######## board_status_display_flat ########
Fig. 1: board_status_display_flat, signal wires on met1
Supply wires on this layer in grey.
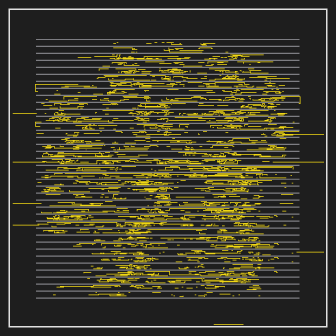

### config.mk
export PLATFORM = sky130hd
export DESIGN_NAME = board_status_display_flat
export DESIGN_NICKNAME = d
export VERILOG_FILES = /design/src/rtl/board_status_display_pkg.sv /design/src/rtl/board_status_display_if.sv /design/src/rtl/board_status_display_debounce.sv /design/src/rtl/board_status_display.sv /design/src/flat_wrapper.sv
export SDC_FILE = /design/constraint.sdc
export NUM_CORES = 1
export LEC_CHECK = 0
export CAP_MARGIN = 10
export CORE_MARGIN = 10
export CORE_UTILIZATION = 53
export CTS_CLUSTER_SIZE = 28
export DETAILED_ROUTE_END_ITERATION = 6
export PLACE_DENSITY = 0.75
export SLEW_MARGIN = 20
export SYNTH_ARGS = -nofsm -noshare
export SYNTH_HDL_FRONTEND = slang
export SYNTH_SLANG_ARGS = --single-unit
export TNS_END_PERCENT = 10
### constraint.sdc
create_clock -name CLOCK_50 -period 2.7 [get_ports CLOCK_50]
set_clock_uncertainty 0.15 [all_clocks]
set_input_delay 0.54 -clock CLOCK_50 [delete_from_list [all_inputs] [get_ports CLOCK_50]]
set_output_delay 0.54 -clock CLOCK_50 [all_outputs]
set_load 0.1 [all_outputs]
### src/rtl/board_status_display_pkg.sv
// board_display_pkg: display modes, active-low gfedcba segment glyphs and the hex glyph decoder
package board_display_pkg;

    typedef enum logic [1:0] {STATUS, VALUE, LOCK_ALERT} mode_t;

    localparam logic [6:0] SEG_BLANK = 7'h7F;
    localparam logic [6:0] SEG_HB    = 7'b0100011;
    localparam logic [6:0] SEG_R     = 7'b1010111;
    localparam logic [6:0] SEG_L     = 7'b1000111;
    localparam logic [6:0] SEG_DASH  = 7'b0111111;
    localparam logic [6:0] SEG_O     = 7'b1000000;
    localparam logic [6:0] SEG_C     = 7'b1000110;
    localparam logic [6:0] SEG_P     = 7'b0001100;

    function automatic logic [6:0] hex_to_seg(input logic [3:0] nib);
        case (nib)
            4'h0: hex_to_seg = 7'h40;
            4'h1: hex_to_seg = 7'h79;
            4'h2: hex_to_seg = 7'h24;
            4'h3: hex_to_seg = 7'h30;
            4'h4: hex_to_seg = 7'h19;
            4'h5: hex_to_seg = 7'h12;
            4'h6: hex_to_seg = 7'h02;
            4'h7: hex_to_seg = 7'h78;
            4'h8: hex_to_seg = 7'h00;
            4'h9: hex_to_seg = 7'h10;
            4'hA: hex_to_seg = 7'h08;
            4'hB: hex_to_seg = 7'h03;
            4'hC: hex_to_seg = 7'h46;
            4'hD: hex_to_seg = 7'h21;
            4'hE: hex_to_seg = 7'h06;
            default: hex_to_seg = 7'h0E;
        endcase
    endfunction

endpackage

### src/rtl/board_status_display_if.sv
// board_status_display_if: value bus from the SoC into the board display
interface board_status_display_if #(
    parameter int NUM_DIGITS = 4
) ();
    logic [4*NUM_DIGITS-1:0] value;
    logic                    value_valid;

    modport master (output value, output value_valid);
    modport slave  (input value, input value_valid);
endinterface

### src/rtl/board_status_display_debounce.sv
// button_debounce: synchronises one raw active-low key and accepts a new level only after it has held long enough
module button_debounce #(
    parameter int DEBOUNCE_BITS = 16
) (
    input  logic CLOCK_50,
    input  logic HRESETn,
    input  logic key_n,
    output logic stable,
    output logic press
);

    logic [1:0]               sync;
    logic [DEBOUNCE_BITS-1:0] cnt;

    // count cycles of disagreement; flip the accepted level once the counter has saturated
    always_ff @(posedge CLOCK_50 or negedge HRESETn) begin
        if (!HRESETn) begin
            sync   <= '0;
            cnt    <= '0;
            stable <= 1'b0;
            press  <= 1'b0;
        end else begin
            sync  <= {sync[0], ~key_n};
            press <= 1'b0;
            if (sync[1] == stable) cnt <= '0;
            else if (&cnt) begin
                cnt    <= '0;
                stable <= ~stable;
                press  <= ~stable;
            end else cnt <= cnt + 1'b1;
        end
    end

endmodule

### src/rtl/board_status_display.sv
// board_status_display: heartbeat/running indicators, key debouncing and mode-driven seven-segment display
module board_status_display
    import board_display_pkg::*;
#(
    parameter int NUM_DIGITS    = 4,
    parameter int NUM_BUTTONS   = 2,
    parameter int HB_MSB        = 25,
    parameter int DEBOUNCE_BITS = 16
) (
    input  logic                     CLOCK_50,
    input  logic                     HRESETn,
    input  logic                     LOCKUP,
    board_status_display_if.slave    bus,
    input  logic [NUM_BUTTONS-1:0]   KEY_n,
    output logic [NUM_BUTTONS-1:0]   buttons,
    output logic [NUM_BUTTONS-1:0]   button_press,
    output logic                     running,
    output logic                     heartbeat,
    output mode_t                    mode,
    output logic [7*NUM_DIGITS-1:0]  HEX
);

    logic [HB_MSB:0]         tick;
    logic [4*NUM_DIGITS-1:0] value_reg;
    logic [7*NUM_DIGITS-1:0] hex_next;

    for (genvar b = 0; b < NUM_BUTTONS; b++) begin : g_btn
        button_debounce #(.DEBOUNCE_BITS(DEBOUNCE_BITS)) u_db (
            .CLOCK_50 (CLOCK_50),
            .HRESETn  (HRESETn),
            .key_n    (KEY_n[b]),
            .stable   (buttons[b]),
            .press    (button_press[b])
        );
    end

    // free-running tick, heartbeat decoded from it one cycle late, running set from the first clock
    always_ff @(posedge CLOCK_50 or negedge HRESETn) begin
        if (!HRESETn) begin
            tick      <= '0;
            heartbeat <= 1'b0;
            running   <= 1'b0;
        end else begin
            tick      <= tick + 1'b1;
            heartbeat <= tick[HB_MSB] & tick[HB_MSB-2];
            running   <= 1'b1;
        end
    end

    // mode FSM: lockup overrides everything, button 0 cycles STATUS/VALUE and acknowledges an alert
    always_ff @(posedge CLOCK_50 or negedge HRESETn) begin
        if (!HRESETn) mode <= STATUS;
        else if (LOCKUP) mode <= LOCK_ALERT;
        else begin
            case (mode)
                STATUS:     mode <= button_press[0] ? VALUE : STATUS;
                VALUE:      mode <= button_press[0] ? STATUS : VALUE;
                LOCK_ALERT: mode <= button_press[0] ? STATUS : LOCK_ALERT;
                default:    mode <= STATUS;
            endcase
        end
    end

    // capture the displayed value whenever the SoC offers one, regardless of mode
    always_ff @(posedge CLOCK_50 or negedge HRESETn) begin
        if (!HRESETn) value_reg <= '0;
        else if (bus.value_valid) value_reg <= bus.value;
    end

    for (genvar d = 0; d < NUM_DIGITS; d++) begin : g_dig
        if (d < 4) begin : g_low
            logic [6:0] st, lk;
            assign lk = d == 3 ? SEG_L : d == 2 ? SEG_O : d == 1 ? SEG_C : SEG_P;
            assign st = d == 0 ? (heartbeat ? SEG_HB : SEG_BLANK) :
                        d == 1 ? (!LOCKUP ? SEG_DASH : SEG_BLANK) :
                        d == 2 ? (running ? SEG_R : SEG_BLANK) :
                                 (LOCKUP ? SEG_L : SEG_BLANK);
            assign hex_next[7*d +: 7] = mode == VALUE      ? hex_to_seg(value_reg[4*d +: 4]) :
                                        mode == LOCK_ALERT ? (heartbeat ? lk : SEG_BLANK) :
                                        mode == STATUS     ? st : SEG_BLANK;
        end else begin : g_high
            assign hex_next[7*d +: 7] = mode == VALUE ? hex_to_seg(value_reg[4*d +: 4]) : SEG_BLANK;
        end
    end

    // register the segment pattern so the pins never see decode glitches
    always_ff @(posedge CLOCK_50 or negedge HRESETn) begin
        if (!HRESETn) HEX <= '1;
        else HEX <= hex_next;
    end

endmodule

### src/flat_wrapper.sv
// flat-port wrapper written by rule: the top's interface ports become plain ports
module board_status_display_flat import board_display_pkg::*;
#(
    parameter int NUM_DIGITS    = 4,
    parameter int NUM_BUTTONS   = 2,
    parameter int HB_MSB        = 25,
    parameter int DEBOUNCE_BITS = 16
)
  (CLOCK_50, HRESETn, LOCKUP, KEY_n, buttons, button_press, running, heartbeat, mode, HEX, bus_value, bus_value_valid);
  board_status_display_if #(.NUM_DIGITS(NUM_DIGITS)) bus_i ();
  input  logic CLOCK_50;
  input  logic HRESETn;
  input  logic LOCKUP;
  input  logic [NUM_BUTTONS-1:0] KEY_n;
  output logic [NUM_BUTTONS-1:0] buttons;
  output logic [NUM_BUTTONS-1:0] button_press;
  output logic running;
  output logic heartbeat;
  output mode_t mode;
  output logic [7*NUM_DIGITS-1:0] HEX;
  input wire logic [$bits(bus_i.value)-1:0] bus_value;
  input wire logic [$bits(bus_i.value_valid)-1:0] bus_value_valid;
  assign bus_i.value = bus_value;
  assign bus_i.value_valid = bus_value_valid;
  board_status_display #(.NUM_DIGITS(NUM_DIGITS), .NUM_BUTTONS(NUM_BUTTONS), .HB_MSB(HB_MSB), .DEBOUNCE_BITS(DEBOUNCE_BITS)) u_core (.CLOCK_50(CLOCK_50), .HRESETn(HRESETn), .LOCKUP(LOCKUP), .bus(bus_i), .KEY_n(KEY_n), .buttons(buttons), .button_press(button_press), .running(running), .heartbeat(heartbeat), .mode(mode), .HEX(HEX));
endmodule
######## mem_access_stage ########
<file path="config.mk">
export PLATFORM = sky130hd
export DESIGN_NAME = mem_access_stage
export DESIGN_NICKNAME = d
export VERILOG_FILES = /design/src/rtl/mem_access_stage.sv
export SDC_FILE = /design/constraint.sdc
export NUM_CORES = 1
export LEC_CHECK = 0
export CORE_MARGIN = 5
export CORE_UTILIZATION = 38
export DETAILED_ROUTE_END_ITERATION = 7
export PLACE_DENSITY_LB_ADDON = 0.25
export SYNTH_ARGS = -nofsm -noshare
export SYNTH_HDL_FRONTEND = slang
export SYNTH_SLANG_ARGS = --single-unit
</file>
<file path="constraint.sdc">
create_clock -name clk -period 1.3 [get_ports clk]
set_input_delay 0.26 -clock clk [delete_from_list [all_inputs] [get_ports clk]]
set_output_delay 0.26 -clock clk [all_outputs]
set_load 0.05 [all_outputs]
</file>
<file path="src/rtl/mem_access_stage.sv">
// MEM pipeline stage: req/ack data-memory access with upstream stall and MEM/WB register.
// Define MEM_ACCESS_TIMEOUT_EN to abort accesses left unacknowledged for TIMEOUT WAIT cycles.
module mem_access_stage #(
  parameter int DW      = 32,
  parameter int AW      = 16,
  parameter int RA      = 5,
  parameter int TIMEOUT = 15
) (
  input  logic          clk,
  input  logic          rst,
  input  logic          MEM_DM_WE,
  input  logic [DW-1:0] MEM_ALU_RES,
  input  logic [DW-1:0] MEM_muxB,
  input  logic [AW-1:0] MEM_DM_ADDR,
  input  logic          MEM_RF_D_SEL,
  input  logic          MEM_RF_WE,
  input  logic [RA-1:0] MEM_RF_WA,
  output logic          DM_REQ,
  output logic          DM_WR,
  output logic [AW-1:0] DM_ADDR,
  output logic [DW-1:0] DM_WDATA,
  input  logic          DM_ACK,
  input  logic [DW-1:0] DM_RDATA,
  output logic          STALL,
  output logic [DW-1:0] WB_RF_DATA,
  output logic          WB_RF_WE,
  output logic [RA-1:0] WB_RF_WA,
  output logic          DM_ERR
);

  typedef enum logic [1:0] {
    IDLE,
    WAIT,
    DONE
  } state_t;

  state_t        state;
  logic [DW-1:0] rdata;
  logic          mem_op;

  assign mem_op = MEM_DM_WE | MEM_RF_D_SEL;

  // DONE deliberately drops the stall so EX/MEM advances past this access.
  assign STALL = !rst &&
                 ((state == IDLE && mem_op) ||
                  state == WAIT);

`ifdef MEM_ACCESS_TIMEOUT_EN
  localparam int CW = $clog2(TIMEOUT + 1);
  logic [CW-1:0] cnt;
  logic          err;
  assign DM_ERR = err;
`else
  assign DM_ERR = 1'b0;
`endif

  always_ff @(posedge clk) begin
    if (rst) begin
      state    <= IDLE;
      DM_REQ   <= 1'b0;
      DM_WR    <= 1'b0;
      DM_ADDR  <= '0;
      DM_WDATA <= '0;
      rdata    <= '0;
`ifdef MEM_ACCESS_TIMEOUT_EN
      cnt      <= '0;
      err      <= 1'b0;
`endif
    end else begin
      unique case (state)
        IDLE: begin
          if (mem_op) begin
            DM_REQ   <= 1'b1;
            DM_WR    <= MEM_DM_WE;
            DM_ADDR  <= MEM_DM_ADDR;
            DM_WDATA <= MEM_muxB;
            state    <= WAIT;
`ifdef MEM_ACCESS_TIMEOUT_EN
            cnt      <= '0;
`endif
          end
        end
        WAIT: begin
          if (DM_ACK) begin
            rdata  <= DM_RDATA;
            DM_REQ <= 1'b0;
            state  <= DONE;
          end
`ifdef MEM_ACCESS_TIMEOUT_EN
          else if (cnt == CW'(TIMEOUT - 1)) begin
            cnt    <= cnt + CW'(1);
            rdata  <= '0;
            DM_REQ <= 1'b0;
            err    <= 1'b1;
            state  <= DONE;
          end else begin
            cnt <= cnt + CW'(1);
          end
`endif
        end
        DONE: state <= IDLE;
        default: state <= IDLE;
      endcase
    end
  end

  always_ff @(posedge clk) begin
    if (rst) begin
      WB_RF_DATA <= '0;
      WB_RF_WE   <= 1'b0;
      WB_RF_WA   <= '0;
    end else if (STALL) begin
      WB_RF_WE <= 1'b0;
    end else begin
      WB_RF_WA   <= MEM_RF_WA;
      WB_RF_WE   <= MEM_RF_WE;
      WB_RF_DATA <= MEM_RF_D_SEL ? rdata : MEM_ALU_RES;
    end
  end

endmodule
</file>
######## id_exe_pipe_reg_flat ########
==> src/rtl/id_exe_pipe_reg_if.sv <==
`default_nettype none
// ============================================================================
// Module  : id_exe_pipe_reg_if
// Brief   : ID-to-EX pipeline register bus (decoded instruction in, EX copy out)
// Revision: 1.0 - initial release
// ============================================================================
interface id_exe_pipe_reg_if #(
    parameter int DATA_W = 64,
    parameter int REG_AW = 5
);
    logic              IF_ID_Valid;
    logic [DATA_W-1:0] ID_TregData;
    logic [DATA_W-1:0] ID_DregData;
    logic [DATA_W-1:0] ID_ExtendedImm;
    logic              ID_ALUSrc;
    logic              ID_MemNew;
    logic              ID_MemRead;
    logic              ID_RegWrite;
    logic [REG_AW-1:0] ID_Sreg;
    logic [REG_AW-1:0] ID_Treg;
    logic [REG_AW-1:0] ID_Dreg;
    logic              EXE_Stall;
    logic              Flush;

    logic [DATA_W-1:0] ID_EXE_TregData;
    logic [DATA_W-1:0] ID_EXE_DregData;
    logic [DATA_W-1:0] ID_EXE_ExtendedImm;
    logic              ID_EXE_ALUSrc;
    logic              ID_EXE_MemNew;
    logic              ID_EXE_MemRead;
    logic              ID_EXE_RegWrite;
    logic [REG_AW-1:0] ID_EXE_Dreg;
    logic              ID_EXE_Valid;
    logic              ID_Stall;
    logic [15:0]       BubbleCount;

    modport master (
        output IF_ID_Valid, ID_TregData, ID_DregData, ID_ExtendedImm,
               ID_ALUSrc, ID_MemNew, ID_MemRead, ID_RegWrite,
               ID_Sreg, ID_Treg, ID_Dreg, EXE_Stall, Flush,
        input  ID_EXE_TregData, ID_EXE_DregData, ID_EXE_ExtendedImm,
               ID_EXE_ALUSrc, ID_EXE_MemNew, ID_EXE_MemRead, ID_EXE_RegWrite,
               ID_EXE_Dreg, ID_EXE_Valid, ID_Stall, BubbleCount
    );

    modport slave (
        input  IF_ID_Valid, ID_TregData, ID_DregData, ID_ExtendedImm,
               ID_ALUSrc, ID_MemNew, ID_MemRead, ID_RegWrite,
               ID_Sreg, ID_Treg, ID_Dreg, EXE_Stall, Flush,
        output ID_EXE_TregData, ID_EXE_DregData, ID_EXE_ExtendedImm,
               ID_EXE_ALUSrc, ID_EXE_MemNew, ID_EXE_MemRead, ID_EXE_RegWrite,
               ID_EXE_Dreg, ID_EXE_Valid, ID_Stall, BubbleCount
    );
endinterface
`default_nettype wire

==> src/rtl/id_exe_pipe_reg.sv <==
`default_nettype none
// ============================================================================
// Module  : id_exe_pipe_reg
// Brief   : ID/EX pipeline register with load-use hazard bubbling and counter
// Revision: 1.0 - initial release
// ============================================================================
module id_exe_pipe_reg #(
    parameter int DATA_W = 64,
    parameter int REG_AW = 5
) (
    input  wire logic         clk,
    input  wire logic         rst_n,
    id_exe_pipe_reg_if.slave  bus
);
    localparam logic [15:0] c_count_max = 16'hFFFF;

    logic [DATA_W-1:0] r_treg_data;
    logic [DATA_W-1:0] r_dreg_data;
    logic [DATA_W-1:0] r_ext_imm;
    logic              r_alu_src;
    logic              r_mem_new;
    logic              r_mem_read;
    logic              r_reg_write;
    logic [REG_AW-1:0] r_dreg;
    logic              r_valid;
    logic [15:0]       r_bubble_count;

    logic w_dreg_match;
    logic w_hazard;
    logic w_ctrl_en;

    // Store-type instructions (MemNew) also read their Dreg as a source.
    assign w_dreg_match = (r_dreg == bus.ID_Sreg) || (r_dreg == bus.ID_Treg) ||
                          (bus.ID_MemNew && (r_dreg == bus.ID_Dreg));
    assign w_hazard     = bus.IF_ID_Valid && r_valid && r_mem_read && r_reg_write &&
                          (r_dreg != '0) && w_dreg_match;
    assign w_ctrl_en    = bus.IF_ID_Valid;

    always_ff @(posedge clk or negedge rst_n) begin
        if (!rst_n) begin
            r_treg_data    <= '0;
            r_dreg_data    <= '0;
            r_ext_imm      <= '0;
            r_alu_src      <= 1'b0;
            r_mem_new      <= 1'b0;
            r_mem_read     <= 1'b0;
            r_reg_write    <= 1'b0;
            r_dreg         <= '0;
            r_valid        <= 1'b0;
            r_bubble_count <= '0;
        end else if (bus.Flush || (!bus.EXE_Stall && w_hazard)) begin
            r_treg_data <= '0;
            r_dreg_data <= '0;
            r_ext_imm   <= '0;
            r_alu_src   <= 1'b0;
            r_mem_new   <= 1'b0;
            r_mem_read  <= 1'b0;
            r_reg_write <= 1'b0;
            r_dreg      <= '0;
            r_valid     <= 1'b0;
            // Only load-use bubbles are counted, never flushes.
            if (!bus.Flush && (r_bubble_count != c_count_max)) begin
                r_bubble_count <= r_bubble_count + 16'd1;
            end
        end else if (!bus.EXE_Stall) begin
            r_treg_data <= bus.ID_TregData;
            r_dreg_data <= bus.ID_DregData;
            r_ext_imm   <= bus.ID_ExtendedImm;
            r_alu_src   <= bus.ID_ALUSrc   && w_ctrl_en;
            r_mem_new   <= bus.ID_MemNew   && w_ctrl_en;
            r_mem_read  <= bus.ID_MemRead  && w_ctrl_en;
            r_reg_write <= bus.ID_RegWrite && w_ctrl_en;
            r_dreg      <= bus.ID_Dreg;
            r_valid     <= bus.IF_ID_Valid;
        end
    end

    assign bus.ID_EXE_TregData    = r_treg_data;
    assign bus.ID_EXE_DregData    = r_dreg_data;
    assign bus.ID_EXE_ExtendedImm = r_ext_imm;
    assign bus.ID_EXE_ALUSrc      = r_alu_src;
    assign bus.ID_EXE_MemNew      = r_mem_new;
    assign bus.ID_EXE_MemRead     = r_mem_read;
    assign bus.ID_EXE_RegWrite    = r_reg_write;
    assign bus.ID_EXE_Dreg        = r_dreg;
    assign bus.ID_EXE_Valid       = r_valid;
    assign bus.BubbleCount        = r_bubble_count;
    assign bus.ID_Stall           = w_hazard || bus.EXE_Stall;
endmodule
`default_nettype wire

==> src/flat_wrapper.sv <==
// flat-port wrapper written by rule: the top's interface ports become plain ports
module id_exe_pipe_reg_flat 
#(
    parameter int DATA_W = 64,
    parameter int REG_AW = 5
)
  (clk, rst_n, bus_IF_ID_Valid, bus_ID_TregData, bus_ID_DregData, bus_ID_ExtendedImm, bus_ID_ALUSrc, bus_ID_MemNew, bus_ID_MemRead, bus_ID_RegWrite, bus_ID_Sreg, bus_ID_Treg, bus_ID_Dreg, bus_EXE_Stall, bus_Flush, bus_ID_EXE_TregData, bus_ID_EXE_DregData, bus_ID_EXE_ExtendedImm, bus_ID_EXE_ALUSrc, bus_ID_EXE_MemNew, bus_ID_EXE_MemRead, bus_ID_EXE_RegWrite, bus_ID_EXE_Dreg, bus_ID_EXE_Valid, bus_ID_Stall, bus_BubbleCount);
  id_exe_pipe_reg_if #(.DATA_W(DATA_W), .REG_AW(REG_AW)) bus_i ();
  input  wire logic clk;
  input  wire logic rst_n;
  input wire logic [$bits(bus_i.IF_ID_Valid)-1:0] bus_IF_ID_Valid;
  input wire logic [$bits(bus_i.ID_TregData)-1:0] bus_ID_TregData;
  input wire logic [$bits(bus_i.ID_DregData)-1:0] bus_ID_DregData;
  input wire logic [$bits(bus_i.ID_ExtendedImm)-1:0] bus_ID_ExtendedImm;
  input wire logic [$bits(bus_i.ID_ALUSrc)-1:0] bus_ID_ALUSrc;
  input wire logic [$bits(bus_i.ID_MemNew)-1:0] bus_ID_MemNew;
  input wire logic [$bits(bus_i.ID_MemRead)-1:0] bus_ID_MemRead;
  input wire logic [$bits(bus_i.ID_RegWrite)-1:0] bus_ID_RegWrite;
  input wire logic [$bits(bus_i.ID_Sreg)-1:0] bus_ID_Sreg;
  input wire logic [$bits(bus_i.ID_Treg)-1:0] bus_ID_Treg;
  input wire logic [$bits(bus_i.ID_Dreg)-1:0] bus_ID_Dreg;
  input wire logic [$bits(bus_i.EXE_Stall)-1:0] bus_EXE_Stall;
  input wire logic [$bits(bus_i.Flush)-1:0] bus_Flush;
  output wire logic [$bits(bus_i.ID_EXE_TregData)-1:0] bus_ID_EXE_TregData;
  output wire logic [$bits(bus_i.ID_EXE_DregData)-1:0] bus_ID_EXE_DregData;
  output wire logic [$bits(bus_i.ID_EXE_ExtendedImm)-1:0] bus_ID_EXE_ExtendedImm;
  output wire logic [$bits(bus_i.ID_EXE_ALUSrc)-1:0] bus_ID_EXE_ALUSrc;
  output wire logic [$bits(bus_i.ID_EXE_MemNew)-1:0] bus_ID_EXE_MemNew;
  output wire logic [$bits(bus_i.ID_EXE_MemRead)-1:0] bus_ID_EXE_MemRead;
  output wire logic [$bits(bus_i.ID_EXE_RegWrite)-1:0] bus_ID_EXE_RegWrite;
  output wire logic [$bits(bus_i.ID_EXE_Dreg)-1:0] bus_ID_EXE_Dreg;
  output wire logic [$bits(bus_i.ID_EXE_Valid)-1:0] bus_ID_EXE_Valid;
  output wire logic [$bits(bus_i.ID_Stall)-1:0] bus_ID_Stall;
  output wire logic [$bits(bus_i.BubbleCount)-1:0] bus_BubbleCount;
  assign bus_i.IF_ID_Valid = bus_IF_ID_Valid;
  assign bus_i.ID_TregData = bus_ID_TregData;
  assign bus_i.ID_DregData = bus_ID_DregData;
  assign bus_i.ID_ExtendedImm = bus_ID_ExtendedImm;
  assign bus_i.ID_ALUSrc = bus_ID_ALUSrc;
  assign bus_i.ID_MemNew = bus_ID_MemNew;
  assign bus_i.ID_MemRead = bus_ID_MemRead;
  assign bus_i.ID_RegWrite = bus_ID_RegWrite;
  assign bus_i.ID_Sreg = bus_ID_Sreg;
  assign bus_i.ID_Treg = bus_ID_Treg;
  assign bus_i.ID_Dreg = bus_ID_Dreg;
  assign bus_i.EXE_Stall = bus_EXE_Stall;
  assign bus_i.Flush = bus_Flush;
  assign bus_ID_EXE_TregData = bus_i.ID_EXE_TregData;
  assign bus_ID_EXE_DregData = bus_i.ID_EXE_DregData;
  assign bus_ID_EXE_ExtendedImm = bus_i.ID_EXE_ExtendedImm;
  assign bus_ID_EXE_ALUSrc = bus_i.ID_EXE_ALUSrc;
  assign bus_ID_EXE_MemNew = bus_i.ID_EXE_MemNew;
  assign bus_ID_EXE_MemRead = bus_i.ID_EXE_MemRead;
  assign bus_ID_EXE_RegWrite = bus_i.ID_EXE_RegWrite;
  assign bus_ID_EXE_Dreg = bus_i.ID_EXE_Dreg;
  assign bus_ID_EXE_Valid = bus_i.ID_EXE_Valid;
  assign bus_ID_Stall = bus_i.ID_Stall;
  assign bus_BubbleCount = bus_i.BubbleCount;
  id_exe_pipe_reg #(.DATA_W(DATA_W), .REG_AW(REG_AW)) u_core (.clk(clk), .rst_n(rst_n), .bus(bus_i));
endmodule
==> config.mk <==
export PLATFORM = sky130hd
export DESIGN_NAME = id_exe_pipe_reg_flat
export DESIGN_NICKNAME = d
export VERILOG_FILES = /design/src/rtl/id_exe_pipe_reg_if.sv /design/src/rtl/id_exe_pipe_reg.sv /design/src/flat_wrapper.sv
export SDC_FILE = /design/constraint.sdc
export NUM_CORES = 1
export LEC_CHECK = 0
export CORE_AREA = 2 2 171 173
export DETAILED_ROUTE_END_ITERATION = 12
export DIE_AREA = 0 0 173 175
export PLACE_DENSITY_LB_ADDON = 0.25
export SYNTH_ARGS = -nofsm -noshare
export SYNTH_HDL_FRONTEND = slang
export SYNTH_SLANG_ARGS = --single-unit
==> constraint.sdc <==
create_clock -name clk -period 2.6 [get_ports clk]
set_input_delay 0.65 -clock clk [delete_from_list [all_inputs] [get_ports clk]]
set_output_delay 0.65 -clock clk [all_outputs]
set_load 0.005 [all_outputs]
Fig. 2: mem_access_stage, wiring by layer
Two of the layers only.
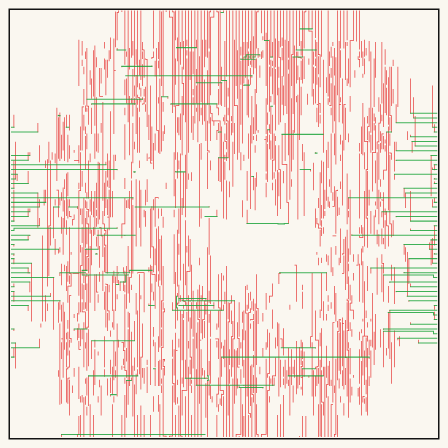
legend:
  red:
    layer: M2
    wire_length: 9,900 um
  green:
    layer: M3
    wire_length: 1,200 um

Fig. 3: mem_access_stage, layout detail
The bar under the picture is 10 um long. Window x 47 to 77, y 47 to 77 um. Cells in grey, sequential cells in the stronger grey; small squares are vias.
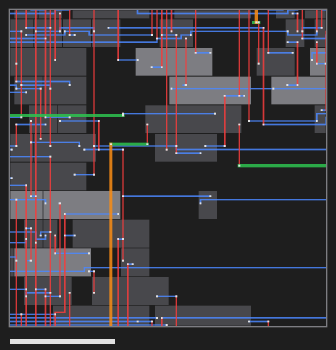
legend:
  orange:
    layer: M4
  blue:
    layer: M1
  red:
    layer: M2
  green:
    layer: M3
cells with their middle in the window: 33
sequential cells in the window: 5
most frequent: buf_4 (7), dfxtp_1 (4), buf_12 (4)
netlist names of flops here include: DM_WDATA (2)

==> impl_metrics.csv, mem_access_stage <==
group,metric,value,unit
grt,global_route.usage.met1,23.6,%
yosys,numSynthFlops,122,
sta,hold_violations,0,
place,dpl_worst_slack,-0.549,ns
yosys,synthesis.area,4950,um2
cells_and_area,non_clock_buffer_count,253,
pwr,combinationalPowerShare,27.7,%
cells_and_area,final-clk-cell-share,6.71,%
sta,setup_violations,71,
worst_setup_path,worst-setup-path-type,"reg -> out",
cells_and_area,num-clock-buffers,22,
route,initialDrtViolationCount,393,
floorplanning,design.portCount,213,
outcome,outcome,"finished, violations left",
sta,post-route-worst-setup-slack,-0.261,ns
worst_setup_path,ff2ff_path_depth,5,
cells_and_area,final_layout_size_suffix_gt1_share,36.1,%
worst_setup_path,critical_path.slowest_cell,"sky130_fd_sc_hd__dfxtp_2",
route,wl_met2,9.90,mm
pwr,finalPower,12.8,mW
clock_network,clock_insertion_delay_worst_skew,0.41,ns
pwr,ir_worst_vdd,0.000959,V
outcome,violations,"setup timing",
yosys,synthDominantAreaCellType,"sky130_fd_sc_hd__dfxtp_1",
worst_setup_path,worst-r2r-setup-slack,-0.07,ns
grt,overflow,0,
pwr,p_seq_share,33.6,%
cells_and_area,nMultiInputCombCells,371,
yosys,synth_sequential_area_ratio,49.3,%
yosys,synth_stat.cells,552,
place,numPlacedInstances,901,
floorplanning,floorplan.rows,41,
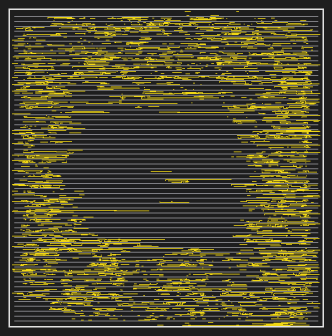
Fig. 4. Signal wires on met1 (id_exe_pipe_reg_flat).
Supply wires on this layer in grey.
longest straight run: 59.8 um
share of all routed wire: 41%
wire length on this layer: 11,300 um
main direction: horizontal

==> impl_metrics.csv, id_exe_pipe_reg_flat <==
group,metric,value,unit
worst_setup_path,path_max_fanout,2,
yosys,yosys.area.top_type_share,66.8,%
grt,number_of_global_route_vias_before_repair,6947,
worst_setup_path,ff2ff_path_depth,11,
yosys,ys_sh_simple,3.77,%
cells_and_area,final-nonclk-buf-share,34.2,%
yosys,synth_sequential_area_ratio,66.8,%
worst_setup_path,worst-setup-path-type,"in -> out",
floorplanning,die_extent_in_x,173,um
yosys,synthDominantAreaCellType,"sky130_fd_sc_hd__dfrtp_1",
cells_and_area,final_layout_size_suffix_gt1_share,9.43,%
place,numPlacedInstances,1361,
worst_setup_path,crit_path_cell_trace,"clkdlybuf4s50_1 -> xnor2_2 -> nand3_1 -> nor3_2 -> o31ai_2 -> nand2b_1 -> clkbuf_2",
place,dpl-instance-area,13100,um2
yosys,synth.lib_cells_used.distinct,28,
route,route.vias.total,6678,
pwr,switching_share,23.1,%
place,routabilityCongestion,0.789,
yosys,top_cells_by_count,"sky130_fd_sc_hd__dfrtp_1 (218), sky130_fd_sc_hd__a22o_1 (198), sky130_fd_sc_hd__clkbuf_1 (24)",
pwr,power_per_cell_area,613,nW/um2
clock_network,postCtsHoldBufs,0,
worst_setup_path,timing.rr.start,"u_core.bus.ID_EXE_Dreg[1]$_DFFE_PN0P_",
place,dpl.hpwl,19.7,mm
route,routed_wirelength,27.8,mm
cells_and_area,antenna_cells_inserted,0,
clock_network,cts_root_buf,"sky130_fd_sc_hd__clkbuf_16",
outcome,outcome,"complete, no violations",
sta,hold_violations,0,
pwr,p_seq_share,42.7,%
grt,grt_first_pass_wirelength,42.0,mm
cells_and_area,final-seq-area,5460,um2
grt,grt_start_max_net_pins,93,
floorplanning,floorplan.rows,62,
sta,setup_violations,0,
Fig. 5: board_status_display_flat, layout detail
The bar under the picture is 10 um long. Window x 46 to 76, y 46 to 76 um. Cells in grey, sequential cells in the stronger grey; small squares are vias.
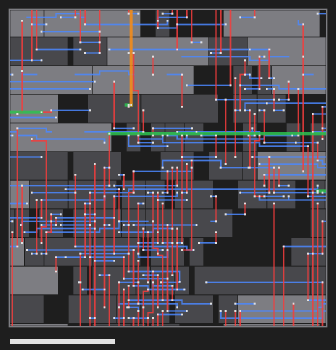
legend:
  blue:
    layer: M1
  red:
    layer: M2
  orange:
    layer: M4
  green:
    layer: M3
sequential cells in the window: 12
netlist names of flops here include: u_core.HEX (4), u_core.g_btn.u_db.cnt (2), u_core.mode (2)
most frequent: inv_1 (8), dfrtp_1 (8), ha_1 (7)
cells with their middle in the window: 63

Fig. 6: board_status_display_flat, signal wires on met4
Supply wires on this layer in grey.
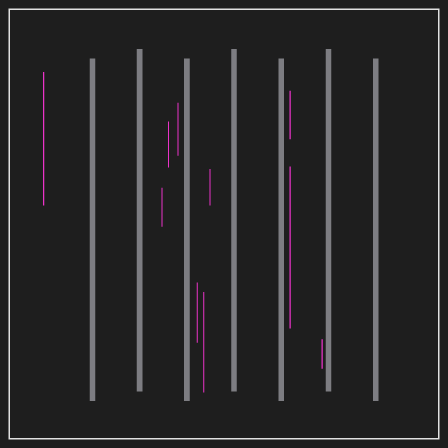
wire length on this layer: 201 um
main direction: vertical

Notes on Fig. 1 above:
wire length on this layer: 5,160 um
main direction: horizontal
share of all routed wire: 45%

==> impl_metrics.csv, board_status_display_flat <==
group,metric,value,unit
outcome,outcome,"complete, no violations",
pwr,top_power_group,"clock",
floorplanning,design.portCount,58,
clock_network,setup_repair_bufs_after_cts,0,
worst_setup_path,critical_path.startpoint_type,"register",
cells_and_area,final_cell_mix,"sky130_fd_sc_hd__dfrtp_1 (86), sky130_fd_sc_hd__nand2_1 (48), sky130_fd_sc_hd__nor2_1 (47)",
cells_and_area,non_clock_buffer_count,64,
grt,grt_most_used_layer,"met2",
yosys,synth.cellmix.xorXnorShare,8.10,%
pwr,power_in_the_clock_group,2.33,mW
yosys,yosys_area,5620,um2
cells_and_area,multiInputGateArea,2490,um2
route,topRoutingLayerUsed,"met4",
sta,post-route-worst-setup-slack,0.551,ns
grt,grt_start_max_net_pins,50,
yosys,synth_warnings,0,
floorplanning,floorplan.rows,37,
pwr,powerComb,0.300,mW
clock_network,worst_setup_hold_path_clk_slew,0.05,ns
pwr,power_switching,0.974,mW
clock_network,htree_levels,4,
sta,finalMaxSlewViolations,0,
cells_and_area,fin_util,66.2,%
grt,grt_first_pass_wirelength,19.5,mm
clock_network,cts_root_buf,"sky130_fd_sc_hd__clkbuf_8",
cells_and_area,final_layout_size_suffix_gt1_share,20.1,%
yosys,synth.lib_cells_used.distinct,50,
yosys,synth_stat.cells,543,
cells_and_area,antenna_cells_inserted,0,
sta,hold_violations,0,
route,route.vias.total,4008,
cells_and_area,final-clk-cell-share,9.13,%
pwr,share_clk_of_total_power,52.4,%
yosys,synthCells,543,
cells_and_area,nFillCells,767,
worst_setup_path,endpoint,"mode[0]",
min_path,hold_end,"u_core.g_btn[0].u_db.sync[1]$_DFF_PN0_",
pwr,seq-power,1.81,mW
cells_and_area,combAreaFraction,36.4,%
flow_run,warnings,46,
yosys,synth-adder-area-share,6.01,%
yosys,yosys.area.top_type_share,38.3,%

######## if_id_imm_stage ########
Fig. 7: if_id_imm_stage, signal wires on met1
Supply wires on this layer in grey.
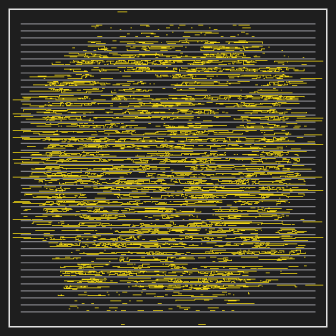

## config.mk

```make
export PLATFORM = sky130hd
export DESIGN_NAME = if_id_imm_stage
export DESIGN_NICKNAME = d
export VERILOG_FILES = /design/src/rtl/rv_isa_pkg.sv /design/src/rtl/imm_field_decode.sv /design/src/rtl/if_id_imm_stage.sv
export SDC_FILE = /design/constraint.sdc
export NUM_CORES = 1
export LEC_CHECK = 0
export CAP_MARGIN = 0
export CORE_MARGIN = 4
export CORE_UTILIZATION = 54
export CTS_CLUSTER_SIZE = 8
export DETAILED_ROUTE_END_ITERATION = 6
export PLACE_DENSITY = 0.86
export RECOVER_POWER = 50
export SYNTH_ARGS = -nofsm -noshare
export SYNTH_HDL_FRONTEND = slang
export SYNTH_SLANG_ARGS = --single-unit
export TNS_END_PERCENT = 30
```

## constraint.sdc

```tcl
create_clock -name clk -period 3.8 [get_ports clk]
set_clock_uncertainty 0.15 [all_clocks]
set_input_delay 0.38 -clock clk [delete_from_list [all_inputs] [get_ports clk]]
set_output_delay 0.38 -clock clk [all_outputs]
set_load 0.01 [all_outputs]
```

## src/rtl/rv_isa_pkg.sv

```systemverilog
// ============================================================================
// Module   : rv_isa_pkg
// Brief    : RV32 opcode, immediate-type and NOP constants for fetch/decode.
// Revision : 1.0
// ============================================================================
`default_nettype none

package rv_isa_pkg;

    localparam logic [6:0] OP     = 7'b0110011;
    localparam logic [6:0] OP_IMM = 7'b0010011;
    localparam logic [6:0] LOAD   = 7'b0000011;
    localparam logic [6:0] STORE  = 7'b0100011;
    localparam logic [6:0] BRANCH = 7'b1100011;
    localparam logic [6:0] JAL    = 7'b1101111;
    localparam logic [6:0] JALR   = 7'b1100111;
    localparam logic [6:0] LUI    = 7'b0110111;
    localparam logic [6:0] AUIPC  = 7'b0010111;

    localparam logic [1:0] IMM_NONE = 2'd0;
    localparam logic [1:0] IMM_I    = 2'd1;
    localparam logic [1:0] IMM_S    = 2'd2;
    localparam logic [1:0] IMM_B    = 2'd3;

    localparam logic [31:0] NOP_INSTR = 32'h0000_0013;

endpackage

`default_nettype wire

```

## src/rtl/imm_field_decode.sv

```systemverilog
// ============================================================================
// Module   : imm_field_decode
// Brief    : Combinational 12-bit immediate assembly and legality check.
// Revision : 1.0
// ============================================================================
`default_nettype none

module imm_field_decode
    import rv_isa_pkg::*;
(
    input  logic [31:0] instr_i,
    output logic [11:0] imm12_o,
    output logic [1:0]  imm_type_o,
    output logic        illegal_o
);

    logic [6:0] w_opcode;
    logic       w_known;

    assign w_opcode = instr_i[6:0];

    always_comb begin
        imm12_o    = 12'd0;
        imm_type_o = IMM_NONE;
        w_known    = 1'b1;
        case (w_opcode)
            OP_IMM, LOAD, JALR: begin
                imm12_o    = instr_i[31:20];
                imm_type_o = IMM_I;
            end
            STORE: begin
                imm12_o    = {instr_i[31:25], instr_i[11:7]};
                imm_type_o = IMM_S;
            end
            // Branch offset bit 0 is implicit; the consumer shifts left by one.
            BRANCH: begin
                imm12_o    = {instr_i[31], instr_i[7], instr_i[30:25], instr_i[11:8]};
                imm_type_o = IMM_B;
            end
            OP, JAL, LUI, AUIPC: w_known = 1'b1;
            default:             w_known = 1'b0;
        endcase
    end

    assign illegal_o = !w_known || (instr_i[1:0] != 2'b11);

endmodule

`default_nettype wire

```

## src/rtl/if_id_imm_stage.sv

```systemverilog
// ============================================================================
// Module   : if_id_imm_stage
// Brief    : Fetch-to-decode stage with 2-entry skid buffer and imm assembly.
// Revision : 1.0
// ============================================================================
`default_nettype none

module if_id_imm_stage
    import rv_isa_pkg::*;
#(
    parameter int               XLEN     = 32,
    parameter logic [XLEN-1:0]  RESET_PC = '0
) (
    input  logic            clk,
    input  logic            rst,
    input  logic            in_valid,
    output logic            in_ready,
    input  logic [XLEN-1:0] in_instr,
    input  logic [XLEN-1:0] in_pc,
    input  logic            flush,
    output logic            out_valid,
    input  logic            out_ready,
    output logic [XLEN-1:0] out_pc,
    output logic [XLEN-1:0] out_instr,
    output logic [4:0]      out_rd,
    output logic [4:0]      out_rs1,
    output logic [4:0]      out_rs2,
    output logic [2:0]      out_funct3,
    output logic [11:0]     out_imm12,
    output logic [1:0]      out_imm_type,
    output logic            out_illegal
);

    typedef enum logic [1:0] {
        EMPTY = 2'd0,
        ONE   = 2'd1,
        FULL  = 2'd2
    } state_e;

    typedef struct packed {
        logic [XLEN-1:0] pc;
        logic [XLEN-1:0] instr;
        logic [11:0]     imm12;
        logic [1:0]      imm_type;
        logic            illegal;
    } entry_t;

    localparam entry_t RESET_ENTRY = '{
        pc:       RESET_PC,
        instr:    XLEN'(NOP_INSTR),
        imm12:    12'd0,
        imm_type: IMM_NONE,
        illegal:  1'b0
    };

    state_e state_q, state_d;
    entry_t head_q, head_d;
    entry_t skid_q, skid_d;
    entry_t w_new;
    logic   w_accept;
    logic   w_pop;

    imm_field_decode u_imm_dec (
        .instr_i    (in_instr[31:0]),
        .imm12_o    (w_new.imm12),
        .imm_type_o (w_new.imm_type),
        .illegal_o  (w_new.illegal)
    );

    assign w_new.pc    = in_pc;
    assign w_new.instr = in_instr;

    // in_ready depends only on the state register, so it is glitch-free.
    assign in_ready  = (state_q != FULL);
    assign out_valid = (state_q != EMPTY);
    assign w_accept  = in_valid && in_ready;
    assign w_pop     = out_valid && out_ready;

    always_comb begin
        state_d = state_q;
        head_d  = head_q;
        skid_d  = skid_q;
        case (state_q)
            EMPTY: begin
                if (w_accept) begin
                    head_d  = w_new;
                    state_d = ONE;
                end
            end
            ONE: begin
                if (w_accept && w_pop) begin
                    head_d = w_new;
                end else if (w_accept) begin
                    skid_d  = w_new;
                    state_d = FULL;
                end else if (w_pop) begin
                    state_d = EMPTY;
                end
            end
            FULL: begin
                if (w_pop) begin
                    head_d  = skid_q;
                    state_d = ONE;
                end
            end
            default: state_d = EMPTY;
        endcase
        // Head keeps its last contents on flush so idle outputs stay quiet.
        if (flush) begin
            state_d = EMPTY;
            head_d  = head_q;
            skid_d  = skid_q;
        end
    end

    always_ff @(posedge clk) begin
        if (rst) begin
            state_q <= EMPTY;
            head_q  <= RESET_ENTRY;
            skid_q  <= RESET_ENTRY;
        end else begin
            state_q <= state_d;
            head_q  <= head_d;
            skid_q  <= skid_d;
        end
    end

    assign out_pc       = head_q.pc;
    assign out_instr    = head_q.instr;
    assign out_rd       = head_q.instr[11:7];
    assign out_rs1      = head_q.instr[19:15];
    assign out_rs2      = head_q.instr[24:20];
    assign out_funct3   = head_q.instr[14:12];
    assign out_imm12    = head_q.imm12;
    assign out_imm_type = head_q.imm_type;
    assign out_illegal  = head_q.illegal;

endmodule

`default_nettype wire

```

######## alu_pipe_flat ########
===== src/rtl/alu_pipe_if.sv =====
// Handshake/bus bundle for alu_pipe: operand side (in_*), result side (out_*), flags and counter.
// master = operand source + result consumer, slave = the ALU itself.
interface alu_pipe_if #(
  parameter int WIDTH = 8,
  parameter int CNT_W = 16
);
  logic             in_valid;
  logic             in_ready;
  logic [WIDTH-1:0] a;
  logic [WIDTH-1:0] b;
  logic [3:0]       op;
  logic             out_valid;
  logic             out_ready;
  logic [WIDTH-1:0] result;
  logic             flag_z;
  logic             flag_n;
  logic             flag_c;
  logic             flag_v;
  logic             err;
  logic [CNT_W-1:0] op_count;

  modport master (
    output in_valid, a, b, op, out_ready,
    input  in_ready, out_valid, result, flag_z, flag_n, flag_c, flag_v, err, op_count
  );

  modport slave (
    input  in_valid, a, b, op, out_ready,
    output in_ready, out_valid, result, flag_z, flag_n, flag_c, flag_v, err, op_count
  );
endinterface


===== src/rtl/alu_pipe.sv =====
// Registered WIDTH-bit ALU with valid/ready handshakes, status flags and an accept counter.
// Optional macro ALU_SAT_EN: ADD/SUB saturate on signed overflow instead of wrapping.
module alu_pipe #(
  parameter int WIDTH = 8,
  parameter int CNT_W = 16
) (
  input  logic         clk,
  input  logic         rst_n,
  alu_pipe_if.slave    bus
);

  localparam int SH_W = $clog2(WIDTH);
  localparam int MSB  = WIDTH - 1;
  localparam logic [SH_W:0]    SH_LIM  = (SH_W + 1)'(WIDTH);
  localparam logic [WIDTH-1:0] MSB_ONE = {1'b1, {(WIDTH - 1){1'b0}}};

  typedef enum logic [3:0] {
    OP_AND  = 4'd0,
    OP_OR   = 4'd1,
    OP_NAND = 4'd2,
    OP_NOR  = 4'd3,
    OP_XOR  = 4'd4,
    OP_XNOR = 4'd5,
    OP_NOT  = 4'd6,
    OP_PASS = 4'd7,
    OP_ADD  = 4'd8,
    OP_SUB  = 4'd9,
    OP_SHL  = 4'd10,
    OP_SHR  = 4'd11,
    OP_SRA  = 4'd12
  } op_e;

  logic             r_out_valid;
  logic [WIDTH-1:0] r_result;
  logic             r_flag_z;
  logic             r_flag_n;
  logic             r_flag_c;
  logic             r_flag_v;
  logic             r_err;
  logic [CNT_W-1:0] r_op_count;

  logic             w_in_ready;
  logic             w_accept;
  logic [SH_W:0]    w_sh_ext;
  logic [SH_W-1:0]  w_sh;
  logic [WIDTH:0]   w_sum;
  logic [WIDTH:0]   w_diff;
  logic [WIDTH:0]   w_shl;
  logic [WIDTH:0]   w_shr;
  logic [WIDTH:0]   w_sra;
  logic             w_add_v;
  logic             w_sub_v;
  logic [WIDTH-1:0] w_sat;
  logic [WIDTH-1:0] w_res;
  logic             w_c;
  logic             w_v;
  logic             w_err;

  assign w_in_ready = rst_n & (~r_out_valid | bus.out_ready);
  assign w_accept   = bus.in_valid & w_in_ready;

  // Shift amount reduced modulo WIDTH (a no-op fold when WIDTH is a power of two).
  assign w_sh_ext = {1'b0, bus.b[SH_W-1:0]};
  assign w_sh     = (w_sh_ext >= SH_LIM) ? SH_W'(w_sh_ext - SH_LIM) : w_sh_ext[SH_W-1:0];

  assign w_sum  = {1'b0, bus.a} + {1'b0, bus.b};
  assign w_diff = {1'b0, bus.a} - {1'b0, bus.b};
  // One guard bit catches the last bit shifted out on either side.
  assign w_shl  = {1'b0, bus.a} << w_sh;
  assign w_shr  = {bus.a, 1'b0} >> w_sh;
  assign w_sra  = $unsigned($signed({bus.a, 1'b0}) >>> w_sh);

  assign w_add_v = (bus.a[MSB] == bus.b[MSB]) & (w_sum[MSB] != bus.a[MSB]);
  assign w_sub_v = (bus.a[MSB] != bus.b[MSB]) & (w_diff[MSB] != bus.a[MSB]);
  // On overflow the true result has the sign of operand a for both ADD and SUB.
  assign w_sat   = bus.a[MSB] ? MSB_ONE : ~MSB_ONE;

  // Next result, carry, overflow and error for the presented operation.
  always_comb begin
    w_res = {WIDTH{1'b0}};
    w_c   = 1'b0;
    w_v   = 1'b0;
    w_err = 1'b0;
    case (bus.op)
      OP_AND:  w_res = bus.a & bus.b;
      OP_OR:   w_res = bus.a | bus.b;
      OP_NAND: w_res = ~(bus.a & bus.b);
      OP_NOR:  w_res = ~(bus.a | bus.b);
      OP_XOR:  w_res = bus.a ^ bus.b;
      OP_XNOR: w_res = ~(bus.a ^ bus.b);
      OP_NOT:  w_res = ~bus.a;
      OP_PASS: w_res = bus.a;
      OP_ADD: begin
`ifdef ALU_SAT_EN
        w_res = w_add_v ? w_sat : w_sum[WIDTH-1:0];
`else
        w_res = w_sum[WIDTH-1:0];
`endif
        w_c = w_sum[WIDTH];
        w_v = w_add_v;
      end
      OP_SUB: begin
`ifdef ALU_SAT_EN
        w_res = w_sub_v ? w_sat : w_diff[WIDTH-1:0];
`else
        w_res = w_diff[WIDTH-1:0];
`endif
        w_c = w_diff[WIDTH];
        w_v = w_sub_v;
      end
      OP_SHL: begin
        w_res = w_shl[WIDTH-1:0];
        w_c   = w_shl[WIDTH];
      end
      OP_SHR: begin
        w_res = w_shr[WIDTH:1];
        w_c   = w_shr[0];
      end
      OP_SRA: begin
        w_res = w_sra[WIDTH:1];
        w_c   = w_sra[0];
      end
      default: begin
        w_res = {WIDTH{1'b0}};
        w_err = 1'b1;
      end
    endcase
  end

  // Output register, valid bit and accept counter; reset wins over any handshake.
  always_ff @(posedge clk) begin
    if (!rst_n) begin
      r_out_valid <= 1'b0;
      r_result    <= {WIDTH{1'b0}};
      r_flag_z    <= 1'b0;
      r_flag_n    <= 1'b0;
      r_flag_c    <= 1'b0;
      r_flag_v    <= 1'b0;
      r_err       <= 1'b0;
      r_op_count  <= {CNT_W{1'b0}};
    end else if (w_accept) begin
      r_out_valid <= 1'b1;
      r_result    <= w_res;
      r_flag_z    <= (w_res == {WIDTH{1'b0}});
      r_flag_n    <= w_res[MSB];
      r_flag_c    <= w_c;
      r_flag_v    <= w_v;
      r_err       <= w_err;
      r_op_count  <= r_op_count + {{(CNT_W - 1){1'b0}}, 1'b1};
    end else if (r_out_valid & bus.out_ready) begin
      r_out_valid <= 1'b0;
    end else begin
      r_out_valid <= r_out_valid;
    end
  end

  assign bus.in_ready  = w_in_ready;
  assign bus.out_valid = r_out_valid;
  assign bus.result    = r_result;
  assign bus.flag_z    = r_flag_z;
  assign bus.flag_n    = r_flag_n;
  assign bus.flag_c    = r_flag_c;
  assign bus.flag_v    = r_flag_v;
  assign bus.err       = r_err;
  assign bus.op_count  = r_op_count;

endmodule


===== src/flat_wrapper.sv =====
// flat-port wrapper written by rule: the top's interface ports become plain ports
module alu_pipe_flat 
#(
  parameter int WIDTH = 8,
  parameter int CNT_W = 16
)
  (clk, rst_n, bus_in_valid, bus_a, bus_b, bus_op, bus_out_ready, bus_in_ready, bus_out_valid, bus_result, bus_flag_z, bus_flag_n, bus_flag_c, bus_flag_v, bus_err, bus_op_count);
  alu_pipe_if #(.WIDTH(WIDTH), .CNT_W(CNT_W)) bus_i ();
  input  logic clk;
  input  logic rst_n;
  input wire logic [$bits(bus_i.in_valid)-1:0] bus_in_valid;
  input wire logic [$bits(bus_i.a)-1:0] bus_a;
  input wire logic [$bits(bus_i.b)-1:0] bus_b;
  input wire logic [$bits(bus_i.op)-1:0] bus_op;
  input wire logic [$bits(bus_i.out_ready)-1:0] bus_out_ready;
  output wire logic [$bits(bus_i.in_ready)-1:0] bus_in_ready;
  output wire logic [$bits(bus_i.out_valid)-1:0] bus_out_valid;
  output wire logic [$bits(bus_i.result)-1:0] bus_result;
  output wire logic [$bits(bus_i.flag_z)-1:0] bus_flag_z;
  output wire logic [$bits(bus_i.flag_n)-1:0] bus_flag_n;
  output wire logic [$bits(bus_i.flag_c)-1:0] bus_flag_c;
  output wire logic [$bits(bus_i.flag_v)-1:0] bus_flag_v;
  output wire logic [$bits(bus_i.err)-1:0] bus_err;
  output wire logic [$bits(bus_i.op_count)-1:0] bus_op_count;
  assign bus_i.in_valid = bus_in_valid;
  assign bus_i.a = bus_a;
  assign bus_i.b = bus_b;
  assign bus_i.op = bus_op;
  assign bus_i.out_ready = bus_out_ready;
  assign bus_in_ready = bus_i.in_ready;
  assign bus_out_valid = bus_i.out_valid;
  assign bus_result = bus_i.result;
  assign bus_flag_z = bus_i.flag_z;
  assign bus_flag_n = bus_i.flag_n;
  assign bus_flag_c = bus_i.flag_c;
  assign bus_flag_v = bus_i.flag_v;
  assign bus_err = bus_i.err;
  assign bus_op_count = bus_i.op_count;
  alu_pipe #(.WIDTH(WIDTH), .CNT_W(CNT_W)) u_core (.clk(clk), .rst_n(rst_n), .bus(bus_i));
endmodule

===== config.mk =====
export PLATFORM = sky130hd
export DESIGN_NAME = alu_pipe_flat
export DESIGN_NICKNAME = d
export VERILOG_FILES = /design/src/rtl/alu_pipe_if.sv /design/src/rtl/alu_pipe.sv /design/src/flat_wrapper.sv
export SDC_FILE = /design/constraint.sdc
export NUM_CORES = 1
export LEC_CHECK = 0
export CORE_MARGIN = 2
export CORE_UTILIZATION = 56
export DETAILED_ROUTE_END_ITERATION = 12
export GPL_TIMING_DRIVEN = 1
export PLACE_DENSITY_LB_ADDON = 0.25
export SETUP_SLACK_MARGIN = 0.15
export SKIP_CTS_REPAIR_TIMING = 1
export SLEW_MARGIN = 40
export SYNTH_ARGS = -nofsm -noshare
export SYNTH_HDL_FRONTEND = slang
export SYNTH_SLANG_ARGS = --single-unit

===== constraint.sdc =====
create_clock -name clk -period 3.4 [get_ports clk]
set_clock_uncertainty 0.05 [all_clocks]
set_input_delay 0.68 -clock clk [delete_from_list [all_inputs] [get_ports clk]]
set_output_delay 0.68 -clock clk [all_outputs]
set_load 0.05 [all_outputs]

######## core_seq ########
**config.mk**
```make
export PLATFORM = sky130hd
export DESIGN_NAME = core_seq
export DESIGN_NICKNAME = d
export VERILOG_FILES = /design/src/rtl/core_seq.sv
export SDC_FILE = /design/constraint.sdc
export NUM_CORES = 1
export LEC_CHECK = 0
export CORE_MARGIN = 5
export CORE_UTILIZATION = 51
export CTS_CLUSTER_DIAMETER = 80
export DETAILED_ROUTE_END_ITERATION = 8
export GPL_ROUTABILITY_DRIVEN = 1
export PLACE_DENSITY = 0.8
export SLEW_MARGIN = 40
export SYNTH_ARGS = -nofsm -noshare
export SYNTH_HDL_FRONTEND = slang
export SYNTH_SLANG_ARGS = --single-unit
```
**constraint.sdc**
```tcl
create_clock -name clk -period 2.9 [get_ports clk]
set_input_delay 0.58 -clock clk [delete_from_list [all_inputs] [get_ports clk]]
set_output_delay 0.58 -clock clk [all_outputs]
set_load 0.03 [all_outputs]
```
**src/rtl/core_seq.sv**
```systemverilog
// core_seq: multi-cycle sequencer for a small RV32-style core.
// It walks each instruction through FETCH / DECODE / EXEC / MEM / WB and
// produces the fetch and data handshakes and the IR, register-file and PC
// write strobes. It also keeps the retired-instruction counter and a sticky trap.
//
// Ports
//   clk                  single clock, rising edge
//   rst                  asynchronous active-high reset
//   en                   run enable; sampled in IDLE and at retire
//   opcode[6:0]          instr_raw[6:0] from the instruction register
//   br_taken             branch compare result, valid in EXEC
//   imem_req/imem_ready  instruction fetch handshake
//   dmem_req/dmem_we/dmem_ready  data access handshake (we=1 for stores)
//   ir_we                instruction register load strobe
//   rf_we                register file write strobe
//   pc_we                PC update strobe; one pulse per retired instruction
//   pc_sel[1:0]          00 pc+4, 01 pc+imm, 10 (rs1+imm)&~1
//   instret[31:0]        retired-instruction counter
//   trap/trap_cause[1:0] sticky trap; 01 illegal, 10 imem timeout, 11 dmem timeout
//
// state  | meaning
// IDLE   | stopped, waiting for en
// FETCH  | imem_req held until imem_ready; loads IR
// DECODE | one cycle; classifies opcode or traps as illegal
// EXEC   | one cycle; branches retire here
// MEM    | dmem_req held until dmem_ready; stores retire here
// WB     | one cycle register write and retire
// TRAP   | absorbing until reset

module core_seq #(
    parameter logic [7:0] TIMEOUT = 8'd255
) (
    input  logic        clk,
    input  logic        rst,
    input  logic        en,
    input  logic [6:0]  opcode,
    input  logic        br_taken,
    output logic        imem_req,
    input  logic        imem_ready,
    output logic        dmem_req,
    output logic        dmem_we,
    input  logic        dmem_ready,
    output logic        ir_we,
    output logic        rf_we,
    output logic        pc_we,
    output logic [1:0]  pc_sel,
    output logic [31:0] instret,
    output logic        trap,
    output logic [1:0]  trap_cause
);

    localparam logic [6:0] OP_ALU    = 7'b0110011;
    localparam logic [6:0] OP_ALUI   = 7'b0010011;
    localparam logic [6:0] OP_LOAD   = 7'b0000011;
    localparam logic [6:0] OP_STORE  = 7'b0100011;
    localparam logic [6:0] OP_LUI    = 7'b0110111;
    localparam logic [6:0] OP_AUIPC  = 7'b0010111;
    localparam logic [6:0] OP_JAL    = 7'b1101111;
    localparam logic [6:0] OP_JALR   = 7'b1100111;
    localparam logic [6:0] OP_BRANCH = 7'b1100011;

    localparam logic [1:0] CAUSE_ILLEGAL = 2'b01;
    localparam logic [1:0] CAUSE_IMEM_TO = 2'b10;
    localparam logic [1:0] CAUSE_DMEM_TO = 2'b11;

    localparam logic [1:0] PC_PLUS4 = 2'b00;
    localparam logic [1:0] PC_REL   = 2'b01;
    localparam logic [1:0] PC_REG   = 2'b10;

    typedef enum logic [2:0] {
        S_IDLE,
        S_FETCH,
        S_DECODE,
        S_EXEC,
        S_MEM,
        S_WB,
        S_TRAP
    } state_t;

    // Instruction class captured in DECODE, so later states do not depend
    // on the IR output staying stable.
    typedef enum logic [2:0] {
        K_ALU,
        K_LOAD,
        K_STORE,
        K_BRANCH,
        K_JAL,
        K_JALR
    } kind_t;

    state_t      state_q, state_d;
    kind_t       kind_q, kind_d;
    logic [1:0]  cause_q, cause_d;
    logic [7:0]  wait_cnt_q, wait_cnt_d;
    logic [31:0] instret_q, instret_d;

    logic        retire;
    logic        legal;
    kind_t       dec_kind;
    logic        wait_last;

    // Opcode classification.
    always_comb begin
        legal    = 1'b1;
        dec_kind = K_ALU;
        case (opcode)
            OP_ALU, OP_ALUI, OP_LUI, OP_AUIPC: dec_kind = K_ALU;
            OP_LOAD:                           dec_kind = K_LOAD;
            OP_STORE:                          dec_kind = K_STORE;
            OP_BRANCH:                         dec_kind = K_BRANCH;
            OP_JAL:                            dec_kind = K_JAL;
            OP_JALR:                           dec_kind = K_JALR;
            default:                           legal    = 1'b0;
        endcase
    end

    // The wait counter reaches TIMEOUT on this edge if ready stays low.
    // A ready in this same cycle is checked first, so ready wins.
    assign wait_last = (wait_cnt_q == (TIMEOUT - 8'd1));

    always_comb begin
        state_d  = state_q;
        kind_d   = kind_q;
        cause_d  = cause_q;
        retire   = 1'b0;
        imem_req = 1'b0;
        dmem_req = 1'b0;
        dmem_we  = 1'b0;
        ir_we    = 1'b0;
        rf_we    = 1'b0;
        pc_we    = 1'b0;
        pc_sel   = PC_PLUS4;

        case (state_q)
            S_IDLE: begin
                if (en) state_d = S_FETCH;
            end
            S_FETCH: begin
                imem_req = 1'b1;
                if (imem_ready) begin
                    ir_we   = 1'b1;
                    state_d = S_DECODE;
                end else if (wait_last) begin
                    state_d = S_TRAP;
                    cause_d = CAUSE_IMEM_TO;
                end
            end
            S_DECODE: begin
                if (legal) begin
                    kind_d  = dec_kind;
                    state_d = S_EXEC;
                end else begin
                    state_d = S_TRAP;
                    cause_d = CAUSE_ILLEGAL;
                end
            end
            S_EXEC: begin
                case (kind_q)
                    K_LOAD, K_STORE: state_d = S_MEM;
                    K_BRANCH: begin
                        pc_we  = 1'b1;
                        pc_sel = br_taken ? PC_REL : PC_PLUS4;
                        retire = 1'b1;
                    end
                    default: state_d = S_WB;
                endcase
            end
            S_MEM: begin
                dmem_req = 1'b1;
                dmem_we  = (kind_q == K_STORE);
                if (dmem_ready) begin
                    if (kind_q == K_STORE) begin
                        pc_we  = 1'b1;
                        retire = 1'b1;
                    end else begin
                        state_d = S_WB;
                    end
                end else if (wait_last) begin
                    state_d = S_TRAP;
                    cause_d = CAUSE_DMEM_TO;
                end
            end
            S_WB: begin
                rf_we  = 1'b1;
                pc_we  = 1'b1;
                retire = 1'b1;
                case (kind_q)
                    K_JAL:   pc_sel = PC_REL;
                    K_JALR:  pc_sel = PC_REG;
                    default: pc_sel = PC_PLUS4;
                endcase
            end
            S_TRAP: begin
                state_d = S_TRAP;
            end
            default: begin
                state_d = S_IDLE;
            end
        endcase

        if (retire) state_d = en ? S_FETCH : S_IDLE;
    end

    // Wait counter: cleared on entry to FETCH or MEM, counts ready-low cycles.
    always_comb begin
        wait_cnt_d = wait_cnt_q;
        if ((state_d != state_q) && (state_d == S_FETCH || state_d == S_MEM)) begin
            wait_cnt_d = 8'd0;
        end else if ((state_q == S_FETCH && !imem_ready) ||
                     (state_q == S_MEM && !dmem_ready)) begin
            wait_cnt_d = wait_cnt_q + 8'd1;
        end
    end

    // pc_we is never asserted in TRAP, so the counter freezes there.
    always_comb begin
        instret_d = instret_q;
        if (pc_we) instret_d = instret_q + 32'd1;
    end

    always_ff @(posedge clk or posedge rst) begin
        if (rst) begin
            state_q    <= S_IDLE;
            kind_q     <= K_ALU;
            cause_q    <= 2'b00;
            wait_cnt_q <= 8'd0;
            instret_q  <= 32'd0;
        end else begin
            state_q    <= state_d;
            kind_q     <= kind_d;
            cause_q    <= cause_d;
            wait_cnt_q <= wait_cnt_d;
            instret_q  <= instret_d;
        end
    end

    assign instret    = instret_q;
    assign trap       = (state_q == S_TRAP);
    assign trap_cause = cause_q;

endmodule

```
######## ftoi_pipe_flat ########
### config.mk
export PLATFORM = sky130hd
export DESIGN_NAME = ftoi_pipe_flat
export DESIGN_NICKNAME = d
export VERILOG_FILES = /design/src/rtl/fpu_pkg.sv /design/src/rtl/ftoi_pipe_if.sv /design/src/rtl/ftoi_round.sv /design/src/rtl/ftoi_pipe.sv /design/src/flat_wrapper.sv
export SDC_FILE = /design/constraint.sdc
export NUM_CORES = 1
export LEC_CHECK = 0
export CAP_MARGIN = 10
export CORE_MARGIN = 2
export CORE_UTILIZATION = 45
export CTS_CLUSTER_SIZE = 25
export DETAILED_ROUTE_END_ITERATION = 8
export HOLD_SLACK_MARGIN = 0.03
export PLACE_DENSITY = 0.69
export SYNTH_ARGS = -nofsm -noshare
export SYNTH_HDL_FRONTEND = slang
export SYNTH_SLANG_ARGS = --single-unit
### constraint.sdc
create_clock -name clk -period 8.7 [get_ports clk]
set_input_delay 2.61 -clock clk [delete_from_list [all_inputs] [get_ports clk]]
set_output_delay 2.61 -clock clk [all_outputs]
set_load 0.005 [all_outputs]
### src/rtl/fpu_pkg.sv
// fpu_pkg: shared float field widths, conversion constants and packed float layout.
package fpu_pkg;
    localparam int EXP_W = 8;
    localparam int MAN_W = 23;
    localparam logic [7:0] BIAS = 8'd127;
    localparam logic [8:0] FTOI_SH0 = 9'd150;
    localparam logic [7:0] FTOI_BIG_E = 8'd158;
    localparam logic [31:0] INT_MAX = 32'h7FFFFFFF;
    localparam logic [31:0] INT_MIN = 32'h80000000;

    typedef struct packed {
        logic s;
        logic [EXP_W-1:0] e;
        logic [MAN_W-1:0] m;
    } float_t;
endpackage

### src/rtl/ftoi_pipe_if.sv
// ftoi_pipe_if: float-in / integer-out valid-ready stream pair.
interface ftoi_pipe_if;
    logic [31:0] x;
    logic in_valid;
    logic in_ready;
    logic [31:0] y;
    logic ovf;
    logic out_valid;
    logic out_ready;

    modport master(output x, in_valid, out_ready, input in_ready, y, ovf, out_valid);
    modport slave(input x, in_valid, out_ready, output in_ready, y, ovf, out_valid);
endinterface

### src/rtl/ftoi_round.sv
// ftoi_round: rounding increment, sign application and saturation for float-to-int.
module ftoi_round
    import fpu_pkg::*;
#(
    parameter bit RNE_EN = 1'b1
) (
    input  logic        s,
    input  logic [31:0] mag,
    input  logic        g,
    input  logic        st,
    input  logic        nan,
    input  logic        big,
    input  logic        exact,
    output logic [31:0] y,
    output logic        ovf
);
    logic inc;
    logic [31:0] r;

    // r cannot wrap: every float below 2^31 with a fraction is far below it
    always_comb begin
        inc = RNE_EN && g && (st || mag[0]);
        r = mag + {31'd0, inc};
        ovf = nan || (big && !exact);
        y = (nan || (big && !s)) ? INT_MAX : big ? INT_MIN : s ? -r : r;
    end
endmodule

### src/rtl/ftoi_pipe.sv
// ftoi_pipe: three-stage float32 to int32 converter (unpack, shift, round) with backpressure.
module ftoi_pipe
    import fpu_pkg::*;
#(
    parameter bit RNE_EN = 1'b1
) (
    input logic clk,
    input logic rst,
    ftoi_pipe_if.slave io
);
    float_t f;
    logic stall;
    logic v1, s1, nan1, big1, tiny1, ex1;
    logic [23:0] mh1;
    logic signed [8:0] sh1;
    logic v2, s2, nan2, big2, ex2, g2, st2;
    logic [31:0] mag2;
    logic [8:0] d;
    logic [47:0] ext;
    logic [31:0] mag;
    logic g, st;
    logic [31:0] yr;
    logic ovfr;

    assign f = io.x;
    assign stall = io.out_valid & ~io.out_ready;
    assign io.in_ready = ~stall;

    // right shifts keep the shifted-out bits in ext[23:0] for guard/sticky
    always_comb begin
        d = -sh1;
        ext = {mh1, 24'd0} >> d[4:0];
        mag = !sh1[8] ? {8'd0, mh1} << sh1[4:0] : d > 9'd24 ? 32'd0 : {8'd0, ext[47:24]};
        g = sh1[8] && d <= 9'd24 && ext[23];
        st = sh1[8] && (d > 9'd24 ? |mh1 : |ext[22:0]);
    end

    ftoi_round #(.RNE_EN(RNE_EN)) u_round (
        .s(s2),
        .mag(mag2),
        .g(g2),
        .st(st2),
        .nan(nan2),
        .big(big2),
        .exact(ex2),
        .y(yr),
        .ovf(ovfr)
    );

    always_ff @(posedge clk) begin
        if (rst) begin
            v1 <= 1'b0;
            v2 <= 1'b0;
            io.out_valid <= 1'b0;
            io.y <= '0;
            io.ovf <= 1'b0;
        end else if (!stall) begin
            v1 <= io.in_valid;
            s1 <= f.s;
            mh1 <= {f.e != 8'd0, f.m};
            sh1 <= {1'b0, f.e} - FTOI_SH0;
            nan1 <= f.e == 8'hFF && f.m != '0;
            big1 <= f.e >= FTOI_BIG_E;
            tiny1 <= f.e < BIAS - 8'd1;
            ex1 <= io.x == {1'b1, FTOI_BIG_E, 23'd0};
            v2 <= v1;
            s2 <= s1;
            mag2 <= tiny1 ? '0 : mag;
            g2 <= g & ~tiny1;
            st2 <= st & ~tiny1;
            nan2 <= nan1;
            big2 <= big1;
            ex2 <= ex1;
            io.out_valid <= v2;
            io.y <= yr;
            io.ovf <= ovfr;
        end
    end
endmodule

### src/flat_wrapper.sv
// flat-port wrapper written by rule: the top's interface ports become plain ports
module ftoi_pipe_flat import fpu_pkg::*;
#(
    parameter bit RNE_EN = 1'b1
)
  (clk, rst, io_x, io_in_valid, io_out_ready, io_in_ready, io_y, io_ovf, io_out_valid);
  ftoi_pipe_if io_i ();
  input logic clk;
  input logic rst;
  input wire logic [$bits(io_i.x)-1:0] io_x;
  input wire logic [$bits(io_i.in_valid)-1:0] io_in_valid;
  input wire logic [$bits(io_i.out_ready)-1:0] io_out_ready;
  output wire logic [$bits(io_i.in_ready)-1:0] io_in_ready;
  output wire logic [$bits(io_i.y)-1:0] io_y;
  output wire logic [$bits(io_i.ovf)-1:0] io_ovf;
  output wire logic [$bits(io_i.out_valid)-1:0] io_out_valid;
  assign io_i.x = io_x;
  assign io_i.in_valid = io_in_valid;
  assign io_i.out_ready = io_out_ready;
  assign io_in_ready = io_i.in_ready;
  assign io_y = io_i.y;
  assign io_ovf = io_i.ovf;
  assign io_out_valid = io_i.out_valid;
  ftoi_pipe #(.RNE_EN(RNE_EN)) u_core (.clk(clk), .rst(rst), .io(io_i));
endmodule

==> gallery <==
Signal wires on met4.
Supply wires on this layer in grey.
panel A
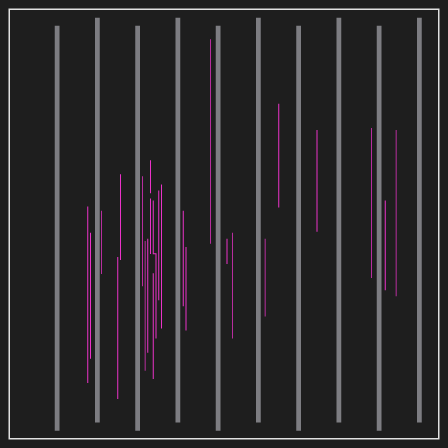
panel B
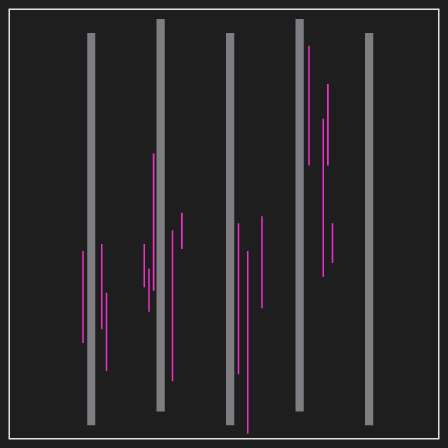
panel C
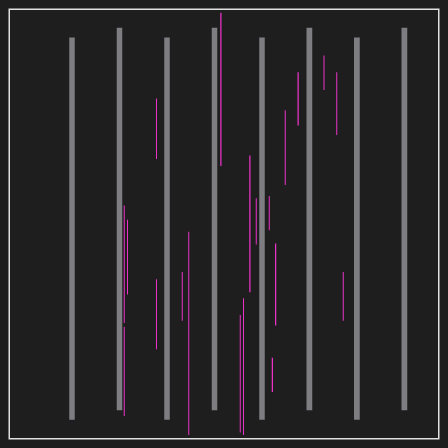
Panel A is ftoi_pipe_flat.
Panel B is alu_pipe_flat.
Panel C is if_id_imm_stage.

Fig. 8: alu_pipe_flat, layout detail
The bar under the picture is 10 um long. Window x 27 to 57, y 27 to 57 um. Cells in grey, sequential cells in the stronger grey; small squares are vias.
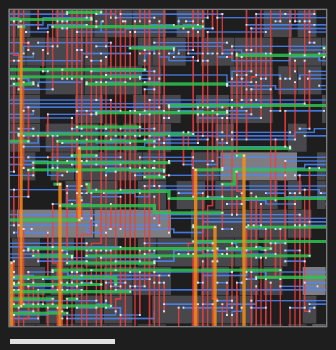
legend:
  blue:
    layer: M1
  red:
    layer: M2
  green:
    layer: M3
  orange:
    layer: M4
cells with their middle in the window: 83
netlist names of flops here include: u_core.bus.result (2), u_core.bus.flag_z (1)
sequential cells in the window: 3
most frequent: nand2_1 (9), buf_4 (9)

Fig. 9: alu_pipe_flat, the clock network
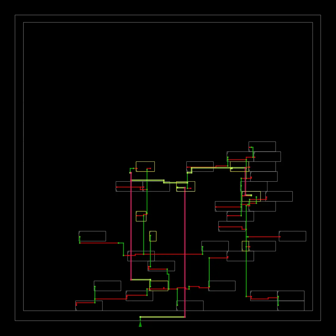
power in the clock group: 0.287 mW
clock latency of the later-clocked register in the worst-skew pair: 0.29 ns
number of buffers inserted during clock tree synthesis: 5

==> impl_metrics.csv, alu_pipe_flat <==
group,metric,value,unit
yosys,yosys.area.top_type_share,16.4,%
sta,post-route-worst-setup-slack,0.256,ns
flow_run,warnings,43,
cells_and_area,antenna_cells_inserted,0,
grt,grt_start_max_net_pins,23,
pwr,share_clk_of_total_power,24.0,%
grt,grt_most_used_layer,"met2",
route,wl_met1,4.90,mm
cells_and_area,nFillCells,503,
worst_setup_path,crit_family,"AND-OR/OR-AND gates",
route,route.vias.total,3786,
min_path,min_path_type,"reg -> reg",
worst_setup_path,timing.rr.start,"u_core.bus.out_valid$_SDFFE_PN0P_",
grt,groute.layer.met2.usage,49.5,%
pwr,power_switching,0.468,mW
cells_and_area,final-nonclk-buf-share,20.1,%
cells_and_area,fin_nets,580,
sta,fin_setup_tns,0,ns
cells_and_area,final_layout_size_suffix_gt1_share,15.3,%
pwr,p_leak,1.86,nW
outcome,outcome,"complete, no violations",
clock_network,clock_path_buffers,2,
clock_network,worst_setup_hold_path_clk_slew,0.07,ns
worst_setup_path,worst-setup-path-type,"in -> reg",
pwr,powerComb,0.543,mW
grt,global_route.usage.met1,45.6,%
cells_and_area,final-seq-area,581,um2
grt,number_of_global_route_vias_before_repair,3458,
worst_setup_path,critical_path.slowest_cell,"sky130_fd_sc_hd__clkdlybuf4s50_1",
route,routed_length_per_instance,18.3,um
pwr,finalPower,1.20,mW
sta,fin_worst_hold_slack,0.423,ns
yosys,synth-async-reset-ratio,0,%
grt,overflow,0,
route,initialDrtViolationCount,332,
cells_and_area,seq_share,13.1,%
clock_network,tritoncts_clock_tree,"done",
yosys,synthesis.area,3550,um2
floorplanning,initial_utilization,56.9,%
cells_and_area,num-clock-buffers,5,
pwr,ir_worst_vdd,0.000272,V
sta,worst_slew_margin_rel,65.3,%
worst_setup_path,ff2ff_path_depth,7,
cells_and_area,largest_register_ff_count,16,
yosys,post-synth-top-count-cell,"sky130_fd_sc_hd__nand2_1",
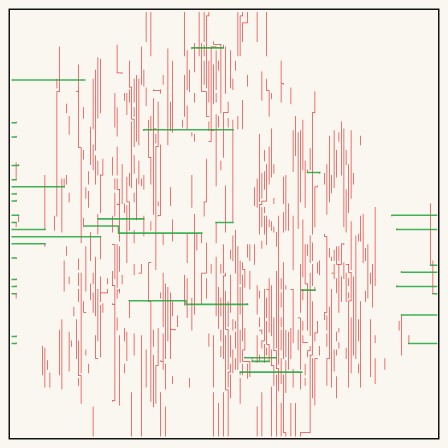
Fig. 10. Wiring by layer (core_seq).
Two of the layers only.
legend:
  red:
    layer: M2
    wire_length: 2,740 um
  green:
    layer: M3
    wire_length: 215 um

==> impl_metrics.csv, core_seq <==
group,metric,value,unit
outcome,outcome,"complete, no violations",
cells_and_area,final-clk-cell-share,2.30,%
worst_setup_path,timing.critical_path.depth,6,
yosys,top_cells_by_count,"sky130_fd_sc_hd__dfrtp_1 (48), sky130_fd_sc_hd__nor2_1 (22), sky130_fd_sc_hd__xnor2_1 (22)",
yosys,synth_stat.cells,252,
pwr,ir_worst_vdd,0.000457,V
cells_and_area,final_layout_size_suffix_gt1_share,12.0,%
route,antenna_left,0,
floorplanning,die_extent_in_x,81.7,um
worst_setup_path,crit_path_cell_trace,"and2b_2 -> nand2_2 -> inv_1 -> nand3b_1 -> o22ai_1 -> clkdlybuf4s50_1",
route,met3RoutedLength,215,um
pwr,share_clk_of_total_power,17.0,%
sta,setup_violations,0,
flow_run,warnings,27,
pwr,combinationalPowerShare,42.8,%
cells_and_area,fin_util,66.8,%
min_path,timing.hold.worst_path_depth,1,
sta,slew_of_the_pin_with_the_lowest_slew_margin,0.560,ns
sta,clock_skew,0.00691,ns
grt,global_route.usage.met1,26.3,%
sta,worst_slew_margin_rel,62.6,%
flow_run,max_cap_viol_count,0,
cells_and_area,largest_register_ff_count,32,
cells_and_area,layoutNonFillerInstCount,387,
cells_and_area,seq_share,35.7,%
yosys,synthCells,252,
worst_setup_path,timing.rr.start,"state_q[2]$_DFF_PP0_",
cells_and_area,nMultiInputCombCells,190,
floorplanning,floorplan.rows,26,
pwr,p_seq_share,40.2,%
yosys,synthesis.area,2620,um2
worst_setup_path,ff2ff_path_depth,8,
yosys,enable_flop_cells,0,
sta,hold_violations,0,
worst_setup_path,cp.required,2.32,ns
cells_and_area,multiInputGateArea,1350,um2
worst_setup_path,worst-r2r-setup-slack,0.71,ns
pwr,power_switching,0.855,mW
cells_and_area,final-seq-area,1200,um2
yosys,post-synth-top-count-cell,"sky130_fd_sc_hd__dfrtp_1",
route,routed_wirelength,5.70,mm
yosys,synth.cellmix.xorXnorShare,12.7,%
worst_setup_path,crit_family,"buffers and inverters",
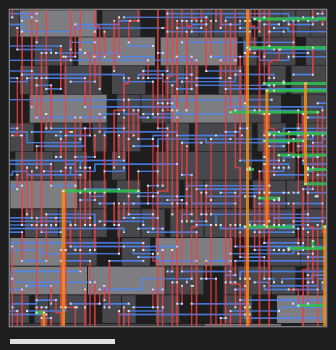
Fig. 11. Layout detail (if_id_imm_stage).
The bar under the picture is 10 um long. Window x 46 to 76, y 46 to 76 um. Cells in grey, sequential cells in the stronger grey; small squares are vias.
legend:
  red:
    layer: M2
  orange:
    layer: M4
  blue:
    layer: M1
  green:
    layer: M3
most frequent: dfxtp_1 (11), nor4_1 (8), a211o_1 (8)
netlist names of flops here include: out_imm12 (6), skid_q (5)
cells with their middle in the window: 83
sequential cells in the window: 11

Fig. 12: if_id_imm_stage, the clock network
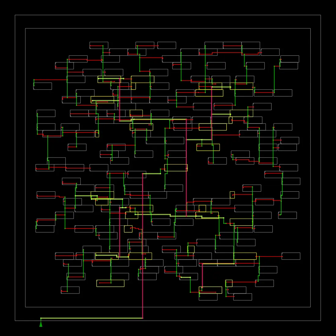
number of buffers inserted during clock tree synthesis: 17
count of clock tree sinks: 160
Seq Cell Count: 160

About Fig. 7:
share of all routed wire: 41%
nets with wire on the layer: 937
main direction: horizontal
longest straight run: 26.7 um
wire length on this layer: 8,300 um

==> impl_metrics.csv, if_id_imm_stage <==
group,metric,value,unit
sta,setup_repair_after_global_routing_missed_its_margin,"false",
pwr,seq-power,1.77,mW
cells_and_area,antenna_cells_inserted,0,
yosys,synth.cellmix.compoundShare,24.2,%
outcome,outcome,"complete, no violations",
floorplanning,initial_utilization,55.5,%
cells_and_area,final-nonclk-buf-share,19.8,%
pwr,power_per_cell_area,440,nW/um2
worst_setup_path,worst-setup-path-type,"in -> reg",
pwr,p_leak,3.39,nW
cells_and_area,num-clock-buffers,22,
cells_and_area,largest_register_ff_count,79,
worst_setup_path,launching_instance_or_port_of_the_critical_path,"out_ready",
yosys,synth_sequential_area_ratio,45.4,%
cells_and_area,n_all_inverters,4,
yosys,top_cells_by_area,"sky130_fd_sc_hd__dfxtp_1 (45%), sky130_fd_sc_hd__nand2_1 (14%), sky130_fd_sc_hd__a21oi_1 (9.2%), sky130_fd_sc_hd__a311oi_1 (7.3%), sky130_fd_sc_hd__buf_2 (2.6%)",
min_path,min_path_type,"reg -> reg",
route,tritonroute_pass_1_iters,5,
cells_and_area,final_layout_size_suffix_gt1_share,7.07,%
place,dpl.hpwl,12.7,mm
worst_setup_path,end_kind,"register",
cells_and_area,non_clock_buffer_count,183,
yosys,post_synthesis_average_cell_area,8.19,um2
route,wl_met2,9.85,mm
grt,groute.layer.met2.usage,43.6,%
clock_network,cts_root_buf,"sky130_fd_sc_hd__clkbuf_16",
cells_and_area,fin_nets,1033,
worst_setup_path,cp.required,3.99,ns
cells_and_area,final-seq-area,3200,um2
pwr,switching_share,23.9,%
clock_network,setup_repair_bufs_after_cts,0,
floorplanning,core-area,12700,um2
pwr,power_switching,0.955,mW
clock_network,clock_insertion_delay_worst_skew,0.42,ns
yosys,synth-adder-area-share,0,%
sta,setup_violations,0,
Fig. 13: ftoi_pipe_flat, the clock network
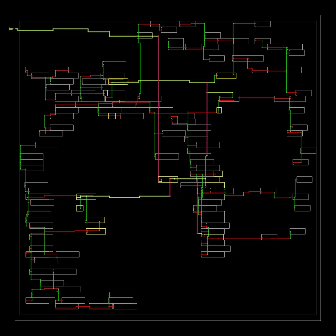
clock latency of the later-clocked register in the worst-skew pair: 0.36 ns
Seq Cell Count: 112
number of buffers inserted during clock tree synthesis: 9
final worst clock skew: 0.0122 ns

==> impl_metrics.csv, ftoi_pipe_flat <==
group,metric,value,unit
outcome,outcome,"complete, no violations",
sta,worst_slew_margin_rel,37.3,%
yosys,synth.lib_cells_used.distinct,77,
worst_setup_path,worstReg2RegEnd,"u_core.st2$_DFFE_PP_",
cells_and_area,layoutNonFillerInstCount,1315,
route,wl_met1,10.2,mm
cells_and_area,non_clock_buffer_count,87,
route,routed_length_per_instance,17.9,um
worst_setup_path,path_max_fanout,36,
pwr,top_power_group,"sequential cells",
grt,grt_most_used_layer,"met2",
floorplanning,core-area,19400,um2
min_path,min_path_type,"reg -> reg",
floorplanning,initial_utilization,45.7,%
sta,finalMaxSlewViolations,0,
route,topRoutingLayerUsed,"met4",
yosys,synthesis.area,8860,um2
route,wl_met2,11.1,mm
grt,groute.layer.met2.usage,38.1,%
worst_setup_path,end_kind,"primary output",
route,initialDrtViolationCount,824,
cells_and_area,multiInputGateArea,5490,um2
yosys,synth_stat.cells,1025,
yosys,post_synthesis_average_cell_area,8.64,um2
floorplanning,design.portCount,71,
sta,fin_setup_tns,0,ns
pwr,cell_internal_pwr,1.01,mW
worst_setup_path,launching_instance_or_port_of_the_critical_path,"io_out_ready",
flow_run,warnings,26,
grt,number_of_global_route_vias_before_repair,7443,
pwr,share_clk_of_total_power,28.3,%
clock_network,cts_root_buf,"sky130_fd_sc_hd__clkbuf_16",


## Gallery

Signal wires on met1.
Supply wires on this layer in grey.
(a)
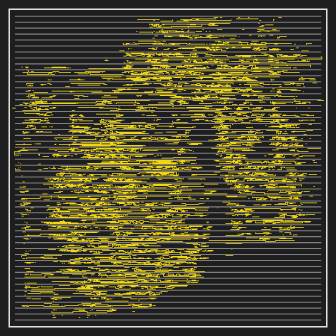
(b)
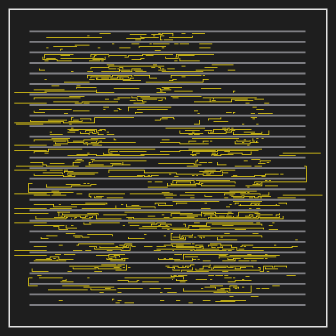
(c)
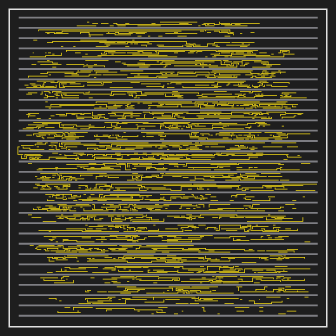
(d)
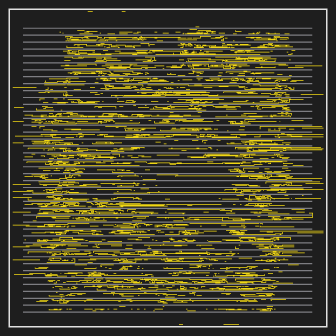
alu_pipe_flat: (c)
core_seq: (b)
mem_access_stage: (d)
ftoi_pipe_flat: (a)


==> gallery <==
Layout detail.
picture 1
The bar under the picture is 10 um long. Window x 26 to 56, y 26 to 56 um. Cells in grey, sequential cells in the stronger grey; small squares are vias.
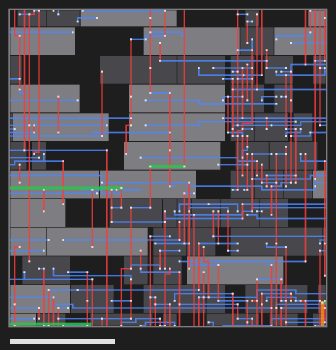
picture 2
The bar under the picture is 10 um long. Window x 72 to 102, y 72 to 102 um. Cells in grey, sequential cells in the stronger grey; small squares are vias.
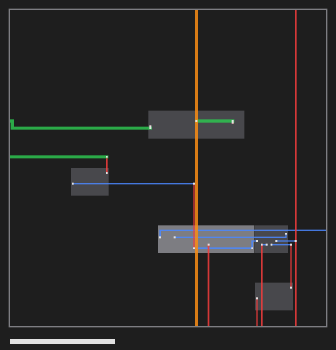
picture 3
The bar under the picture is 10 um long. Window x 57 to 87, y 57 to 87 um. Cells in grey, sequential cells in the stronger grey; small squares are vias.
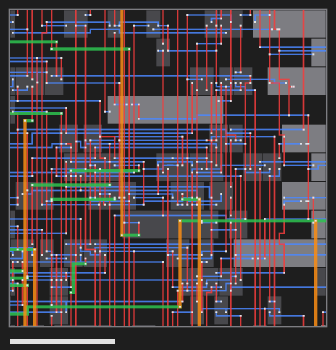
picture 3: ftoi_pipe_flat
picture 1: core_seq
picture 2: id_exe_pipe_reg_flat
The one with the smallest die is picture 1.
The one with the largest die is picture 2.

Power figures rest on the tool's default switching activity, not on a simulated workload.
